==================== design 1
### Logic cells by family, design 1

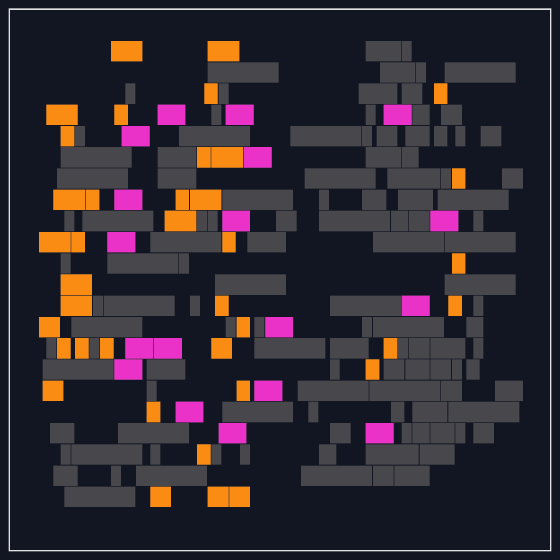

[config.mk]
export PLATFORM = sky130hd
export DESIGN_NAME = joypad_serializer
export DESIGN_NICKNAME = d
export VERILOG_FILES = /design/src/rtl/joypad_pkg.sv /design/src/rtl/joypad_channel.sv /design/src/rtl/joypad_serializer.sv
export SDC_FILE = /design/constraint.sdc
export NUM_CORES = 1
export LEC_CHECK = 0
export CORE_MARGIN = 3
export CORE_UTILIZATION = 42
export DETAILED_ROUTE_END_ITERATION = 12
export DONT_BUFFER_PORTS = 1
export PLACE_DENSITY = 0.54
export RECOVER_POWER = 25
export SLEW_MARGIN = 20
export SYNTH_ARGS = -nofsm -noshare
export SYNTH_HDL_FRONTEND = slang
export SYNTH_HIERARCHICAL = 1
export SYNTH_SLANG_ARGS = --single-unit
[constraint.sdc]
create_clock -name clk -period 2.1 [get_ports clk]
set_input_delay 0.42 -clock clk [delete_from_list [all_inputs] [get_ports clk]]
set_output_delay 0.42 -clock clk [all_outputs]
set_load 0.05 [all_outputs]
[src/rtl/joypad_pkg.sv]
// joypad_pkg: shared pad widths and NES button bit positions
package joypad_pkg;
  localparam int NES_PAD_BITS = 8;
  localparam int EXT_PAD_BITS = 16;
  localparam int BTN_A = 0;
  localparam int BTN_B = 1;
  localparam int BTN_SELECT = 2;
  localparam int BTN_START = 3;
  localparam int BTN_UP = 4;
  localparam int BTN_DOWN = 5;
  localparam int BTN_LEFT = 6;
  localparam int BTN_RIGHT = 7;
endpackage

[src/rtl/joypad_channel.sv]
// joypad_channel: one serial controller port (shift register, clock edge detect, read counter, overrun)
//   clk, reset (async active-low), strobe: level-sensitive reload, pad_clk: core read clock,
//   load_val: effective buttons, data: serial bit out, read_count: saturating shifts since strobe,
//   overrun: sticky, set when read beyond PAD_BITS
module joypad_channel
  import joypad_pkg::*;
#(
  parameter int PAD_BITS = NES_PAD_BITS,
  parameter logic FILL_BIT = 1'b1,
  parameter int CNT_W = 5
) (
  input  logic                clk,
  input  logic                reset,
  input  logic                strobe,
  input  logic                pad_clk,
  input  logic [PAD_BITS-1:0] load_val,
  output logic                data,
  output logic [CNT_W-1:0]    read_count,
  output logic                overrun
);
  localparam logic [CNT_W-1:0] FULL = CNT_W'(PAD_BITS);
  logic [PAD_BITS-1:0] sr;
  logic last_clk;
  logic shift;
  // strobe takes priority, so an edge coinciding with it is dropped
  assign shift = last_clk & ~pad_clk & ~strobe;
  assign data = sr[0];
  always_ff @(posedge clk or negedge reset)
    if (!reset) begin
      sr <= '0;
      last_clk <= 1'b0;
      read_count <= '0;
      overrun <= 1'b0;
    end else begin
      last_clk <= pad_clk;
      if (strobe) begin
        sr <= load_val;
        read_count <= '0;
        overrun <= 1'b0;
      end else if (shift) begin
        sr <= {FILL_BIT, sr[PAD_BITS-1:1]};
        read_count <= &read_count ? read_count : read_count + CNT_W'(1);
        if (read_count >= FULL) overrun <= 1'b1;
      end
    end
endmodule

[src/rtl/joypad_serializer.sv]
// joypad_serializer: NUM_PADS serial NES controller ports with turbo, fill bits and read counters
//   clk, reset (async active-low), pad_buttons/turbo_mask: per-pad button and autofire bits,
//   frame_tick: turbo time base, joypad_strobe/joypad_clock/joypad_data: core serial interface,
//   read_count/overrun: per-port shift counters and sticky over-read flags
module joypad_serializer
  import joypad_pkg::*;
#(
  parameter int NUM_PADS = 2,
  parameter int PAD_BITS = NES_PAD_BITS,
  parameter logic FILL_BIT = 1'b1,
  parameter int TURBO_FRAMES = 2,
  parameter int CNT_W = 5
) (
  input  logic                         clk,
  input  logic                         reset,
  input  logic [NUM_PADS*PAD_BITS-1:0] pad_buttons,
  input  logic [NUM_PADS*PAD_BITS-1:0] turbo_mask,
  input  logic                         frame_tick,
  input  logic                         joypad_strobe,
  input  logic [NUM_PADS-1:0]          joypad_clock,
  output logic [NUM_PADS-1:0]          joypad_data,
  output logic [NUM_PADS*CNT_W-1:0]    read_count,
  output logic [NUM_PADS-1:0]          overrun
);
  localparam int TW = TURBO_FRAMES > 1 ? $clog2(TURBO_FRAMES) : 1;
  localparam logic [TW-1:0] TLAST = TW'(TURBO_FRAMES - 1);
  logic [TW-1:0] tcnt;
  logic turbo_phase;
  logic [NUM_PADS*PAD_BITS-1:0] eff;
  // autofire buttons read as released during phase 0
  assign eff = pad_buttons & ~(turbo_mask & {(NUM_PADS*PAD_BITS){~turbo_phase}});
  always_ff @(posedge clk or negedge reset)
    if (!reset) begin
      tcnt <= '0;
      turbo_phase <= 1'b0;
    end else if (frame_tick) begin
      tcnt <= tcnt == TLAST ? '0 : tcnt + TW'(1);
      turbo_phase <= turbo_phase ^ (tcnt == TLAST);
    end
  for (genvar i = 0; i < NUM_PADS; i++) begin : g_ch
    joypad_channel #(
      .PAD_BITS(PAD_BITS),
      .FILL_BIT(FILL_BIT),
      .CNT_W(CNT_W)
    ) u_ch (
      .clk(clk),
      .reset(reset),
      .strobe(joypad_strobe),
      .pad_clk(joypad_clock[i]),
      .load_val(eff[i*PAD_BITS +: PAD_BITS]),
      .data(joypad_data[i]),
      .read_count(read_count[i*CNT_W +: CNT_W]),
      .overrun(overrun[i])
    );
  end
endmodule

==================== design 2
==> config.mk <==
export PLATFORM = sky130hd
export DESIGN_NAME = cbus_initiator_flat
export DESIGN_NICKNAME = d
export VERILOG_FILES = /design/src/rtl/cbus_initiator_pkg.sv /design/src/rtl/cbus_initiator_if.sv /design/src/rtl/cbus_initiator.sv /design/src/flat_wrapper.sv
export SDC_FILE = /design/constraint.sdc
export NUM_CORES = 1
export LEC_CHECK = 0
export ABC_AREA = 0
export CORE_AREA = 2 2 106 108
export CTS_BUF_LIST = sky130_fd_sc_hd__clkbuf_8
export DETAILED_ROUTE_END_ITERATION = 8
export DIE_AREA = 0 0 108 110
export PLACE_DENSITY = 0.76
export RECOVER_POWER = 25
export SYNTH_ARGS = -nofsm -noshare
export SYNTH_HDL_FRONTEND = slang
export SYNTH_SLANG_ARGS = --single-unit
==> constraint.sdc <==
create_clock -name c_clk -period 3.6 [get_ports c_clk]
set_input_delay 0.72 -clock c_clk [delete_from_list [all_inputs] [get_ports c_clk]]
set_output_delay 0.72 -clock c_clk [all_outputs]
set_load 0.01 [all_outputs]
==> src/rtl/cbus_initiator_pkg.sv <==
// Shared encodings and helpers for the c_* configuration bus initiator.
package cbus_pkg;

  localparam logic [1:0] SZ_BYTE = 2'd0;
  localparam logic [1:0] SZ_HALF = 2'd1;
  localparam logic [1:0] SZ_WORD = 2'd2;

  typedef enum logic [1:0] {
    IDLE,
    CHECK,
    REQ,
    TURN
  } state_t;

  // True when the access cannot be issued: reserved size or natural misalignment.
  function automatic logic misaligned(input logic [1:0] size, input logic [1:0] addr_lo);
    logic rej;
    case (size)
      SZ_BYTE: rej = 1'b0;
      SZ_HALF: rej = addr_lo[0];
      SZ_WORD: rej = (addr_lo != 2'b00);
      default: rej = 1'b1;
    endcase
    return rej;
  endfunction

  // Mask applied to LSB-aligned read data so narrow reads come back zero-extended.
  function automatic logic [31:0] size_mask(input logic [1:0] size);
    logic [31:0] m;
    case (size)
      SZ_BYTE: m = 32'h0000_00FF;
      SZ_HALF: m = 32'h0000_FFFF;
      default: m = '1;
    endcase
    return m;
  endfunction

endpackage

==> src/rtl/cbus_initiator_if.sv <==
// Request/response port plus c_* bus signals seen by the initiator.
interface cbus_initiator_if;
  logic        req_valid;
  logic        req_ready;
  logic        req_write;
  logic [31:0] req_addr;
  logic [31:0] req_wdata;
  logic [1:0]  req_size;
  logic        rsp_valid;
  logic        rsp_err;
  logic [31:0] rsp_rdata;
  logic        c_valid;
  logic        c_write;
  logic [31:0] c_addr;
  logic [31:0] c_wdata;
  logic [1:0]  c_size;
  logic        c_ready;
  logic [31:0] c_rdata;

  // Initiator side: serves local requests and masters the c_* bus.
  modport master (
    input  req_valid, req_write, req_addr, req_wdata, req_size,
    output req_ready, rsp_valid, rsp_err, rsp_rdata,
    output c_valid, c_write, c_addr, c_wdata, c_size,
    input  c_ready, c_rdata
  );

  // Environment side: request source and bus responder.
  modport slave (
    output req_valid, req_write, req_addr, req_wdata, req_size,
    input  req_ready, rsp_valid, rsp_err, rsp_rdata,
    input  c_valid, c_write, c_addr, c_wdata, c_size,
    output c_ready, c_rdata
  );
endinterface

==> src/rtl/cbus_initiator.sv <==
// Single-outstanding initiator for the c_* configuration bus with alignment
// check, bounded wait for c_ready and a one-cycle response strobe.
module cbus_initiator
  import cbus_pkg::*;
#(
  parameter int          TIMEOUT  = 16,
  parameter logic [31:0] ERR_DATA = 32'hDEAD_BEEF
) (
  input  logic              c_clk,
  input  logic              c_rst,
  cbus_initiator_if.master  bus,
  output logic              busy
);

  localparam logic [7:0] TIMEOUT_M1 = 8'(TIMEOUT - 1);

  state_t      state, state_nxt;
  logic [7:0]  wait_cnt;
  logic        write_q;
  logic [31:0] addr_q;
  logic [31:0] wdata_q;
  logic [1:0]  size_q;
  logic        err_q;
  logic [31:0] rdata_q;
  logic        accept;
  logic        reject;
  logic        timeout_hit;

  assign accept      = (state == IDLE) && bus.req_valid;
  assign reject      = misaligned(size_q, addr_q[1:0]);
  assign timeout_hit = (wait_cnt == TIMEOUT_M1);

  // State register.
  always_ff @(posedge c_clk) begin
    if (c_rst) state <= IDLE;
    else       state <= state_nxt;
  end

  // Next-state logic; c_ready only matters while the bus cycle is live in REQ.
  always_comb begin
    state_nxt = state;
    case (state)
      IDLE:  if (bus.req_valid) state_nxt = CHECK;
      CHECK: state_nxt = reject ? TURN : REQ;
      REQ:   if (bus.c_ready || timeout_hit) state_nxt = TURN;
      TURN:  state_nxt = IDLE;
      default: state_nxt = IDLE;
    endcase
  end

  // Handshake outputs follow the state directly; TURN is the response cycle.
  always_comb begin
    bus.req_ready = (state == IDLE);
    bus.c_valid   = (state == REQ);
    bus.rsp_valid = (state == TURN);
    busy          = (state != IDLE);
  end

  // Request capture, wait counter and held response registers.
  always_ff @(posedge c_clk) begin
    if (c_rst) begin
      write_q  <= 1'b0;
      addr_q   <= '0;
      wdata_q  <= '0;
      size_q   <= '0;
      wait_cnt <= '0;
      err_q    <= 1'b0;
      rdata_q  <= '0;
    end else begin
      if (accept) begin
        write_q <= bus.req_write;
        addr_q  <= bus.req_addr;
        wdata_q <= bus.req_wdata;
        size_q  <= bus.req_size;
      end
      wait_cnt <= (state == REQ) ? wait_cnt + 8'd1 : '0;
      if (state == CHECK && reject) begin
        err_q   <= 1'b1;
        rdata_q <= ERR_DATA;
      end
      if (state == REQ) begin
        if (bus.c_ready) begin
          err_q   <= 1'b0;
          rdata_q <= write_q ? '0 : (bus.c_rdata & size_mask(size_q));
        end else if (timeout_hit) begin
          err_q   <= 1'b1;
          rdata_q <= ERR_DATA;
        end
      end
    end
  end

  assign bus.c_write   = write_q;
  assign bus.c_addr    = addr_q;
  assign bus.c_wdata   = wdata_q;
  assign bus.c_size    = size_q;
  assign bus.rsp_err   = err_q;
  assign bus.rsp_rdata = rdata_q;

endmodule

==> src/flat_wrapper.sv <==
// flat-port wrapper written by rule: the top's interface ports become plain ports
module cbus_initiator_flat import cbus_pkg::*;
#(
  parameter int          TIMEOUT  = 16,
  parameter logic [31:0] ERR_DATA = 32'hDEAD_BEEF
)
  (c_clk, c_rst, busy, bus_req_valid, bus_req_write, bus_req_addr, bus_req_wdata, bus_req_size, bus_req_ready, bus_rsp_valid, bus_rsp_err, bus_rsp_rdata, bus_c_valid, bus_c_write, bus_c_addr, bus_c_wdata, bus_c_size, bus_c_ready, bus_c_rdata);
  cbus_initiator_if bus_i ();
  input  logic c_clk;
  input  logic c_rst;
  output logic busy;
  input wire logic [$bits(bus_i.req_valid)-1:0] bus_req_valid;
  input wire logic [$bits(bus_i.req_write)-1:0] bus_req_write;
  input wire logic [$bits(bus_i.req_addr)-1:0] bus_req_addr;
  input wire logic [$bits(bus_i.req_wdata)-1:0] bus_req_wdata;
  input wire logic [$bits(bus_i.req_size)-1:0] bus_req_size;
  output wire logic [$bits(bus_i.req_ready)-1:0] bus_req_ready;
  output wire logic [$bits(bus_i.rsp_valid)-1:0] bus_rsp_valid;
  output wire logic [$bits(bus_i.rsp_err)-1:0] bus_rsp_err;
  output wire logic [$bits(bus_i.rsp_rdata)-1:0] bus_rsp_rdata;
  output wire logic [$bits(bus_i.c_valid)-1:0] bus_c_valid;
  output wire logic [$bits(bus_i.c_write)-1:0] bus_c_write;
  output wire logic [$bits(bus_i.c_addr)-1:0] bus_c_addr;
  output wire logic [$bits(bus_i.c_wdata)-1:0] bus_c_wdata;
  output wire logic [$bits(bus_i.c_size)-1:0] bus_c_size;
  input wire logic [$bits(bus_i.c_ready)-1:0] bus_c_ready;
  input wire logic [$bits(bus_i.c_rdata)-1:0] bus_c_rdata;
  assign bus_i.req_valid = bus_req_valid;
  assign bus_i.req_write = bus_req_write;
  assign bus_i.req_addr = bus_req_addr;
  assign bus_i.req_wdata = bus_req_wdata;
  assign bus_i.req_size = bus_req_size;
  assign bus_req_ready = bus_i.req_ready;
  assign bus_rsp_valid = bus_i.rsp_valid;
  assign bus_rsp_err = bus_i.rsp_err;
  assign bus_rsp_rdata = bus_i.rsp_rdata;
  assign bus_c_valid = bus_i.c_valid;
  assign bus_c_write = bus_i.c_write;
  assign bus_c_addr = bus_i.c_addr;
  assign bus_c_wdata = bus_i.c_wdata;
  assign bus_c_size = bus_i.c_size;
  assign bus_i.c_ready = bus_c_ready;
  assign bus_i.c_rdata = bus_c_rdata;
  cbus_initiator #(.TIMEOUT(TIMEOUT), .ERR_DATA(ERR_DATA)) u_core (.c_clk(c_clk), .c_rst(c_rst), .bus(bus_i), .busy(busy));
endmodule
==================== design 3
File: src/rtl/wash_pkg.sv
// Shared definitions for the wash sequencer: state encodings, program codes
// and the phase-to-actuator table.
package wash_pkg;

    typedef enum logic [3:0] {
        S_IDLE   = 4'd0,
        S_FILL1  = 4'd1,
        S_WASH   = 4'd2,
        S_DRAIN1 = 4'd3,
        S_FILL2  = 4'd4,
        S_RINSE  = 4'd5,
        S_DRAIN2 = 4'd6,
        S_SPIN   = 4'd7,
        S_PAUSED = 4'd8
    } state_t;

    localparam logic [2:0] PROG_NORMAL   = 3'd0;
    localparam logic [2:0] PROG_HEAVY    = 3'd1;
    localparam logic [2:0] PROG_DELICATE = 3'd2;

    typedef struct packed {
        logic water_valve;
        logic wash_motor;
        logic drain_pump;
        logic spin_motor;
        logic door_lock;
    } act_t;

    function automatic logic is_running(state_t s);
        return (s != S_IDLE) && (s != S_PAUSED);
    endfunction

    function automatic act_t phase_act(state_t s);
        act_t a;
        a = '0;
        a.door_lock = is_running(s);
        case (s)
            S_FILL1, S_FILL2:          a.water_valve = 1'b1;
            S_WASH, S_RINSE:           a.wash_motor  = 1'b1;
            S_DRAIN1, S_DRAIN2:        a.drain_pump  = 1'b1;
            S_SPIN: begin
                a.drain_pump = 1'b1;
                a.spin_motor = 1'b1;
            end
            default: ;
        endcase
        return a;
    endfunction

    // Successor of each running phase; SPIN wraps back to IDLE.
    function automatic state_t next_phase(state_t s);
        case (s)
            S_FILL1:  return S_WASH;
            S_WASH:   return S_DRAIN1;
            S_DRAIN1: return S_FILL2;
            S_FILL2:  return S_RINSE;
            S_RINSE:  return S_DRAIN2;
            S_DRAIN2: return S_SPIN;
            default:  return S_IDLE;
        endcase
    endfunction

endpackage

File: src/rtl/wash_phase_entry.sv
// Phase-entry window: holds timer_reset for RESET_LEN cycles after each entry
// into a running phase, and keeps it high while idle or paused.
module wash_phase_entry #(
    parameter int RESET_LEN = 1
) (
    input  logic clk,
    input  logic rst,
    input  logic enter,
    input  logic hold,
    output logic timer_reset,
    output logic flag_en
);

    localparam int CW = $clog2(RESET_LEN + 1);

    logic [CW-1:0] cnt;

    // NOTE: state registers use non-blocking assignments so every flop samples pre-edge values.
    always_ff @(posedge clk or posedge rst) begin
        if (rst) begin
            cnt         <= '0;
            timer_reset <= 1'b1;
        end else if (hold) begin
            cnt         <= '0;
            timer_reset <= 1'b1;
        end else if (enter) begin
            cnt         <= CW'(RESET_LEN - 1);
            timer_reset <= 1'b1;
        end else if (cnt != '0) begin
            cnt         <= cnt - CW'(1);
            timer_reset <= 1'b1;
        end else begin
            timer_reset <= 1'b0;
        end
    end

    // Done flags are only trusted once the timer has been released.
    assign flag_en = ~timer_reset;

endmodule

File: src/rtl/wash_cycle_ctrl.sv
// Wash-sequence controller: steps FILL/WASH/DRAIN/FILL/RINSE/DRAIN/SPIN on
// timer done flags, pauses on door open and resumes the interrupted phase.
module wash_cycle_ctrl
    import wash_pkg::*;
#(
    parameter int PROG_W    = 3,
    parameter int RESET_LEN = 1
) (
    input  logic              clk,
    input  logic              reset,
    input  logic              start,
    input  logic              door_closed,
    input  logic [PROG_W-1:0] prog,
    input  logic              tf,
    input  logic              tw,
    input  logic              td,
    input  logic              tr,
    input  logic              ts,
    output logic              timer_reset,
    output logic [PROG_W-1:0] timer_load,
    output logic              water_valve,
    output logic              wash_motor,
    output logic              drain_pump,
    output logic              spin_motor,
    output logic              door_lock,
    output logic              cycle_done,
    output logic [3:0]        phase
);

    state_t state, nxt, resume_reg;
    act_t   act;
    logic   phase_flag, flag_en, enter, hold;

    always_comb begin
        // NOTE: every always_comb output gets a default first so no latch is inferred.
        phase_flag = 1'b0;
        case (state)
            S_FILL1, S_FILL2:   phase_flag = tf;
            S_WASH:             phase_flag = tw;
            S_DRAIN1, S_DRAIN2: phase_flag = td;
            S_RINSE:            phase_flag = tr;
            S_SPIN:             phase_flag = ts;
            default: ;
        endcase
    end

    // Door-open takes priority over a done flag so the interrupted phase is resumed.
    always_comb begin
        nxt = state;
        case (state)
            S_IDLE:   if (start && door_closed) nxt = S_FILL1;
            S_PAUSED: if (start && door_closed) nxt = resume_reg;
            default: begin
                if (!door_closed)                nxt = S_PAUSED;
                else if (flag_en && phase_flag)  nxt = next_phase(state);
            end
        endcase
    end

    assign enter = (nxt != state) && is_running(nxt);
    assign hold  = !is_running(nxt);

    wash_phase_entry #(.RESET_LEN(RESET_LEN)) u_entry (
        .clk         (clk),
        .rst         (reset),
        .enter       (enter),
        .hold        (hold),
        .timer_reset (timer_reset),
        .flag_en     (flag_en)
    );

    always_ff @(posedge clk or posedge reset) begin
        if (reset) begin
            // NOTE: resume_reg is reset too, so an async reset leaves no resume memory behind.
            state      <= S_IDLE;
            resume_reg <= S_IDLE;
            timer_load <= '0;
            act        <= '0;
            cycle_done <= 1'b0;
        end else begin
            state      <= nxt;
            act        <= phase_act(nxt);
            cycle_done <= (state == S_SPIN) && (nxt == S_IDLE);
            if (state == S_IDLE && nxt == S_FILL1)
                timer_load <= (prog > PROG_W'(PROG_DELICATE)) ? PROG_W'(PROG_NORMAL) : prog;
            if (state != S_PAUSED && nxt == S_PAUSED)
                resume_reg <= state;
        end
    end

    assign water_valve = act.water_valve;
    assign wash_motor  = act.wash_motor;
    assign drain_pump  = act.drain_pump;
    assign spin_motor  = act.spin_motor;
    assign door_lock   = act.door_lock;
    assign phase       = state;

endmodule

File: config.mk
export PLATFORM = sky130hd
export DESIGN_NAME = wash_cycle_ctrl
export DESIGN_NICKNAME = d
export VERILOG_FILES = /design/src/rtl/wash_pkg.sv /design/src/rtl/wash_phase_entry.sv /design/src/rtl/wash_cycle_ctrl.sv
export SDC_FILE = /design/constraint.sdc
export NUM_CORES = 1
export LEC_CHECK = 0
export ABC_AREA = 1
export CORE_MARGIN = 2
export CORE_UTILIZATION = 52
export DETAILED_ROUTE_END_ITERATION = 8
export PLACE_DENSITY = 0.93
export SLEW_MARGIN = 10
export SYNTH_ARGS = -nofsm -noshare
export SYNTH_HDL_FRONTEND = slang
export SYNTH_SLANG_ARGS = --single-unit
File: constraint.sdc
create_clock -name clk -period 2.6 [get_ports clk]
set_input_delay 0.52 -clock clk [delete_from_list [all_inputs] [get_ports clk]]
set_output_delay 0.52 -clock clk [all_outputs]
set_load 0.02 [all_outputs]
==================== design 4
<file path="src/rtl/axi_sched_pkg.sv">
// Shared types and width helpers for the per-slave AXI access scheduler.
package axi_sched_pkg;

  typedef enum logic [1:0] {
    IDLE  = 2'd0,
    GNT_R = 2'd1,
    GNT_W = 2'd2
  } sched_state_t;

  localparam int unsigned WDOG_W = 16;

  function automatic int unsigned idx_width(input int unsigned n);
    return (n > 1) ? $clog2(n) : 1;
  endfunction

endpackage

</file>
<file path="src/rtl/rr_pick.sv">
// Combinational rotate-priority picker: the first set bit of i_elig above i_ptr
// wins, wrapping around to index 0, so the master at i_ptr itself is last.
module rr_pick
  import axi_sched_pkg::*;
#(
  parameter int unsigned N  = 3,
  parameter int unsigned IW = idx_width(N)
) (
  input  logic [N-1:0]  i_elig,
  input  logic [IW-1:0] i_ptr,
  output logic          o_found,
  output logic [IW-1:0] o_idx,
  output logic [N-1:0]  o_onehot
);

  localparam int unsigned CW = IW + 1;

  // Two passes instead of a modulo rotate: indices above the pointer first,
  // then the wrap-around from 0 up to and including the pointer.
  always_comb begin
    // NOTE: every output gets a default first so no latch is inferred.
    o_found  = 1'b0;
    o_idx    = '0;
    o_onehot = '0;
    for (int i = 0; i < int'(N); i++) begin
      if (!o_found && i_elig[i] && (CW'(i) > {1'b0, i_ptr})) begin
        o_found     = 1'b1;
        o_idx       = IW'(i);
        o_onehot[i] = 1'b1;
      end
    end
    for (int i = 0; i < int'(N); i++) begin
      if (!o_found && i_elig[i] && (CW'(i) <= {1'b0, i_ptr})) begin
        o_found     = 1'b1;
        o_idx       = IW'(i);
        o_onehot[i] = 1'b1;
      end
    end
  end

endmodule

</file>
<file path="src/rtl/axi_slave_rr_scheduler.sv">
// Per-slave round-robin scheduler: one grant per transaction, released on the
// R-last or B handshake, or forcibly by the watchdog.
module axi_slave_rr_scheduler
  import axi_sched_pkg::*;
#(
  parameter int unsigned NUM_M   = 3,
  parameter int unsigned TIMEOUT = 255
) (
  input  logic                     ACLK,
  input  logic                     ARESETn,
  input  logic [NUM_M-1:0]         req,
  input  logic [NUM_M-1:0]         req_rd,
  input  logic [NUM_M-1:0]         blk,
  input  logic                     end_r,
  input  logic                     end_w,
  output logic [NUM_M-1:0]         grant,
  output logic [$clog2(NUM_M)-1:0] grant_id,
  output logic                     grant_rd,
  output logic                     busy,
  output logic                     timeout_err
);

  localparam int unsigned IW = idx_width(NUM_M);
  localparam logic [WDOG_W-1:0] WDOG_LAST = WDOG_W'(TIMEOUT - 1);

  sched_state_t      r_state, w_state;
  logic [NUM_M-1:0]  r_grant, w_grant;
  logic [IW-1:0]     r_grant_id, w_grant_id;
  logic              r_grant_rd, w_grant_rd;
  logic              r_timeout_err, w_timeout_err;
  logic [IW-1:0]     r_rr_ptr, w_rr_ptr;
  logic [WDOG_W-1:0] r_wdog, w_wdog;

  logic              w_arb;
  logic              w_found;
  logic [IW-1:0]     w_win;
  logic [NUM_M-1:0]  w_onehot;

  rr_pick #(.N(NUM_M), .IW(IW)) u_pick (
    .i_elig   (req & ~blk),
    .i_ptr    (r_rr_ptr),
    .o_found  (w_found),
    .o_idx    (w_win),
    .o_onehot (w_onehot)
  );

  always_comb begin
    w_state       = r_state;
    w_grant       = r_grant;
    w_grant_id    = r_grant_id;
    w_grant_rd    = r_grant_rd;
    w_rr_ptr      = r_rr_ptr;
    w_wdog        = r_wdog;
    w_timeout_err = 1'b0;
    w_arb         = 1'b0;
    case (r_state)
      IDLE: w_arb = 1'b1;
      GNT_R, GNT_W: begin
        // A normal end wins over a watchdog expiry in the same cycle.
        if ((r_state == GNT_R) ? end_r : end_w) begin
          w_arb = 1'b1;
        end else if (r_wdog == WDOG_LAST) begin
          w_state       = IDLE;
          w_grant       = '0;
          w_grant_id    = '0;
          w_grant_rd    = 1'b0;
          w_wdog        = '0;
          w_timeout_err = 1'b1;
          w_rr_ptr      = r_grant_id;
        end else begin
          w_wdog = r_wdog + 1'b1;
        end
      end
      default: begin
        w_state    = IDLE;
        w_grant    = '0;
        w_grant_id = '0;
        w_grant_rd = 1'b0;
        w_wdog     = '0;
      end
    endcase

    if (w_arb) begin
      w_wdog = '0;
      if (w_found) begin
        w_state    = req_rd[w_win] ? GNT_R : GNT_W;
        w_grant    = w_onehot;
        w_grant_id = w_win;
        w_grant_rd = req_rd[w_win];
        w_rr_ptr   = w_win;
      end else begin
        w_state    = IDLE;
        w_grant    = '0;
        w_grant_id = '0;
        w_grant_rd = 1'b0;
      end
    end
  end

  always_ff @(posedge ACLK or negedge ARESETn) begin
    if (!ARESETn) begin
      r_state       <= IDLE;
      r_grant       <= '0;
      r_grant_id    <= '0;
      r_grant_rd    <= 1'b0;
      r_timeout_err <= 1'b0;
      r_rr_ptr      <= IW'(NUM_M - 1);
      r_wdog        <= '0;
    end else begin
      // NOTE: non-blocking assignments so every register samples pre-edge values.
      r_state       <= w_state;
      r_grant       <= w_grant;
      r_grant_id    <= w_grant_id;
      r_grant_rd    <= w_grant_rd;
      r_timeout_err <= w_timeout_err;
      r_rr_ptr      <= w_rr_ptr;
      r_wdog        <= w_wdog;
    end
  end

  assign grant       = r_grant;
  assign grant_id    = r_grant_id;
  assign grant_rd    = r_grant_rd;
  assign busy        = |r_grant;
  assign timeout_err = r_timeout_err;

endmodule

</file>
<file path="config.mk">
export PLATFORM = sky130hd
export DESIGN_NAME = axi_slave_rr_scheduler
export DESIGN_NICKNAME = d
export VERILOG_FILES = /design/src/rtl/axi_sched_pkg.sv /design/src/rtl/rr_pick.sv /design/src/rtl/axi_slave_rr_scheduler.sv
export SDC_FILE = /design/constraint.sdc
export NUM_CORES = 1
export LEC_CHECK = 0
export CORE_ASPECT_RATIO = 0.75
export CORE_UTILIZATION = 30
export CTS_CLUSTER_DIAMETER = 50
export DETAILED_ROUTE_END_ITERATION = 10
export SETUP_SLACK_MARGIN = 0.2
export SLEW_MARGIN = 5
export SYNTH_ARGS = -nofsm -noshare
export SYNTH_HDL_FRONTEND = slang
export SYNTH_SLANG_ARGS = --single-unit
</file>
<file path="constraint.sdc">
create_clock -name ACLK -period 3.2 [get_ports ACLK]
set_input_delay 0.64 -clock ACLK [delete_from_list [all_inputs] [get_ports ACLK]]
set_output_delay 0.64 -clock ACLK [all_outputs]
set_load 0.05 [all_outputs]
</file>
### Clock wires, drivers and flops, design 4

The bar under the picture is 20 µm long.
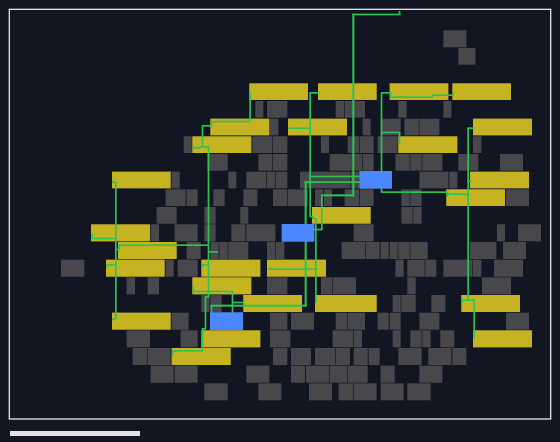
- green: clock wires (length 354 µm)
- blue: clock drivers (count 3)
- yellow: flip-flops (count 26)
- routed clock nets: 4

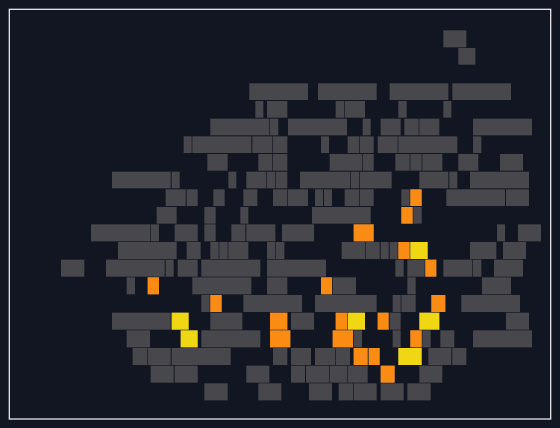
*Logic cells by family, design 4*
- yellow: non-inverting ao/oa cells (cells 6)
- orange: aoi and oai cells (cells 18; most used o21ai_0)

==> results.yml, design 4 <==
# generated from flow reports
status:
  run_status: "completed"
min_path:
  hold_path_class: "reg -> reg"
setup_path:
  critical_path.n_buffers_inverters: 1
  category_of_cells_accounting_for_the_largest_share_of_critical_path_delay: "AND-OR/OR-AND gates"
  timing.critical_path.to_type: "register"
  worst_setup_path_endpoint: "r_wdog[15]$_DFFE_PN0P_"
  critical_path.slowest_cell: "sky130_fd_sc_hd__o21ai_0"
  critical_path_cell_count: 6
clock_tree:
  post_cts_resize_count: 0
  cts_hold_buffers: 0
  cts_tree: "built"
  cts_buffer_depth: 2
  worstSkewPairLatency_ns: 0.27
global_routing:
  most_congested_layer_reported_by_global_routing: "met1"
  congestion_overflow_gr: 0
  maximum_number_of_pins_on_one_net_before_global_route_repair: 27
  groute.layer.met3.usage_pct: 1.98
place:
  port_buffers: 20
  dp.cells: 228
  detailedPlacementHpwl_mm: 2.35
yosys:
  synth-async-reset-ratio_pct: 100
  synth_top_area_share_pct: 42.2
  synth.yosys.seq_area_share_pct: 43.9
  cell_type_contributing_the_most_total_cell_area_after_synthesis: "sky130_fd_sc_hd__dfrtp_1"
  most_common_cell: "sky130_fd_sc_hd__dfrtp_1"
  edf_count: 0
final_timing:
  setup_tns_final_ns: 0
  worst_slew_margin_rel_pct: 24.5
  setup_viol_count_final: 0
  finalWorstSetupSlack_ns: 0.756
  timing.hold.ws_ns: 0.509
detailed_routing:
  final_wirelength_mm: 3.11
  first_iter_violations: 77
cells_and_area:
  top_register: "r_wdog"
run:
  max_cap_viol_count: 0
die:
  ios: 21
  row_count: 21
==> design 4: where the power goes <==
part | total, mW | internal [mW] | switching (mW)
Clock | 0.195 | 0.0894 | 0.105
Sequential | 0.453 | 0.389 | 0.0640
Combinational | 0.556 | 0.193 | 0.363
==> design 4: logic make-up after synthesis <==
group / synth area share, %
compound gates: 10.5
xor+xnor: 8.26
fa+ha+maj: 4.22
buf+inv: 2.87
flops: 43.9
mux: 2.78
simple gates: 27.4
==> design 4: area by class of cell <==
class	count	area, µm²
fill	460	2810
multi-input combinational	119	790
sequential	26	652
timing repair buffer	21	208
tap	57	71.3
clock buffer	4	45.0
inverter	5	18.8
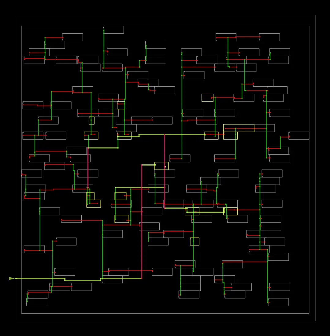
*Clock nets, design 2*
Clock Buffer Count: 9
Num Clock Sinks: 110

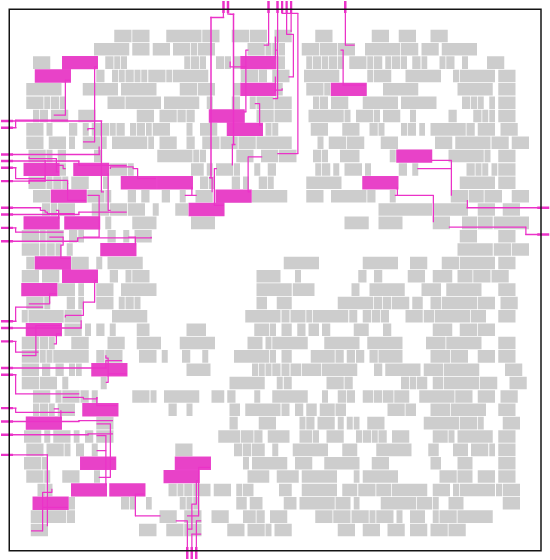
*Wires at chosen ports, followed through buffers, design 2*
- magenta: bus_c_wdata (direction output; edge 19 left, 8 top, 3 bottom, 2 right; end cells 32; wire 917 µm)

==> results.yml, design 2 <==
# generated from flow reports
pwr:
  p_total_mw: 3.80
  vdd_ir_drop_max_v: 0.000323
  cell_internal_pwr_mw: 2.51
  share_clk_of_total_power_pct: 20.2
  power_density_of_the_placed_cells_mw_per_mm2: 600
setup_path:
  worstSetupStartpointType: "input port"
  worst_setup_path_endpoint: "u_core.bus.rsp_rdata[23]$_SDFF_PP0_"
  worstReg2RegEnd: "u_core.bus.rsp_rdata[17]$_SDFF_PP0_"
  reg2reg_depth: 6
  crit_path_required_time_ns: 3.84
global_routing:
  maximum_number_of_pins_on_one_net_before_global_route_repair: 68
  most_congested_layer_reported_by_global_routing: "met2"
  groute.layer.met3.usage_pct: 6.88
  grt.met2_usage_pct: 31.4
cells_and_area:
  seq_area_share_pct: 34.8
  final_area_mm2: 0.00633
  area_share_nonclk_buffers_pct: 32.9
  count_of_multi_input_combinational_gates: 327
  antennaDiodeCount: 0
  final_layout_top_logic_cell: "sky130_fd_sc_hd__clkdlybuf4s50_1"
  area.growth.synth_to_final_pct: 58.1
die:
  row_count: 38
  core_area_mm2: 0.0107
yosys:
  aoi_share_pct: 17.3
  syn-mean-instance-area_um2: 8.49
  synth-main-ff-cell: "sky130_fd_sc_hd__dfxtp_1"
  ys_sh_simple_pct: 21.6
  ys_ff: 110
place:
  post_dp_cell_area_mm2: 0.00614
status:
  run_status: "completed"
detailed_routing:
  m1WireLength_mm: 4.74
  dr.max_layer_used: "met4"
clock_tree:
  cts_hold_buffers: 0
final_timing:
  setup_viol_count_final: 0
==> design 2: logic make-up (layout without fill, tap and decap cells) <==
group,count (synthesis),after routing
buffers and inverters,35,231
adder cells (fa/ha/maj),5,5
AND/OR/NAND/NOR,205,205
AND-OR/OR-AND,113,113
flip-flops,110,110
XOR/XNOR,4,4
==> design 2: flip-flops by register name, summed over array words and instances, names as in the netlist <==
signal	cells
u_core.wait_cnt	8
u_core.bus.c_write	1
u_core.state	2
u_core.bus.rsp_err	1
u_core.bus.rsp_rdata	32
u_core.bus.c_addr	32
u_core.bus.c_wdata	32
u_core.bus.c_size	2
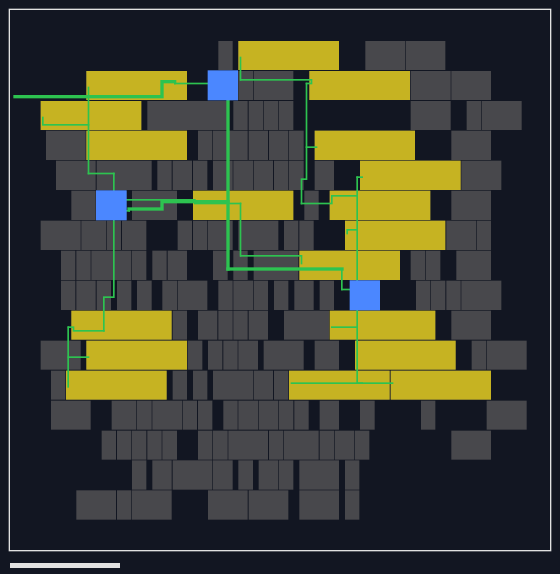
*Clock wires, drivers and flops, design 3*
The bar under the picture is 10 µm long.
- blue: clock drivers (count 3)
- green: clock wires (length 187 µm)
- yellow: flip-flops (count 18)
- routed clock nets: 4

==> results.yml, design 3 <==
# generated from flow reports
setup_path:
  critical_path.n_buffers_inverters: 1
  critical_path.reg2reg.startpoint: "phase[1]$_DFF_PP0_"
  critical_path_cell_count: 1
cells_and_area:
  area.growth.synth_to_final_pct: 30.4
  layout-drive-gt1-share_pct: 13.1
  layout.clock.cell_area_share_pct: 2.64
detailed_routing:
  routedWlPerCell_um: 12.8
  final_antenna_net_count: 0
yosys:
  syn-mean-instance-area_um2: 7.58
  distinct_cell_type_count_after_synthesis: 23
status:
  run_status: "completed"
clock_tree:
  cts_buffer_depth: 2
pwr:
  p_switching_mw: 0.728
min_path:
  worst_hold_path.num_cells: 2
final_timing:
  hold_violations: 0
## design 3: worst reg2reg max path: cells and delay by family, from the launching register on
family                 cells  cell delay [ns]
buffers and inverters      1             0.08
and+or+nand+nor           12             1.17
DFF                        1             0.51
AOI/OAI and AO/OA          1             0.15
## design 3: metrics by stage
| stage | hold slack [ns] | util [%] |
|---|---|---|
| finish | 0.484 | 70.7 |
| global route | 0.511 | 70.7 |
| CTS | 0.484 | 70.7 |
| detailed placement | 0.459 | 68.9 |
| global placement | 0.453 | 68.9 |
| floorplan | 0.437 | - |
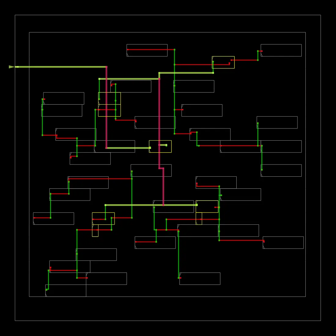
*Clock nets, design 1*
Worst Clk Skew: 0.00624 ns
sequential cells: 32
Num Clock Sinks: 32
clk latency late pin: 0.28 ns

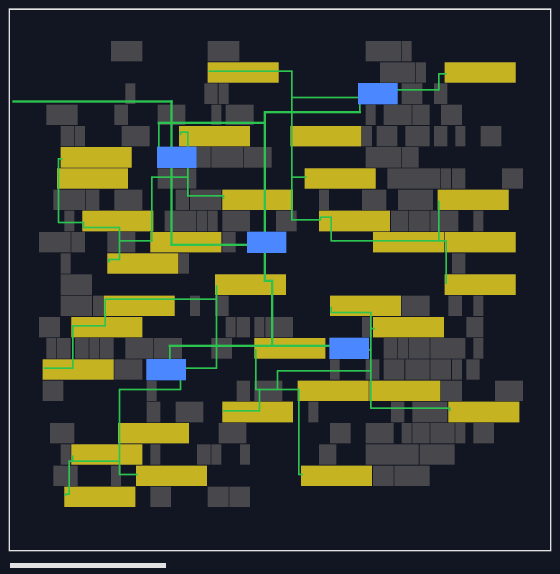
*Clock wires, drivers and flops, design 1*
The bar under the picture is 20 µm long.
- green: clock wires (length 437 µm)
- yellow: flip-flops (count 32)
- blue: clock drivers (count 5)
- routed clock nets: 6

Notes on 'Logic cells by family' of design 1 above:
- magenta: mux cells (cells 18; most used mux2i_1)
- orange: aoi and oai cells (cells 38; most used o21ai_0)

==> results.yml, design 1 <==
# generated from flow reports
status:
  run_status: "completed"
pwr:
  switching_share_pct: 29.8
  vdd_ir_drop_max_v: 0.000551
detailed_routing:
  vias: 1164
place:
  dp.cells: 210
  global_placement_routability_congestion: 0.671
setup_path:
  reg2reg_depth: 6
  worst_ep_arrival_time_ns: 1.87
  chain_of_cells_forming_the_critical_path: "ha_1, and3_1, ha_1, nor3b_4, mux2i_1, nor2_1"
  critical_path.max_stage_delay_ns: 0.40
final_timing:
  rsz0062_at_grt: "no"
  share_of_the_clock_period_used_by_the_worst_path_pct: 81.0
  setup_tns_final_ns: 0
min_path:
  worstHoldEndpoint: "g_ch[0].u_ch/last_clk$_DFF_PN0_"
yosys:
  synth.yosys.num_cells: 157
  synth.yosys.seq_area_share_pct: 47.7
cells_and_area:
  inv_count: 9
==> design 1: worst register-to-register path, cell delays in order (launching register included) <==
cell	delay, ns
sky130_fd_sc_hd__dfrtp_1	0.40
sky130_fd_sc_hd__ha_1	0.20
sky130_fd_sc_hd__and3_1	0.18
sky130_fd_sc_hd__ha_1	0.21
sky130_fd_sc_hd__nor3b_4	0.31
sky130_fd_sc_hd__mux2i_1	0.23
sky130_fd_sc_hd__nor2_1	0.05

==================== design 5
### Logic cells by family, design 5

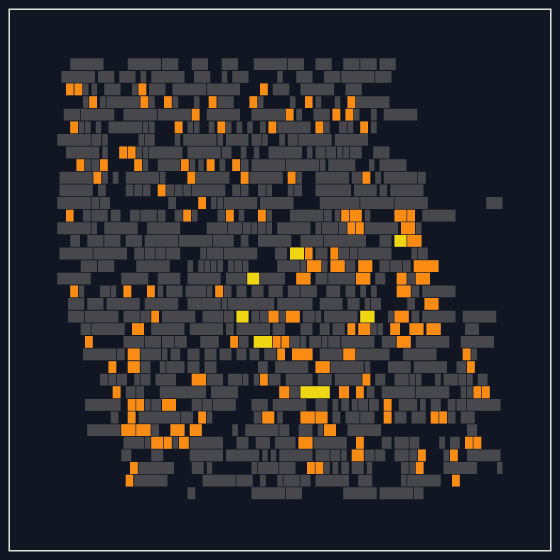

File: config.mk
export PLATFORM = sky130hd
export DESIGN_NAME = jstk_spi_reader
export DESIGN_NICKNAME = d
export VERILOG_FILES = /design/src/rtl/jstk_pkg.sv /design/src/rtl/spi_byte_shifter.sv /design/src/rtl/jstk_spi_reader.sv
export SDC_FILE = /design/constraint.sdc
export NUM_CORES = 1
export LEC_CHECK = 0
export CORE_MARGIN = 10
export CORE_UTILIZATION = 53
export CTS_CLUSTER_SIZE = 25
export DETAILED_ROUTE_END_ITERATION = 8
export PLACE_DENSITY = 0.76
export SLEW_MARGIN = 20
export SYNTH_ARGS = -nofsm -noshare
export SYNTH_HDL_FRONTEND = slang
export SYNTH_HIERARCHICAL = 1
export SYNTH_SLANG_ARGS = --single-unit
File: constraint.sdc
create_clock -name clk -period 2.4 [get_ports clk]
set_input_delay 0.24 -clock clk [delete_from_list [all_inputs] [get_ports clk]]
set_output_delay 0.24 -clock clk [all_outputs]
set_load 0.005 [all_outputs]
File: src/rtl/jstk_pkg.sv
// Shared definitions for the joystick SPI reader: FSM encoding, frame layout,
// direction bit positions and the centred axis value used at reset.
package jstk_pkg;
  typedef enum logic [2:0] {
    ST_IDLE,
    ST_PRE,
    ST_XFER,
    ST_GAP,
    ST_POST,
    ST_DONE
  } state_t;

  localparam int FRAME_BYTES = 5;

  localparam int POS_UP    = 0;
  localparam int POS_DOWN  = 1;
  localparam int POS_LEFT  = 2;
  localparam int POS_RIGHT = 3;

  localparam logic [9:0] AXIS_CENTER = 10'd512;
endpackage

File: src/rtl/spi_byte_shifter.sv
// SPI mode-0 single-byte receive engine: 8 SCLK periods, MSB first,
// miso captured on the cycle sclk rises, done on the cycle of the 8th fall.
module spi_byte_shifter #(
  parameter int SCLK_HALF = 50
) (
  input  logic       clk,
  input  logic       rst,
  input  logic       start,
  input  logic       miso,
  output logic       sclk,
  output logic       done,
  output logic [7:0] rx_byte
);
  localparam int CW = (SCLK_HALF > 1) ? $clog2(SCLK_HALF) : 1;
  localparam logic [CW-1:0] CNT_LAST = CW'(SCLK_HALF - 1);

  logic          active;
  logic [CW-1:0] cnt;
  logic [2:0]    nfall;
  logic          half_end;

  assign half_end = active && (cnt == CNT_LAST);
  // Combinational so the caller moves on in the same edge as the last fall,
  // keeping each byte exactly 16 half-periods long.
  assign done = half_end && sclk && (nfall == 3'd7);

  always_ff @(posedge clk) begin
    if (rst) begin
      active  <= 1'b0;
      cnt     <= '0;
      nfall   <= '0;
      sclk    <= 1'b0;
      rx_byte <= '0;
    end else if (!active) begin
      if (start) begin
        active <= 1'b1;
        cnt    <= '0;
        nfall  <= '0;
      end
    end else if (half_end) begin
      cnt  <= '0;
      sclk <= ~sclk;
      if (!sclk) begin
        rx_byte <= {rx_byte[6:0], miso};
      end else begin
        nfall <= nfall + 3'd1;
        if (nfall == 3'd7) active <= 1'b0;
      end
    end else begin
      cnt <= cnt + 1'b1;
    end
  end
endmodule

File: src/rtl/jstk_spi_reader.sv
// Polls the joystick over SPI mode 0, assembles the 5-byte status frame and
// decodes axis thresholds into the direction vector and button level.
module jstk_spi_reader
  import jstk_pkg::*;
#(
  parameter int SCLK_HALF = 50,
  parameter int PRE_DLY   = 1500,
  parameter int BYTE_DLY  = 1000,
  parameter int POST_DLY  = 2500,
  parameter int POLL_GAP  = 1_000_000,
  parameter int LOW_TH    = 256,
  parameter int HIGH_TH   = 768
) (
  input  logic       clk,
  input  logic       rst,
  input  logic       en,
  input  logic       miso,
  output logic       sclk,
  output logic       mosi,
  output logic       cs_n,
  output logic [3:0] jstkPos,
  output logic       jstkPress,
  output logic [9:0] x,
  output logic [9:0] y,
  output logic       valid,
  output logic       busy
);
  localparam int DMAX = (PRE_DLY > BYTE_DLY) ?
                        ((PRE_DLY > POST_DLY) ? PRE_DLY : POST_DLY) :
                        ((BYTE_DLY > POST_DLY) ? BYTE_DLY : POST_DLY);
  localparam int DW = (DMAX > 1) ? $clog2(DMAX) : 1;
  localparam int GW = $clog2(POLL_GAP + 1);

  localparam logic [DW-1:0] PRE_LAST  = DW'(PRE_DLY - 1);
  localparam logic [DW-1:0] BYTE_LAST = DW'(BYTE_DLY - 1);
  localparam logic [DW-1:0] POST_LAST = DW'(POST_DLY - 1);
  localparam logic [GW-1:0] GAP_LAST  = GW'(POLL_GAP);
  localparam logic [2:0]    LAST_BYTE = 3'(FRAME_BYTES - 1);
  localparam logic [9:0]    LO        = 10'(LOW_TH);
  localparam logic [9:0]    HI        = 10'(HIGH_TH);

  state_t        state;
  logic [GW-1:0] gap;
  logic [DW-1:0] dly;
  logic [2:0]    bidx;
  logic [9:0]    xn, yn;
  logic          btn;
  logic          start, done;
  logic [7:0]    rx_byte;
  logic [3:0]    pos_next;

  assign mosi = 1'b0;
  assign busy = ~cs_n;

  // Start is issued on the edge that leaves PRE/GAP so no cycle is lost
  // between the delay expiring and the first SCLK half-period.
  assign start = ((state == ST_PRE) && (dly == PRE_LAST)) ||
                 ((state == ST_GAP) && (dly == BYTE_LAST));

  spi_byte_shifter #(.SCLK_HALF(SCLK_HALF)) u_shift (
    .clk     (clk),
    .rst     (rst),
    .start   (start),
    .miso    (miso),
    .sclk    (sclk),
    .done    (done),
    .rx_byte (rx_byte)
  );

  always_comb begin
    pos_next            = '0;
    pos_next[POS_UP]    = (yn > HI);
    pos_next[POS_DOWN]  = (yn < LO);
    pos_next[POS_LEFT]  = (xn < LO);
    pos_next[POS_RIGHT] = (xn > HI);
  end

  always_ff @(posedge clk) begin
    if (rst) begin
      state     <= ST_IDLE;
      gap       <= '0;
      dly       <= '0;
      bidx      <= '0;
      xn        <= AXIS_CENTER;
      yn        <= AXIS_CENTER;
      btn       <= 1'b0;
      cs_n      <= 1'b1;
      x         <= AXIS_CENTER;
      y         <= AXIS_CENTER;
      jstkPos   <= '0;
      jstkPress <= 1'b0;
      valid     <= 1'b0;
    end else begin
      valid <= 1'b0;
      case (state)
        ST_IDLE: begin
          if (gap != GAP_LAST) begin
            gap <= gap + 1'b1;
          end else if (en) begin
            state <= ST_PRE;
            cs_n  <= 1'b0;
            dly   <= '0;
          end
        end
        ST_PRE: begin
          if (dly == PRE_LAST) begin
            state <= ST_XFER;
            bidx  <= '0;
          end else begin
            dly <= dly + 1'b1;
          end
        end
        ST_XFER: begin
          if (done) begin
            case (bidx)
              3'd0:    xn[7:0] <= rx_byte;
              3'd1:    xn[9:8] <= rx_byte[1:0];
              3'd2:    yn[7:0] <= rx_byte;
              3'd3:    yn[9:8] <= rx_byte[1:0];
              default: btn     <= rx_byte[0];
            endcase
            bidx  <= bidx + 3'd1;
            dly   <= '0;
            state <= (bidx == LAST_BYTE) ? ST_POST : ST_GAP;
          end
        end
        ST_GAP: begin
          if (dly == BYTE_LAST) state <= ST_XFER;
          else                  dly   <= dly + 1'b1;
        end
        ST_POST: begin
          if (dly == POST_LAST) begin
            state     <= ST_DONE;
            cs_n      <= 1'b1;
            x         <= xn;
            y         <= yn;
            jstkPos   <= pos_next;
            jstkPress <= btn;
            valid     <= 1'b1;
          end else begin
            dly <= dly + 1'b1;
          end
        end
        ST_DONE: begin
          state <= ST_IDLE;
          gap   <= '0;
        end
        default: state <= ST_IDLE;
      endcase
    end
  end
endmodule

==================== design 6
[src/rtl/sram_port_arbiter.sv]
// Round-robin arbiter sharing one single-port SRAM between the CPU port (C)
// and the SPI readout engine (S). S may take a bounded burst lock so it can
// stream consecutive bytes; C still gets one slot every MAX_HOLD S grants.
// Read data comes back one cycle after the grant as a one-cycle rvalid pulse.
//
// state  | owner | meaning
// -------+-------+----------------------------------------------------------
// IDLE   | 00    | no access issued last cycle
// OWN_C  | 01    | last access belonged to C
// OWN_S  | 10    | last access belonged to S, no burst lock
// S_LOCK | 11    | S burst lock active; S wins contests until hold limit
module sram_port_arbiter #(
    parameter int ADDR_WIDTH = 9,
    parameter int DATA_WIDTH = 8,
    parameter int MAX_HOLD   = 16
) (
    input  logic                  CLK,
    input  logic                  rst_n,
    input  logic                  c_req,
    input  logic                  c_we,
    input  logic [ADDR_WIDTH-1:0] c_addr,
    input  logic [DATA_WIDTH-1:0] c_wdata,
    output logic                  c_gnt,
    output logic                  c_rvalid,
    output logic [DATA_WIDTH-1:0] c_rdata,
    input  logic                  s_req,
    input  logic                  s_lock,
    input  logic [ADDR_WIDTH-1:0] s_addr,
    output logic                  s_gnt,
    output logic                  s_rvalid,
    output logic [DATA_WIDTH-1:0] s_rdata,
    output logic                  mem_cen,
    output logic                  mem_wen,
    output logic [ADDR_WIDTH-1:0] mem_addr,
    output logic [DATA_WIDTH-1:0] mem_d,
    input  logic [DATA_WIDTH-1:0] mem_q,
    output logic [1:0]            owner
);

    localparam int HW = $clog2(MAX_HOLD + 1);
    localparam logic [HW-1:0] HOLD_LIMIT = HW'(MAX_HOLD);
    localparam logic LAST_C = 1'b0;
    localparam logic LAST_S = 1'b1;

    typedef enum logic [1:0] {
        IDLE   = 2'b00,
        OWN_C  = 2'b01,
        OWN_S  = 2'b10,
        S_LOCK = 2'b11
    } state_t;

    state_t                state_q, state_d;
    logic                  last_q, last_d;
    logic [HW-1:0]         hold_cnt_q, hold_cnt_d;
    logic                  c_pend_q, c_pend_d;
    logic                  s_pend_q, s_pend_d;
    logic [DATA_WIDTH-1:0] c_rdata_q, c_rdata_d;
    logic [DATA_WIDTH-1:0] s_rdata_q, s_rdata_d;
    logic [ADDR_WIDTH-1:0] mem_addr_q, mem_addr_d;
    logic [DATA_WIDTH-1:0] mem_d_q, mem_d_d;
    logic                  c_win, s_win;

    // Per-cycle winner; nothing is granted while reset is asserted.
    always_comb begin
        c_win = 1'b0;
        s_win = 1'b0;
        if (rst_n) begin
            if (c_req && !s_req) begin
                c_win = 1'b1;
            end else if (s_req && !c_req) begin
                s_win = 1'b1;
            end else if (c_req && s_req) begin
                if (state_q == S_LOCK) begin
                    if (hold_cnt_q < HOLD_LIMIT) s_win = 1'b1;
                    else                         c_win = 1'b1;
                end else if (last_q == LAST_C) begin
                    s_win = 1'b1;
                end else begin
                    c_win = 1'b1;
                end
            end
        end
    end

    // SRAM drive and requester-facing outputs.
    always_comb begin
        c_gnt    = c_win;
        s_gnt    = s_win;
        mem_cen  = !(c_win || s_win);
        mem_wen  = !(c_win && c_we);
        mem_addr = mem_addr_q;
        mem_d    = mem_d_q;
        if (c_win) begin
            mem_addr = c_addr;
            mem_d    = c_wdata;
        end else if (s_win) begin
            mem_addr = s_addr;
        end
        c_rvalid = c_pend_q;
        s_rvalid = s_pend_q;
        c_rdata  = c_pend_q ? mem_q : c_rdata_q;
        s_rdata  = s_pend_q ? mem_q : s_rdata_q;
        owner    = state_q;
    end

    // Next state, hold counter, round-robin pointer and read tracking.
    // A C grant while S holds the lock but is not requesting leaves the lock
    // in place: the lock only orders priority and must not be lost to an
    // opportunistic C access.
    always_comb begin
        state_d = state_q;
        if (s_win) begin
            state_d = s_lock ? S_LOCK : OWN_S;
        end else if (c_win) begin
            state_d = (state_q == S_LOCK && s_lock && !s_req) ? S_LOCK : OWN_C;
        end else begin
            state_d = (state_q == S_LOCK && s_lock) ? S_LOCK : IDLE;
        end

        hold_cnt_d = hold_cnt_q;
        if (c_win || !s_lock || state_d != S_LOCK) begin
            hold_cnt_d = '0;
        end else if (s_win && c_req && hold_cnt_q < HOLD_LIMIT) begin
            hold_cnt_d = hold_cnt_q + HW'(1);
        end

        last_d = last_q;
        if (c_win)      last_d = LAST_C;
        else if (s_win) last_d = LAST_S;

        c_pend_d   = c_win && !c_we;
        s_pend_d   = s_win;
        c_rdata_d  = c_pend_q ? mem_q : c_rdata_q;
        s_rdata_d  = s_pend_q ? mem_q : s_rdata_q;
        mem_addr_d = mem_addr;
        mem_d_d    = mem_d;
    end

    // State registers; last resets to S so the first contested cycle goes to C.
    always_ff @(posedge CLK or negedge rst_n) begin
        if (!rst_n) begin
            state_q    <= IDLE;
            last_q     <= LAST_S;
            hold_cnt_q <= '0;
            c_pend_q   <= 1'b0;
            s_pend_q   <= 1'b0;
            c_rdata_q  <= '0;
            s_rdata_q  <= '0;
            mem_addr_q <= '0;
            mem_d_q    <= '0;
        end else begin
            state_q    <= state_d;
            last_q     <= last_d;
            hold_cnt_q <= hold_cnt_d;
            c_pend_q   <= c_pend_d;
            s_pend_q   <= s_pend_d;
            c_rdata_q  <= c_rdata_d;
            s_rdata_q  <= s_rdata_d;
            mem_addr_q <= mem_addr_d;
            mem_d_q    <= mem_d_d;
        end
    end

endmodule

[config.mk]
export PLATFORM = sky130hd
export DESIGN_NAME = sram_port_arbiter
export DESIGN_NICKNAME = d
export VERILOG_FILES = /design/src/rtl/sram_port_arbiter.sv
export SDC_FILE = /design/constraint.sdc
export NUM_CORES = 1
export LEC_CHECK = 0
export ABC_AREA = 1
export CORE_UTILIZATION = 38
export CTS_CLUSTER_SIZE = 24
export DETAILED_ROUTE_END_ITERATION = 10
export PLACE_DENSITY = 0.76
export REMOVE_ABC_BUFFERS = 1
export SYNTH_ARGS = -nofsm -noshare
export SYNTH_HDL_FRONTEND = slang
export SYNTH_SLANG_ARGS = --single-unit
[constraint.sdc]
create_clock -name CLK -period 1.45 [get_ports CLK]
set_input_delay 0.29 -clock CLK [delete_from_list [all_inputs] [get_ports CLK]]
set_output_delay 0.29 -clock CLK [all_outputs]
set_load 0.02 [all_outputs]
### Clock nets, design 6

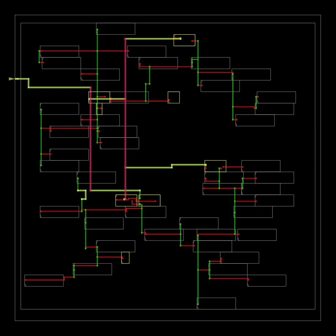
Worst Clk Skew: 0.00557 ns
clk latency late pin: 0.30 ns
Power Clock: 0.753 mW

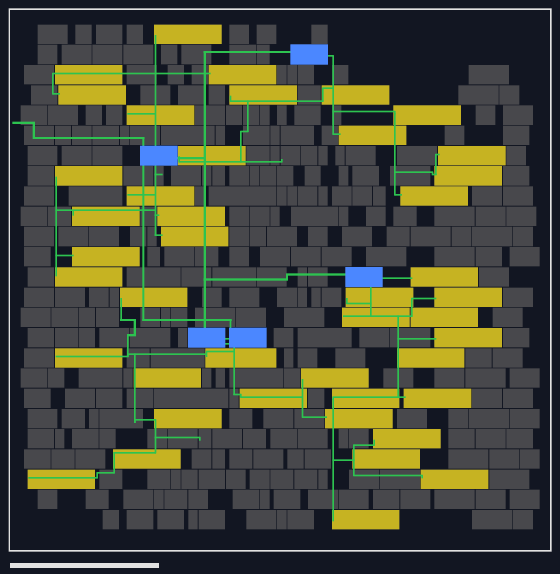
*Clock wires, drivers and flops, design 6*
The bar under the picture is 20 µm long.
- yellow: flip-flops (count 43)
- green: clock wires (length 523 µm)
- blue: clock drivers (count 5)
- flops lie: spread over the die
- routed clock nets: 6

==> results.yml, design 6 <==
# generated from flow reports
clock_tree:
  post_cts_buffers: 21
  cts_tree: "built"
setup_path:
  worstSetupStartpointType: "register"
  critical_path.max_stage_delay_ns: 0.57
  critPathMaxFanout: 6
  worst_setup_path_endpoint: "mem_addr[4]"
yosys:
  edf_count: 0
  synth_top_area_share_pct: 55.4
  fa_ha_area_share_pct: 0.660
  syn-mean-instance-area_um2: 9.87
  synth.yosys.seq_area_share_pct: 56.8
  synthTopLogicFamily: "simple AND/OR/NAND/NOR gates"
cells_and_area:
  final_layout_top_logic_cells: "sky130_fd_sc_hd__buf_6 (54), sky130_fd_sc_hd__dfrtp_1 (42), sky130_fd_sc_hd__buf_4 (38)"
final_timing:
  timing.fmax_ghz: 0.498
  setup_viol_count_final: 43
  finalWorstSetupSlack_ns: -0.556
global_routing:
  global_route.usage.met1_pct: 24.4
  grt_first_pass_wirelength_mm: 8.73
die:
  die_x_um: 72.6
status:
  failed_checks: "negative setup slack"
  run_status: "finished with violations"
place:
  global_placement_routability_congestion: 0.777
pwr:
  top_power_group: "combinational cells"
detailed_routing:
  final_antenna_net_count: 0
design 6: how the worst min path moves through the flow:
stage	end	cells past startpoint	startpoint
global placement	c_rvalid$_DFF_PN0_	2	rst_n
detailed placement	c_rvalid$_DFF_PN0_	2	rst_n
global route	mem_addr_q[1]$_DFF_PN0_	2	rst_n
CTS	hold_cnt_q[3]$_DFFE_PN0P_	2	rst_n
floorplan	c_rdata_q[0]$_DFF_PN0_	0	rst_n
finish	mem_addr_q[1]$_DFF_PN0_	2	rst_n
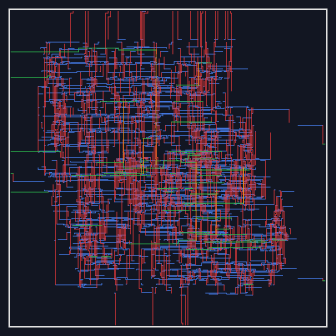
*Metal layers overlaid, design 5*
- red: metal 2 (wire length 5960 µm)
- blue: metal 1 (wire length 5090 µm)
- orange: metal 4 (wire length 146 µm)
- green: metal 3 (wire length 560 µm)

## Picture notes: 'Logic cells by family' of design 5
- yellow: non-inverting ao/oa cells (cells 7; most used o21a_1; where center)
- orange: aoi and oai cells (cells 130; most used a21oi_1)

==> results.yml, design 5 <==
# generated from flow reports
final_timing:
  timing.hold.ws_ns: 0.230
  share_of_the_clock_period_used_by_the_worst_path_pct: 97.1
  hold_violations: 0
place:
  port_buffers: 32
die:
  ios: 34
  nWellTaps: 111
  floorplan.initialDensity_pct: 53.8
run:
  warning_count: 31
yosys:
  synthMuxAreaShare_pct: 2.67
  fa_ha_area_share_pct: 3.05
  edf_count: 0
pwr:
  vdd_ir_drop_max_v: 0.000315
  share_clk_of_total_power_pct: 38.6
  p_seq_mw: 1.75
status:
  run_status: "completed"
cells_and_area:
  final_layout_top_logic_cell: "sky130_fd_sc_hd__dfxtp_1"
  final_layout_top_logic_cells: "sky130_fd_sc_hd__dfxtp_1 (101), sky130_fd_sc_hd__nand2_1 (91), sky130_fd_sc_hd__a21oi_1 (67)"
  final_area_mm2: 0.00575
clock_tree:
  cts_buffer_depth: 2
-- design 5: worst paths after layout --
| path | from | end | slack, ns | depth (start not counted) |
|---|---|---|---|---|
| worst max register to register | dly[0]$_SDFFE_PP0P_ | state[0]$_SDFFE_PP0P_ | 0.07 | 6 |
| worst min register to register | y[1]$_SDFFE_PP0P_ | y[1]$_SDFFE_PP0P_ | 0.46 | 2 |
| worst min-delay path | rst | valid$_SDFF_PP0_ | 0.23 | 2 |
| worst max-delay path | dly[0]$_SDFFE_PP0P_ | state[0]$_SDFFE_PP0P_ | 0.07 | 6 |

==> screenshots <==
Wires at chosen ports, followed through buffers.
(a)
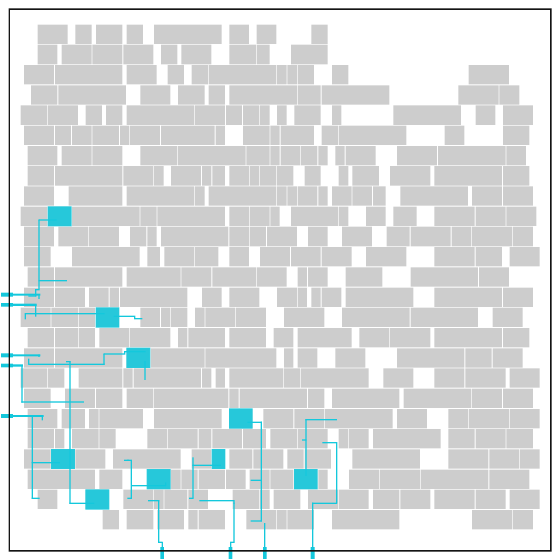
(b)
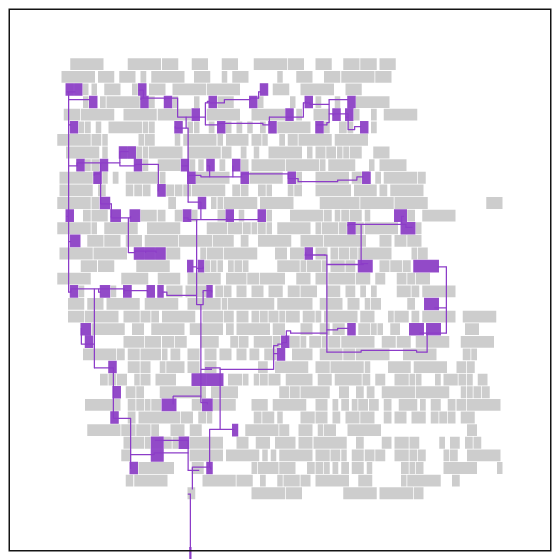
(b): design 5
(a): design 6
Of these, most cells: (b)


==================== design 7
### Clock wires, drivers and flops, design 7

The bar under the picture is 10 µm long.
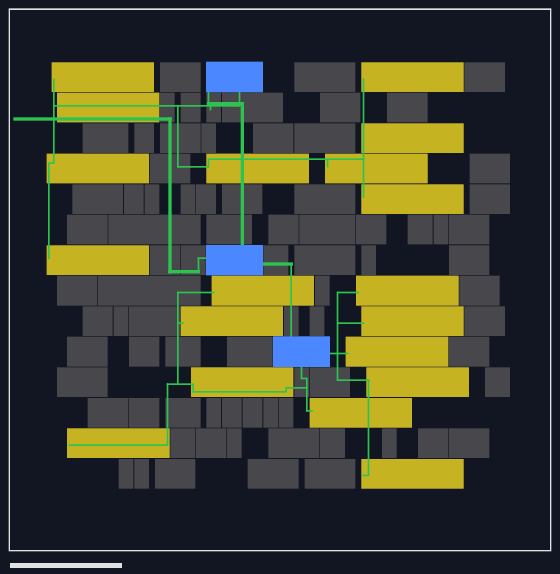

`src/rtl/shift_deser.sv`:
```
// shift_deser: serial-to-parallel receiver for framed words
// (start bit, W data bits, even parity, stop bit) with a one-word
// holding buffer on the parallel side.
//
// Handshake: dout/dvalid follow valid/ready rules. A word transfers on a
// rising edge where dvalid=1 and dready=1. While dvalid=1 and dready=0,
// dout is held stable and dvalid stays high. dvalid never depends
// combinationally on dready.
module shift_deser #(
    parameter int W = 4
) (
    input  logic         clk,
    input  logic         rst_n,
    input  logic         sin,
    input  logic         sen,
    input  logic         lsb_first,
    output logic [W-1:0] dout,
    output logic         dvalid,
    input  logic         dready,
    output logic         perr,
    output logic         ferr,
    output logic         ovf,
    input  logic         ovf_clr,
    output logic         busy,
    output logic [1:0]   dbg_state
);

    localparam int CW = $clog2(W + 1);

    typedef enum logic [1:0] {
        IDLE = 2'd0,
        DATA = 2'd1,
        PAR  = 2'd2,
        STOP = 2'd3
    } state_t;

    state_t         state, state_n;
    logic [W-1:0]   sh, sh_n;
    logic [CW-1:0]  cnt, cnt_n;
    logic           acc, acc_n;
    logic           lsb_q, lsb_n;
    logic           stop_seen;

    logic           stop_bad;
    logic           par_bad;
    logic           good;
    logic           xfer;
    logic           load;
    logic           drop;

    // Frame state register and bit collection datapath
    always_ff @(posedge clk or negedge rst_n) begin
        if (!rst_n) begin
            state <= IDLE;
            sh    <= '0;
            cnt   <= '0;
            acc   <= 1'b0;
            lsb_q <= 1'b0;
        end else begin
            state <= state_n;
            sh    <= sh_n;
            cnt   <= cnt_n;
            acc   <= acc_n;
            lsb_q <= lsb_n;
        end
    end

    // Next-state logic: advance only on a strobe, otherwise hold everything
    always_comb begin
        state_n   = state;
        sh_n      = sh;
        cnt_n     = cnt;
        acc_n     = acc;
        lsb_n     = lsb_q;
        stop_seen = 1'b0;
        if (sen) begin
            case (state)
                IDLE: begin
                    // A high bit while idle is line idle, not a start bit
                    if (!sin) begin
                        lsb_n   = lsb_first;
                        cnt_n   = '0;
                        acc_n   = 1'b0;
                        state_n = DATA;
                    end
                end
                DATA: begin
                    sh_n  = lsb_q ? {sin, sh[W-1:1]} : {sh[W-2:0], sin};
                    acc_n = acc ^ sin;
                    cnt_n = cnt + CW'(1);
                    if (cnt == CW'(W - 1)) begin
                        state_n = PAR;
                    end
                end
                PAR: begin
                    acc_n   = acc ^ sin;
                    state_n = STOP;
                end
                STOP: begin
                    stop_seen = 1'b1;
                    state_n   = IDLE;
                end
                default: begin
                    state_n = IDLE;
                end
            endcase
        end
    end

    // Frame verdict on the stop strobe; sin is the stop bit at that point
    assign stop_bad = stop_seen & ~sin;
    assign par_bad  = stop_seen & acc;
    assign good     = stop_seen & sin & ~acc;
    assign xfer     = dvalid & dready;
    assign load     = good & (~dvalid | dready);
    assign drop     = good & dvalid & ~dready;

    // Holding buffer, error pulses and sticky overflow
    always_ff @(posedge clk or negedge rst_n) begin
        if (!rst_n) begin
            dout   <= '0;
            dvalid <= 1'b0;
            perr   <= 1'b0;
            ferr   <= 1'b0;
            ovf    <= 1'b0;
        end else begin
            perr <= par_bad;
            ferr <= stop_bad;
            if (load) begin
                dout   <= sh;
                dvalid <= 1'b1;
            end else if (xfer) begin
                dvalid <= 1'b0;
            end
            // A new drop outranks a clear on the same edge
            if (drop) begin
                ovf <= 1'b1;
            end else if (ovf_clr) begin
                ovf <= 1'b0;
            end
        end
    end

    assign busy      = (state != IDLE);
    assign dbg_state = state;

endmodule

```
`config.mk`:
```
export PLATFORM = sky130hd
export DESIGN_NAME = shift_deser
export DESIGN_NICKNAME = d
export VERILOG_FILES = /design/src/rtl/shift_deser.sv
export SDC_FILE = /design/constraint.sdc
export NUM_CORES = 1
export LEC_CHECK = 0
export CORE_MARGIN = 3
export CORE_UTILIZATION = 52
export CTS_BUF_LIST = sky130_fd_sc_hd__clkbuf_8
export CTS_CLUSTER_DIAMETER = 40
export DETAILED_ROUTE_END_ITERATION = 8
export PLACE_DENSITY = 0.81
export SETUP_SLACK_MARGIN = 0.15
export SKIP_CTS_REPAIR_TIMING = 1
export SLEW_MARGIN = 20
export SYNTH_ARGS = -nofsm -noshare
export SYNTH_HDL_FRONTEND = slang
export SYNTH_SLANG_ARGS = --single-unit
```
`constraint.sdc`:
```
create_clock -name clk -period 1.75 [get_ports clk]
set_input_delay 0.2625 -clock clk [delete_from_list [all_inputs] [get_ports clk]]
set_output_delay 0.2625 -clock clk [all_outputs]
set_load 0.005 [all_outputs]
```
==================== design 8
**config.mk**
```make
export PLATFORM = sky130hd
export DESIGN_NAME = mem_arbiter
export DESIGN_NICKNAME = d
export VERILOG_FILES = /design/src/rtl/mem_arb_pkg.sv /design/src/rtl/mem_align_check.sv /design/src/rtl/mem_arbiter.sv
export SDC_FILE = /design/constraint.sdc
export NUM_CORES = 1
export LEC_CHECK = 0
export CAP_MARGIN = 10
export CELL_PAD_IN_SITES_DETAIL_PLACEMENT = 0
export CELL_PAD_IN_SITES_GLOBAL_PLACEMENT = 1
export CORE_ASPECT_RATIO = 0.6
export CORE_MARGIN = 5
export CORE_UTILIZATION = 32
export CTS_CLUSTER_SIZE = 25
export DETAILED_ROUTE_END_ITERATION = 8
export GPL_TIMING_DRIVEN = 0
export PLACE_DENSITY_LB_ADDON = 0.1
export SYNTH_ARGS = -nofsm -noshare
export SYNTH_HDL_FRONTEND = slang
export SYNTH_SLANG_ARGS = --single-unit
```
**constraint.sdc**
```tcl
create_clock -name clk -period 3.6 [get_ports clk]
set_input_delay 0.72 -clock clk [delete_from_list [all_inputs] [get_ports clk]]
set_output_delay 0.72 -clock clk [all_outputs]
set_load 0.03 [all_outputs]
```
**src/rtl/mem_arb_pkg.sv**
```systemverilog
// Shared types and constants for the two-port memory arbiter.
//   arb_state_e : arbiter FSM states
//   F3_*        : load/store size codes carried on func3
package mem_arb_pkg;

  typedef enum logic [1:0] {
    IDLE    = 2'd0,
    SERVE_D = 2'd1,
    SERVE_I = 2'd2,
    RESP    = 2'd3
  } arb_state_e;

  localparam logic [2:0] F3_B  = 3'd0;
  localparam logic [2:0] F3_H  = 3'd1;
  localparam logic [2:0] F3_W  = 3'd2;
  localparam logic [2:0] F3_BU = 3'd4;
  localparam logic [2:0] F3_HU = 3'd5;

endpackage

```
**src/rtl/mem_align_check.sv**
```systemverilog
// Combinational legality check for a data-port access.
//   func3   : access size/sign code
//   addr_lo : low two byte-address bits
//   we      : 1 = store, 0 = load
//   illegal : 1 when the access must be refused (bad size code,
//             unsigned store, or misaligned half/word)
module mem_align_check
  import mem_arb_pkg::*;
(
  input  logic [2:0] func3,
  input  logic [1:0] addr_lo,
  input  logic       we,
  output logic       illegal
);

  always_comb begin
    illegal = 1'b1;
    case (func3)
      F3_B:    illegal = 1'b0;
      F3_H:    illegal = addr_lo[0];
      F3_W:    illegal = |addr_lo;
      F3_BU:   illegal = we;
      F3_HU:   illegal = we | addr_lo[0];
      default: illegal = 1'b1;
    endcase
  end

endmodule

```
**src/rtl/mem_arbiter.sv**
```systemverilog
// Arbiter sharing one sync-write/async-read memory port between a
// fetch requester (word reads) and a data requester (loads/stores).
//   clk, rst                 : clock, synchronous active-high reset
//   i_req/i_addr             : fetch request (held until i_ack)
//   i_ack/i_rdata            : fetch response
//   d_req/d_we/d_addr/d_wdata/d_func3 : data request (held until d_ack)
//   d_ack/d_rdata/d_err      : data response, d_err flags illegal access
//   mem_*                    : memory side, one access per SERVE cycle
// Each transaction is grant edge -> SERVE (1 cycle) -> RESP (ack cycle).
module mem_arbiter
  import mem_arb_pkg::*;
#(
  parameter int ADDR_W     = 12,
  parameter int STARVE_MAX = 4
) (
  input  logic              clk,
  input  logic              rst,
  input  logic              i_req,
  input  logic [ADDR_W-1:0] i_addr,
  output logic              i_ack,
  output logic [31:0]       i_rdata,
  input  logic              d_req,
  input  logic              d_we,
  input  logic [ADDR_W-1:0] d_addr,
  input  logic [31:0]       d_wdata,
  input  logic [2:0]        d_func3,
  output logic              d_ack,
  output logic [31:0]       d_rdata,
  output logic              d_err,
  output logic              mem_read,
  output logic              mem_write,
  output logic [ADDR_W-1:0] mem_addr,
  output logic [31:0]       mem_wdata,
  output logic [2:0]        mem_func3,
  input  logic [31:0]       mem_rdata
);

  localparam int SW = $clog2(STARVE_MAX + 1);
  localparam logic [SW-1:0] STARVE_LIM = SW'(STARVE_MAX);

  arb_state_e        state, state_n;
  logic              grant_d, grant_i;
  logic [SW-1:0]     starve;
  logic [ADDR_W-1:0] lat_addr;
  logic [31:0]       lat_wdata;
  logic [2:0]        lat_func3;
  logic              lat_we;
  logic              resp_d;   // RESP belongs to the data port
  logic              err_q;
  logic              illegal;

  mem_align_check u_chk (
    .func3   (lat_func3),
    .addr_lo (lat_addr[1:0]),
    .we      (lat_we),
    .illegal (illegal)
  );

  // state register
  always_ff @(posedge clk) begin
    if (rst) state <= IDLE;
    else     state <= state_n;
  end

  // next state; RESP only looks at the port that was not just acked
  always_comb begin
    state_n = state;
    grant_d = 1'b0;
    grant_i = 1'b0;
    case (state)
      IDLE: begin
        if (d_req && !(i_req && starve == STARVE_LIM)) grant_d = 1'b1;
        else if (i_req)                                 grant_i = 1'b1;
      end
      RESP: begin
        if (resp_d) grant_i = i_req;
        else        grant_d = d_req;
      end
      default: ;
    endcase
    if (state == SERVE_D || state == SERVE_I) state_n = RESP;
    else if (grant_d)                          state_n = SERVE_D;
    else if (grant_i)                          state_n = SERVE_I;
    else                                       state_n = IDLE;
  end

  // request latches, starve counter, response registers
  always_ff @(posedge clk) begin
    if (rst) begin
      starve    <= '0;
      lat_addr  <= '0;
      lat_wdata <= '0;
      lat_func3 <= '0;
      lat_we    <= 1'b0;
      resp_d    <= 1'b0;
      err_q     <= 1'b0;
      i_rdata   <= '0;
      d_rdata   <= '0;
    end else begin
      if (grant_d) begin
        lat_addr  <= d_addr;
        lat_wdata <= d_wdata;
        lat_func3 <= d_func3;
        lat_we    <= d_we;
        if (i_req && starve != STARVE_LIM) starve <= starve + 1'b1;
      end
      if (grant_i) begin
        lat_addr  <= i_addr;
        lat_wdata <= '0;
        lat_func3 <= F3_W;
        lat_we    <= 1'b0;
        starve    <= '0;
      end
      if (state == SERVE_D) begin
        resp_d  <= 1'b1;
        err_q   <= illegal;
        // refused accesses and stores return zero
        d_rdata <= (illegal || lat_we) ? 32'd0 : mem_rdata;
      end
      if (state == SERVE_I) begin
        resp_d  <= 1'b0;
        i_rdata <= mem_rdata;
      end
    end
  end

  // outputs; strobes gated by rst so a write in flight is aborted
  always_comb begin
    mem_addr  = lat_addr;
    mem_wdata = lat_wdata;
    mem_func3 = lat_func3;
    mem_read  = 1'b0;
    mem_write = 1'b0;
    if (state == SERVE_I) begin
      mem_addr  = {lat_addr[ADDR_W-1:2], 2'b00};
      mem_func3 = F3_W;
      mem_read  = !rst;
    end
    if (state == SERVE_D && !illegal) begin
      mem_read  = !rst && !lat_we;
      mem_write = !rst && lat_we;
    end
    i_ack = (state == RESP) && !resp_d;
    d_ack = (state == RESP) && resp_d;
    d_err = d_ack && err_q;
  end

endmodule

```
==================== design 9
**src/rtl/dlfloat16_to_int32_if.sv**
```systemverilog
// Operand/result bundle for the DLFloat16 to int32 converter.
// The producer drives in_valid/float_in; the converter returns the registered result and flags.
interface dlfloat16_to_int32_if;
   logic        in_valid;
   logic [15:0] float_in;
   logic        out_valid;
   logic [31:0] int_out;
   logic        invalid;
   logic        inexact;

   modport master (
      output in_valid,
      output float_in,
      input  out_valid,
      input  int_out,
      input  invalid,
      input  inexact
   );

   modport slave (
      input  in_valid,
      input  float_in,
      output out_valid,
      output int_out,
      output invalid,
      output inexact
   );
endinterface

```
**src/rtl/dlfloat16_to_int32.sv**
```systemverilog
// DLFloat16 (1/6/9, bias 31) to signed int32 converter with one registered stage.
// The default build truncates toward zero; define ROUND_NEAREST_EN for round-to-nearest-even.
module dlfloat16_to_int32 #(
   parameter int BIAS  = 31,
   parameter int OUT_W = 32
) (
   input  logic                 clk,
   input  logic                 rst_n,
   dlfloat16_to_int32_if.slave  bus
);
   localparam logic [5:0] BIAS_C  = 6'(BIAS);
   localparam logic [5:0] EXP_MAX = 6'd63;

   logic             sign_s;
   logic [5:0]       exp_s;
   logic [9:0]       sig_s;
   logic [5:0]       rsh_s;
   logic [3:0]       rsh4_s;
   logic [5:0]       lsh_s;
   logic [9:0]       lost_mask_s;
   logic [9:0]       half_s;
   logic [32:0]      mag_s;
   logic [32:0]      mag_rnd_s;
   logic             guard_s;
   logic             sticky_s;
   logic             lost_s;
   logic             special_s;
   logic             incr_s;
   logic             ovf_s;
   logic [OUT_W-1:0] res_s;
   logic             inv_s;
   logic             inx_s;

   logic             out_valid_q, out_valid_d;
   logic [OUT_W-1:0] int_out_q, int_out_d;
   logic             invalid_q, invalid_d;
   logic             inexact_q, inexact_d;

   assign sign_s = bus.float_in[15];
   assign exp_s  = bus.float_in[14:9];
   assign sig_s  = {1'b1, bus.float_in[8:0]};
   assign rsh4_s = rsh_s[3:0];

   // Magnitude alignment: right shift below 2^9, left shift above; guard/sticky feed rounding.
   always_comb begin
      rsh_s       = 6'd0;
      lsh_s       = 6'd0;
      lost_mask_s = 10'd0;
      half_s      = 10'd0;
      mag_s       = 33'd0;
      guard_s     = 1'b0;
      sticky_s    = 1'b0;
      lost_s      = 1'b0;
      special_s   = 1'b0;
      if (exp_s == 6'd0) begin
         mag_s = 33'd0;
      end else if (exp_s == EXP_MAX) begin
         special_s = 1'b1;
      end else if (exp_s < BIAS_C) begin
         // |x| < 1: only 0.5 <= |x| < 1 has the hidden bit as guard.
         lost_s = 1'b1;
         if (exp_s == BIAS_C - 6'd1) begin
            guard_s  = 1'b1;
            sticky_s = |bus.float_in[8:0];
         end else begin
            guard_s  = 1'b0;
            sticky_s = 1'b1;
         end
      end else if (exp_s <= BIAS_C + 6'd8) begin
         rsh_s       = BIAS_C + 6'd9 - exp_s;
         lost_mask_s = (10'd1 << rsh4_s) - 10'd1;
         half_s      = 10'd1 << (rsh4_s - 4'd1);
         mag_s       = {23'd0, sig_s >> rsh4_s};
         lost_s      = |(sig_s & lost_mask_s);
         guard_s     = |(sig_s & half_s);
         sticky_s    = |(sig_s & (lost_mask_s >> 1));
      end else begin
         lsh_s = exp_s - BIAS_C - 6'd9;
         mag_s = {23'd0, sig_s} << lsh_s;
      end
   end

`ifdef ROUND_NEAREST_EN
   assign incr_s = guard_s & (sticky_s | mag_s[0]);
`else
   assign incr_s = 1'b0;
`endif

   assign mag_rnd_s = mag_s + {32'd0, incr_s};

   // Only -2^31 is representable at magnitude 2^31; anything larger saturates.
   always_comb begin
      ovf_s = 1'b0;
      if (sign_s) begin
         ovf_s = (mag_rnd_s > 33'h0_8000_0000);
      end else begin
         ovf_s = (mag_rnd_s > 33'h0_7FFF_FFFF);
      end
   end

   // Apply sign or saturation and choose flags.
   always_comb begin
      res_s = 32'd0;
      inv_s = 1'b0;
      inx_s = 1'b0;
      if (special_s || ovf_s) begin
         res_s = sign_s ? 32'h8000_0000 : 32'h7FFF_FFFF;
         inv_s = 1'b1;
         inx_s = 1'b0;
      end else begin
         res_s = sign_s ? (~mag_rnd_s[31:0] + 32'd1) : mag_rnd_s[31:0];
         inv_s = 1'b0;
         inx_s = lost_s;
      end
   end

   // Result and flags load only on a valid operand; otherwise they hold.
   always_comb begin
      out_valid_d = bus.in_valid;
      int_out_d   = int_out_q;
      invalid_d   = invalid_q;
      inexact_d   = inexact_q;
      if (bus.in_valid) begin
         int_out_d = res_s;
         invalid_d = inv_s;
         inexact_d = inx_s;
      end else begin
         int_out_d = int_out_q;
         invalid_d = invalid_q;
         inexact_d = inexact_q;
      end
   end

   // Output pipeline register with synchronous active-low reset.
   always_ff @(posedge clk) begin
      if (!rst_n) begin
         out_valid_q <= 1'b0;
         int_out_q   <= 32'd0;
         invalid_q   <= 1'b0;
         inexact_q   <= 1'b0;
      end else begin
         out_valid_q <= out_valid_d;
         int_out_q   <= int_out_d;
         invalid_q   <= invalid_d;
         inexact_q   <= inexact_d;
      end
   end

   assign bus.out_valid = out_valid_q;
   assign bus.int_out   = int_out_q;
   assign bus.invalid   = invalid_q;
   assign bus.inexact   = inexact_q;
endmodule

```
**src/flat_wrapper.sv**
```systemverilog
// flat-port wrapper written by rule: the top's interface ports become plain ports
module dlfloat16_to_int32_flat 
#(
   parameter int BIAS  = 31,
   parameter int OUT_W = 32
)
  (clk, rst_n, bus_in_valid, bus_float_in, bus_out_valid, bus_int_out, bus_invalid, bus_inexact);
  dlfloat16_to_int32_if bus_i ();
  input  logic clk;
  input  logic rst_n;
  input wire logic [$bits(bus_i.in_valid)-1:0] bus_in_valid;
  input wire logic [$bits(bus_i.float_in)-1:0] bus_float_in;
  output wire logic [$bits(bus_i.out_valid)-1:0] bus_out_valid;
  output wire logic [$bits(bus_i.int_out)-1:0] bus_int_out;
  output wire logic [$bits(bus_i.invalid)-1:0] bus_invalid;
  output wire logic [$bits(bus_i.inexact)-1:0] bus_inexact;
  assign bus_i.in_valid = bus_in_valid;
  assign bus_i.float_in = bus_float_in;
  assign bus_out_valid = bus_i.out_valid;
  assign bus_int_out = bus_i.int_out;
  assign bus_invalid = bus_i.invalid;
  assign bus_inexact = bus_i.inexact;
  dlfloat16_to_int32 #(.BIAS(BIAS), .OUT_W(OUT_W)) u_core (.clk(clk), .rst_n(rst_n), .bus(bus_i));
endmodule
```
**config.mk**
```make
export PLATFORM = sky130hd
export DESIGN_NAME = dlfloat16_to_int32_flat
export DESIGN_NICKNAME = d
export VERILOG_FILES = /design/src/rtl/dlfloat16_to_int32_if.sv /design/src/rtl/dlfloat16_to_int32.sv /design/src/flat_wrapper.sv
export SDC_FILE = /design/constraint.sdc
export NUM_CORES = 1
export LEC_CHECK = 0
export ABC_AREA = 1
export ABC_CLOCK_PERIOD_IN_PS = 3100
export CORE_MARGIN = 2
export CORE_UTILIZATION = 30
export CTS_BUF_LIST = sky130_fd_sc_hd__clkbuf_4 sky130_fd_sc_hd__clkbuf_8
export CTS_CLUSTER_DIAMETER = 50
export DETAILED_ROUTE_END_ITERATION = 12
export GPL_TIMING_DRIVEN = 0
export REMOVE_ABC_BUFFERS = 1
export SLEW_MARGIN = 15
export SYNTH_ARGS = -nofsm -noshare
export SYNTH_HDL_FRONTEND = slang
export SYNTH_SLANG_ARGS = --single-unit
```
**constraint.sdc**
```tcl
create_clock -name clk -period 3.1 [get_ports clk]
set_input_delay 0.465 -clock clk [delete_from_list [all_inputs] [get_ports clk]]
set_output_delay 0.465 -clock clk [all_outputs]
set_load 0.05 [all_outputs]
```
==================== design 10
## src/rtl/lvt_serial_pkg.sv

```systemverilog
// Shared types and size helpers for the LVT serial host.
package lvt_serial_pkg;

  typedef enum logic [2:0] {
    IDLE,
    SHIFT,
    PUSH,
    WAIT,
    CAPTURE,
    RESP
  } lvt_host_state_e;

  function automatic int calc_aw(input int depth);
    return $clog2(depth);
  endfunction

  // Command frame: per port one enable bit, one data word and one address.
  function automatic int calc_f(input int width, input int depth, input int ports);
    return ports * (1 + width + calc_aw(depth));
  endfunction

  // Response: one data word per port.
  function automatic int calc_r(input int width, input int ports);
    return ports * width;
  endfunction

endpackage

```

## src/rtl/lvt_serial_shifter.sv

```systemverilog
// Parallel-load / serial-out and serial-in / parallel-out shift register.
// Shifts left (MSB out first, new bit enters at LSB) and counts shifts since
// the last load; 'last' flags that the shift in progress is the N-th one.
module lvt_serial_shifter #(
  parameter int N = 8
) (
  input  logic         clk,
  input  logic         rst_n,
  input  logic         load,
  input  logic [N-1:0] load_data,
  input  logic         shift_en,
  input  logic         ser_in,
  output logic         ser_out,
  output logic [N-1:0] par_out,
  output logic         last
);

  localparam int CW = $clog2(N + 1);

  logic [N-1:0]  shreg;
  logic [CW-1:0] bit_cnt;

  // Load resets the bit count; each shift moves one bit out and one in.
  always_ff @(posedge clk or negedge rst_n) begin
    if (!rst_n) begin
      shreg   <= '0;
      bit_cnt <= '0;
    end else if (load) begin
      shreg   <= load_data;
      bit_cnt <= '0;
    end else if (shift_en) begin
      shreg   <= (shreg << 1) | N'(ser_in);
      bit_cnt <= bit_cnt + CW'(1);
    end
  end

  assign ser_out = shreg[N-1];
  assign par_out = shreg;
  assign last    = (bit_cnt == CW'(N - 1));

endmodule

```

## src/rtl/lvt_serial_host.sv

```systemverilog
// Host side of the LVT harness serial port: shifts one multi-port command out
// on ser_d, strobes ser_push, then collects the read-back from ser_q.
// Optional: define LVT_SERIAL_HOST_STATS_EN for the stat_cmds/stat_reads counters.
module lvt_serial_host
  import lvt_serial_pkg::*;
#(
  parameter int WIDTH       = 32,
  parameter int DEPTH       = 512,
  parameter int PORTS       = 8,
  parameter int CAPTURE_LAT = 4,
  localparam int AW         = calc_aw(DEPTH)
) (
  input  logic                   clk,
  input  logic                   rst_n,
  input  logic                   cmd_valid,
  output logic                   cmd_ready,
  input  logic [PORTS*AW-1:0]    cmd_addr,
  input  logic [PORTS*WIDTH-1:0] cmd_data,
  input  logic [PORTS-1:0]       cmd_en,
  input  logic                   cmd_no_read,
  output logic                   ser_d,
  output logic                   ser_push,
  input  logic                   ser_q,
  output logic                   rsp_valid,
  input  logic                   rsp_ready,
  output logic [PORTS*WIDTH-1:0] rsp_data
`ifdef LVT_SERIAL_HOST_STATS_EN
  ,
  output logic [15:0]            stat_cmds,
  output logic [15:0]            stat_reads
`endif
);

  localparam int F        = calc_f(WIDTH, DEPTH, PORTS);
  localparam int R        = calc_r(WIDTH, PORTS);
  localparam int WAIT_MAX = (R > CAPTURE_LAT) ? R : CAPTURE_LAT;
  localparam int WAIT_W   = $clog2(WAIT_MAX + 1);

  lvt_host_state_e state_q, state_d;
  logic              no_read_q;
  logic [WAIT_W-1:0] wait_cnt_q;
  logic              accept;
  logic              frame_load, frame_shift, frame_msb, frame_last;
  logic              rsp_load, rsp_shift, rsp_last, rsp_msb;
  logic [F-1:0]      frame_par;
  logic              unused_bits;

  assign accept = cmd_valid && (state_q == IDLE);

  lvt_serial_shifter #(.N(F)) u_frame (
    .clk       (clk),
    .rst_n     (rst_n),
    .load      (frame_load),
    .load_data ({cmd_en, cmd_data, cmd_addr}),
    .shift_en  (frame_shift),
    .ser_in    (1'b0),
    .ser_out   (frame_msb),
    .par_out   (frame_par),
    .last      (frame_last)
  );

  // Cleared on accept so a no-read command reports all zeros.
  lvt_serial_shifter #(.N(R)) u_rsp (
    .clk       (clk),
    .rst_n     (rst_n),
    .load      (rsp_load),
    .load_data ('0),
    .shift_en  (rsp_shift),
    .ser_in    (ser_q),
    .ser_out   (rsp_msb),
    .par_out   (rsp_data),
    .last      (rsp_last)
  );

  assign unused_bits = ^{frame_par, rsp_msb};

  // State, no-read flag and the return-latency down-counter.
  always_ff @(posedge clk or negedge rst_n) begin
    if (!rst_n) begin
      state_q    <= IDLE;
      no_read_q  <= 1'b0;
      wait_cnt_q <= '0;
    end else begin
      state_q <= state_d;
      if (accept) no_read_q <= cmd_no_read;
      if (state_q == PUSH)
        wait_cnt_q <= WAIT_W'((CAPTURE_LAT > 1) ? CAPTURE_LAT - 2 : 0);
      else if (state_q == WAIT && wait_cnt_q != '0)
        wait_cnt_q <= wait_cnt_q - WAIT_W'(1);
    end
  end

  // Next state and Moore outputs; with zero latency the push cycle is also the
  // first capture cycle.
  always_comb begin
    state_d     = state_q;
    cmd_ready   = 1'b0;
    ser_d       = 1'b0;
    ser_push    = 1'b0;
    rsp_valid   = 1'b0;
    frame_load  = 1'b0;
    frame_shift = 1'b0;
    rsp_load    = 1'b0;
    rsp_shift   = 1'b0;
    case (state_q)
      IDLE: begin
        cmd_ready = 1'b1;
        if (cmd_valid) begin
          frame_load = 1'b1;
          rsp_load   = 1'b1;
          state_d    = SHIFT;
        end
      end
      SHIFT: begin
        ser_d       = frame_msb;
        frame_shift = 1'b1;
        if (frame_last) state_d = PUSH;
      end
      PUSH: begin
        ser_push = 1'b1;
        if (no_read_q) begin
          state_d = RESP;
        end else if (CAPTURE_LAT == 0) begin
          rsp_shift = 1'b1;
          state_d   = rsp_last ? RESP : CAPTURE;
        end else if (CAPTURE_LAT == 1) begin
          state_d = CAPTURE;
        end else begin
          state_d = WAIT;
        end
      end
      WAIT: begin
        if (wait_cnt_q == '0) state_d = CAPTURE;
      end
      CAPTURE: begin
        rsp_shift = 1'b1;
        if (rsp_last) state_d = RESP;
      end
      RESP: begin
        rsp_valid = 1'b1;
        if (rsp_ready) state_d = IDLE;
      end
      default: state_d = IDLE;
    endcase
  end

`ifdef LVT_SERIAL_HOST_STATS_EN
  // Command and read-completion counters, free-running modulo 2^16.
  always_ff @(posedge clk or negedge rst_n) begin
    if (!rst_n) begin
      stat_cmds  <= '0;
      stat_reads <= '0;
    end else begin
      if (accept) stat_cmds <= stat_cmds + 16'd1;
      if (state_q != RESP && state_d == RESP && !no_read_q)
        stat_reads <= stat_reads + 16'd1;
    end
  end
`endif

endmodule

```

## config.mk

```make
export PLATFORM = sky130hd
export DESIGN_NAME = lvt_serial_host
export DESIGN_NICKNAME = d
export VERILOG_FILES = /design/src/rtl/lvt_serial_pkg.sv /design/src/rtl/lvt_serial_shifter.sv /design/src/rtl/lvt_serial_host.sv
export SDC_FILE = /design/constraint.sdc
export NUM_CORES = 1
export LEC_CHECK = 0
export ABC_AREA = 1
export CAP_MARGIN = 10
export CORE_MARGIN = 4
export CORE_UTILIZATION = 35
export DETAILED_ROUTE_END_ITERATION = 16
export HOLD_SLACK_MARGIN = 0.02
export SYNTH_ARGS = -nofsm -noshare
export SYNTH_HDL_FRONTEND = slang
export SYNTH_SLANG_ARGS = --single-unit
```

## constraint.sdc

```tcl
create_clock -name clk -period 1.9 [get_ports clk]
set_input_delay 0.475 -clock clk [delete_from_list [all_inputs] [get_ports clk]]
set_output_delay 0.475 -clock clk [all_outputs]
set_load 0.03 [all_outputs]
```


==> layout pictures side by side <==
Metal layers overlaid.
panel A
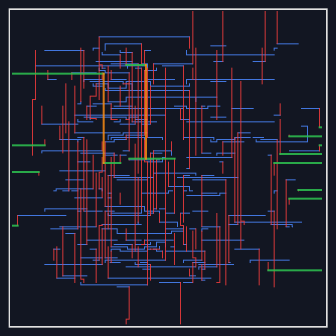
panel B
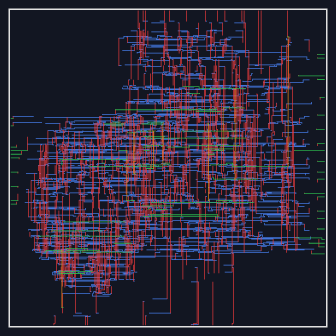
panel C
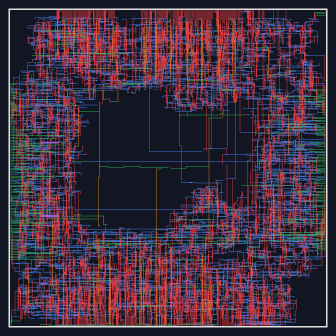
panel D
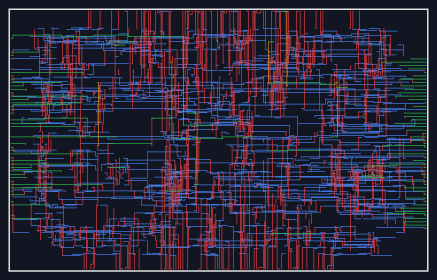
Of these, least wire: panel A
Of these, most wire: panel C
Design 10 is panel C.
Design 7 is panel A.
Design 8 is panel D.
Design 9 is panel B.

Key to panel B:
- green: metal 3 (wire length 772 µm)
- orange: metal 4 (wire length 216 µm)
- blue: metal 1 (wire length 6320 µm)
- red: metal 2 (wire length 5850 µm)

### Clock wires, drivers and flops, design 9

The bar under the picture is 20 µm long.
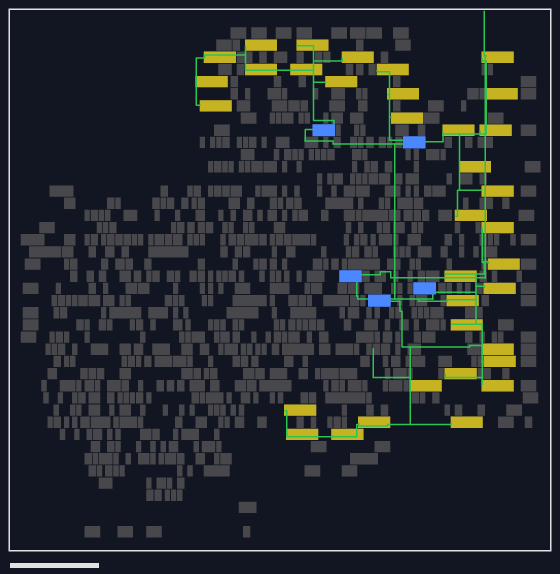
- yellow: flip-flops (count 35)
- green: clock wires (length 558 µm)
- blue: clock drivers (count 5)
- routed clock nets: 6

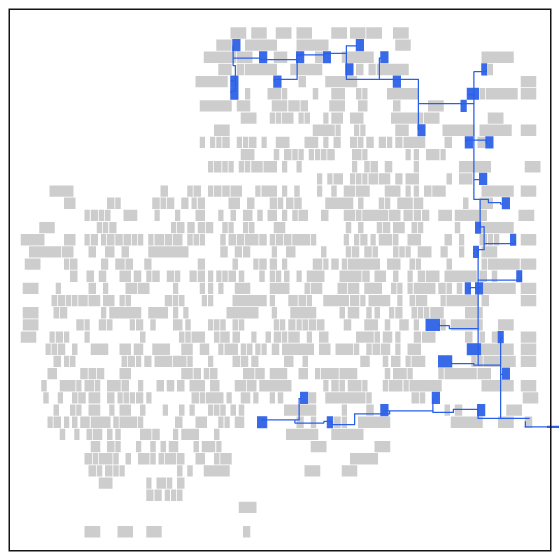
*Wires at chosen ports, followed through buffers, design 9*
- blue: bus_in_valid (direction input; edge right; end cells 36; wire 339 µm)

==> results.yml, design 9 <==
# generated from flow reports
setup_path:
  reg2reg_depth: 4
  critical_path.slowest_cell: "sky130_fd_sc_hd__clkdlybuf4s15_2"
  critPathMostFrequentCell: "sky130_fd_sc_hd__nand2_1"
  timing.critical_path.to_type: "register"
yosys:
  netlist_top_cells_area: "sky130_fd_sc_hd__nand2_1 (19%), sky130_fd_sc_hd__dfxtp_1 (17%), sky130_fd_sc_hd__nand3_1 (11%)"
  synth.yosys.num_cells: 703
  aoi_share_pct: 17.0
detailed_routing:
  met3WireLength_um: 771
cells_and_area:
  fin_cells: 935
  largest_reg_flops: 32
  buffers_excl_clock: 76
  logic_area_mm2: 0.00308
die:
  fp.dieArea_mm2: 0.0146
global_routing:
  most_congested_layer_reported_by_global_routing: "met2"
status:
  run_status: "completed"
## design 9: cell families after synthesis
group | count (synthesis)
simple gates | 418
flops | 35
buf+inv | 108
fa+ha+maj | 5
compound gates | 114
xor+xnor | 23
## design 9: worst reg2reg max path: stages (launching register included)
cell and delay, ns:
sky130_fd_sc_hd__dfxtp_1 0.32, sky130_fd_sc_hd__nor2_1 0.08, sky130_fd_sc_hd__nor2_1 0.04, sky130_fd_sc_hd__o21ai_0 0.08
sky130_fd_sc_hd__inv_1 0.05
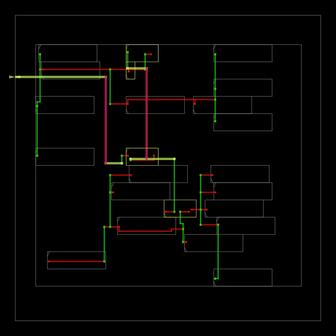
*Clock nets, design 7*
CTS buffer count: 3
Num Clock Sinks: 19
clk latency late pin: 0.25 ns

## Picture notes: 'Clock wires, drivers and flops' of design 7
- green: clock wires (length 216 µm)
- yellow: flip-flops (count 19)
- blue: clock drivers (count 3)
- routed clock nets: 4

==> results.yml, design 7 <==
# generated from flow reports
yosys:
  share_of_the_synthesized_netlist_area_taken_by_xor_and_xnor_gates_pct: 0
  synth_area_um2: 923
  synth.yosys.num_cells: 77
  synth.net_count: 90
  most_common_cell: "sky130_fd_sc_hd__dfrtp_1"
global_routing:
  maximum_number_of_pins_on_one_net_before_global_route_repair: 20
  grt.met2_usage_pct: 28.1
  groute.layer.met3.usage_pct: 3.32
die:
  die-height_um: 48.1
  die_x_um: 48.1
  floorplan.initialDensity_pct: 57.9
  ios: 18
  row_count: 14
setup_path:
  category_of_cells_accounting_for_the_largest_share_of_critical_path_delay: "flip-flops"
  chain_of_cells_forming_the_critical_path: "buf_4, ha_1, nand4b_2, nor2b_4, mux2_4"
  r2r_slack_ns: 0.14
  worst_setup_path_endpoint: "dout[3]$_DFFE_PN0P_"
  cp-startpoint: "dbg_state[0]$_DFFE_PN0P_"
  worst_ep_arrival_time_ns: 1.75
status:
  run_status: "completed"
cells_and_area:
  layout-drive-gt1-share_pct: 22.3
  logic_area_um2: 423
  final_layout_top_logic_cell: "sky130_fd_sc_hd__dfrtp_1"
  buffers_excl_clock: 24
  layout.nets: 117
  count_of_multi_input_combinational_gates: 48
  clock_buffer_count: 3
pwr:
  leakagePower_nw: 0.581
clock_tree:
  clk_pin_slew_worst_paths_ns: 0.07
  number_of_levels_the_h_tree_was_split_into: 1
detailed_routing:
  dr.max_layer_used: "met4"
  route.detailed.drc: 0
place:
  dp.cells: 119
  global_placement_routability_congestion: 0.716
run:
  max_cap_viol_count: 0
## design 7: power by group
part           switching, mW  leakage [nW]  internal, mW
clock                  0.136        0.0269         0.156
combinational          0.353         0.323         0.570
sequential             0.156         0.231         0.620
total                  0.645         0.581          1.35
## design 7: worst register-to-register path: stages, from the launching register on
cell and delay (ns):
sky130_fd_sc_hd__dfrtp_1 0.41, sky130_fd_sc_hd__buf_4 0.13, sky130_fd_sc_hd__ha_1 0.24, sky130_fd_sc_hd__nand4b_2 0.18, sky130_fd_sc_hd__nor2b_4 0.22, sky130_fd_sc_hd__mux2_4 0.31
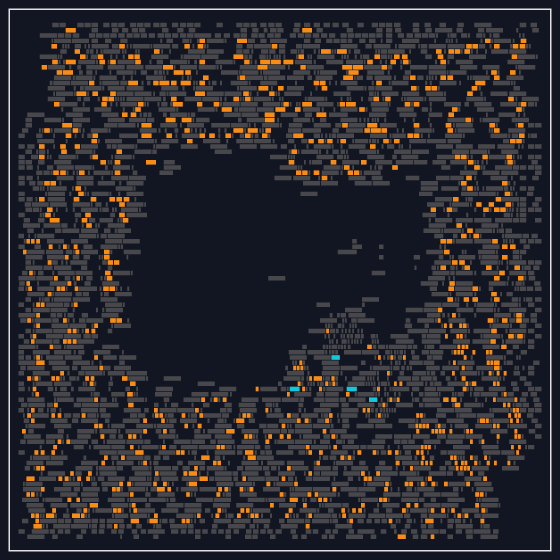
*Logic cells by family, design 10*
- cyan: fa/ha/maj cells (cells 4)
- orange: aoi and oai cells (cells 683; most used o221ai_1; where spread over the die)

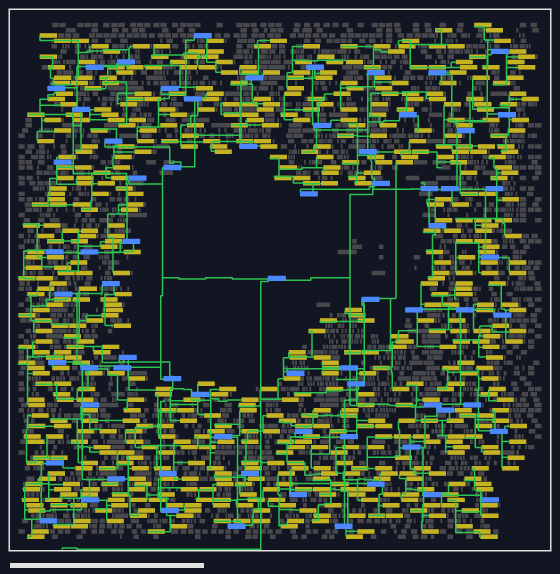
*Clock wires, drivers and flops, design 10*
The bar under the picture is 100 µm long.
- blue: clock drivers (count 70)
- green: clock wires (length 8220 µm)
- yellow: flip-flops (count 623)
- routed clock nets: 71

==> results.yml, design 10 <==
# generated from flow reports
place:
  post_dp_cell_area_mm2: 0.0334
  detailedPlacementHpwl_mm: 57.0
status:
  run_status: "finished with violations"
  failed_checks: "negative setup slack"
setup_path:
  critPathMostFrequentCell: "sky130_fd_sc_hd__nor2_4"
  timing.critical_path.to_type: "output pin"
  chain_of_cells_forming_the_critical_path: "inv_2, nand2_4, nor2_4, clkinv_8, nor2_4, buf_6"
  worstSetupStartpointType: "register"
  category_of_cells_accounting_for_the_largest_share_of_critical_path_delay: "flip-flops"
final_timing:
  setup_viol_count_final: 77
  rsz0062_at_grt: "yes"
  finalWorstSetupSlack_ns: -0.192
global_routing:
  groute.layer.met3.usage_pct: 4.49
  congestion_overflow_gr: 0
  most_congested_layer_reported_by_global_routing: "met2"
  first_global_vias: 21600
detailed_routing:
  m1WireLength_mm: 34.3
  met3WireLength_mm: 5.25
  first_iter_violations: 1245
cells_and_area:
  area_share_nonclk_buffers_pct: 22.4
  antennaDiodeCount: 6
  buffers_excl_clock: 766
clock_tree:
  worstSkewPairLatency_ns: 0.58
  clk_pin_slew_worst_paths_ns: 0.06
die:
  fp.dieArea_mm2: 0.0775
  die-height_um: 278
yosys:
  synth_area_mm2: 0.0256
  most_common_cell: "sky130_fd_sc_hd__dfrtp_1"
  synth-async-reset-ratio_pct: 100
pwr:
  p_switching_mw: 6.06
min_path:
  hold_path_class: "in -> async"
-- design 10: power by group through the flow --
stage | registers [mW] | logic (mW) | clock network [mW]
after global routing | 13.3 | 1.50 | 14.0
after CTS | 13.3 | 1.42 | 13.5
after detailed placement | 13.6 | 1.44 | 0
final | 13.3 | 1.40 | 13.2
after global placement | 13.6 | 1.43 | 0
after floorplan | 13.7 | 0.0620 | 0
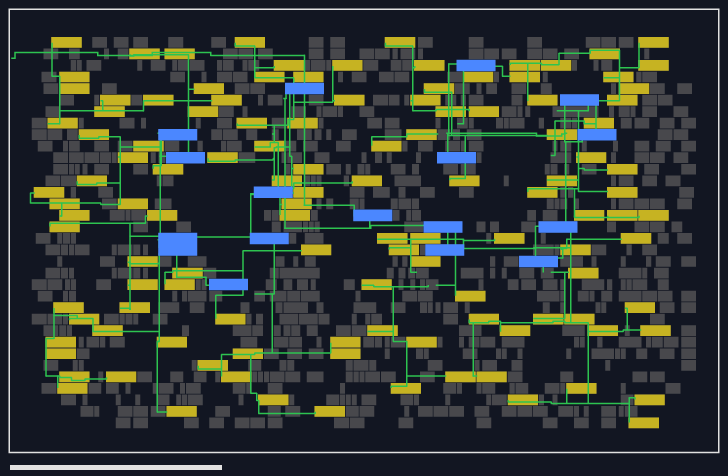
*Clock wires, drivers and flops, design 8*
The bar under the picture is 50 µm long.
- blue: clock drivers (count 17)
- green: clock wires (length 1800 µm)
- yellow: flip-flops (count 119)
- flops lie: spread over the die
- routed clock nets: 18

==> results.yml, design 8 <==
# generated from flow reports
yosys:
  synth_area_mm2: 0.00473
  synth-async-reset-ratio_pct: 0
  syn-mean-instance-area_um2: 9.28
  cell_type_contributing_the_most_total_cell_area_after_synthesis: "sky130_fd_sc_hd__dfxtp_1"
  synthMuxAreaShare_pct: 6.98
  distinct_cell_type_count_after_synthesis: 39
  aoi_share_pct: 17.0
  fa_ha_area_share_pct: 1.59
setup_path:
  worstSetupStartpointType: "input port"
  critical_path.max_stage_delay_ns: 0.63
  r2r_slack_ns: 1.63
  critPathMostFrequentCell: "sky130_fd_sc_hd__clkdlybuf4s50_1"
  crit_path_required_time_ns: 2.88
  cp-startpoint: "rst"
  critPathMaxFanout: 10
global_routing:
  congestion_overflow_gr: 0
  global_route.usage.met1_pct: 24.3
  grt_antenna_before_repair: 0
place:
  global_placement_routability_congestion: 0.754
clock_tree:
  cts_inserted_buffers: 17
  cts.root.buffer_cell: "sky130_fd_sc_hd__clkbuf_16"
  cts_tree: "built"
  cts_buffer_depth: 2
die:
  fp.dieArea_mm2: 0.0174
  ios: 212
min_path:
  hp-start: "mem_wdata[0]$_SDFFE_PP0P_"
cells_and_area:
  dominant-cell-class: "non-clock buffers"
  final_layout_top_logic_cell: "sky130_fd_sc_hd__clkdlybuf4s50_1"
  fillerInstances: 1344
  fin_cells: 951
  layout.clock.cell_area_share_pct: 7.58
  ff_latch_area_mm2: 0.00238
pwr:
  seq_power_share_pct: 28.3
  vdd_ir_drop_max_v: 0.000291
  cell_internal_pwr_mw: 3.98
final_timing:
  timing.fmax_ghz: 0.293
  final_period_minus_worst_setup_slack_ns: 3.42
  finalWorstSetupSlack_ns: 0.182
  rsz0062_at_grt: "no"
detailed_routing:
  final_antenna_net_count: 0
status:
  run_status: "completed"
design 8: state kept, by name, summed over array words and instances, names as in the netlist:
| register | count |
|---|---|
| i_rdata | 32 |
| lat_addr | 12 |
| d_rdata | 32 |
| lat_we | 1 |
| mem_wdata | 32 |
| lat_func3 | 3 |
| resp_d | 1 |
| state | 2 |
| starve | 3 |
| err_q | 1 |
design 8: worst max-delay path: cells and delay by family:
kind	cells	cell delay, ns
buf+inv	4	1.86
simple gates	1	0.10


## Gallery

Metal layers overlaid.
shot_01.png
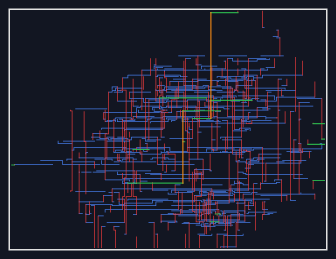
shot_02.png
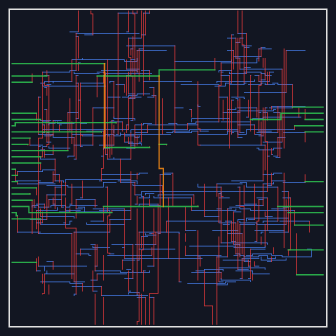
shot_03.png
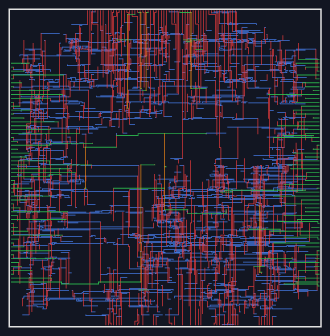
shot_04.png
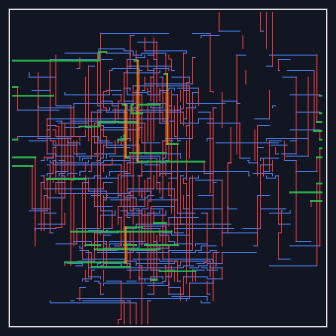
shot_05.png
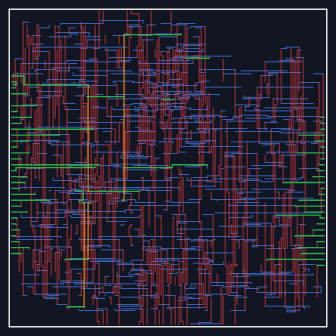
Design 6 is shot_05.png.
Design 4 is shot_01.png.
Design 2 is shot_03.png.
Design 3 is shot_04.png.
Design 1 is shot_02.png.
- least wire: shot_04.png
- most wire: shot_03.png

Key to shot_04.png:
- green: metal 3 (wire length 144 µm)
- orange: metal 4 (wire length 40.1 µm)
- blue: metal 1 (wire length 1060 µm)
- red: metal 2 (wire length 1260 µm)


==> notes/layouts.md <==
Pictures saved along the way, in no particular order.

Logic cells by family.
Plate I
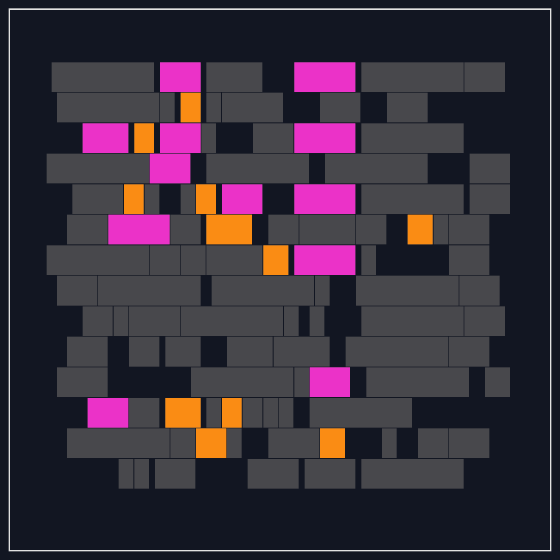
Plate II
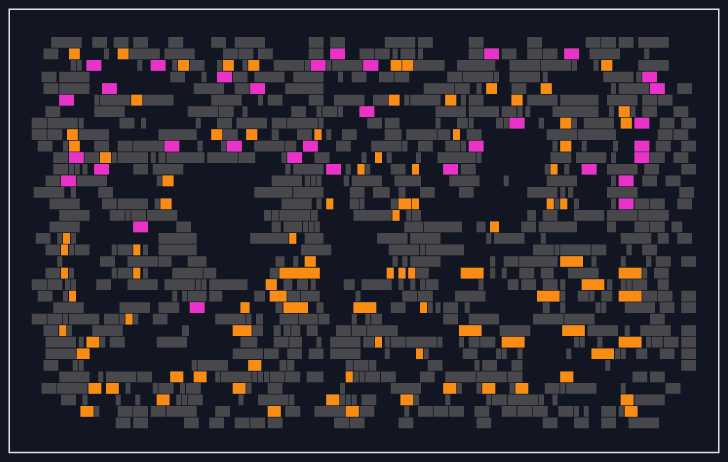
Plate III
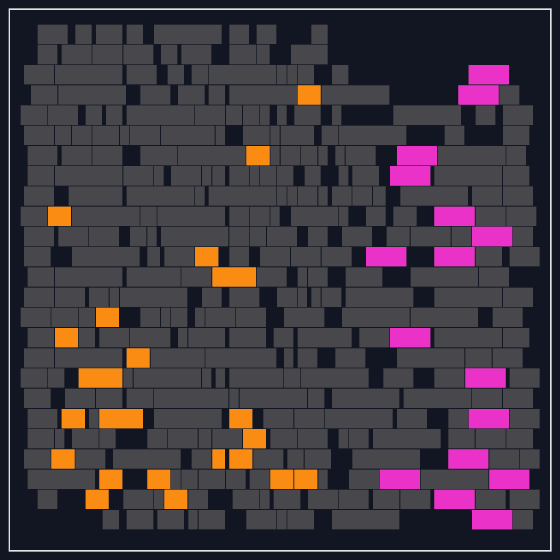
Plate IV
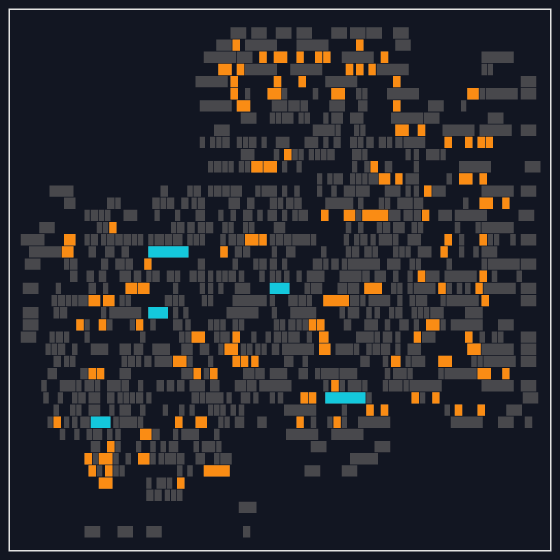
Plate V
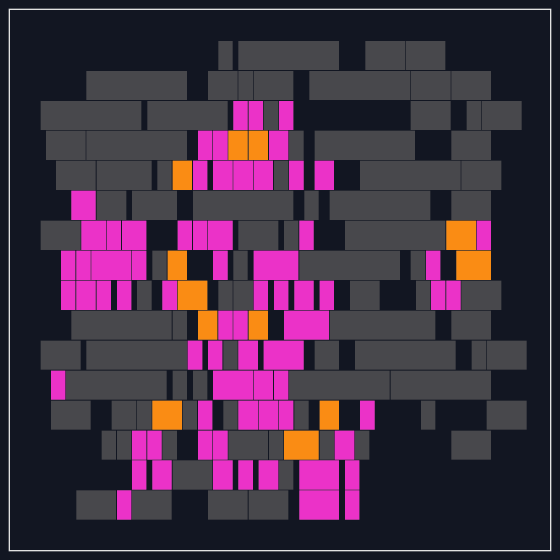
Plate VI
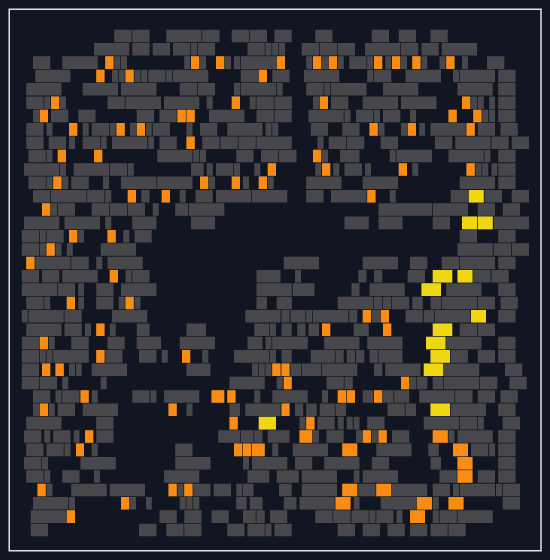
Plate VI: design 2
Plate IV: design 9
Plate II: design 8
Plate V: design 3
Plate III: design 6
Plate I: design 7

Power is estimated from default activity; no workload was simulated.
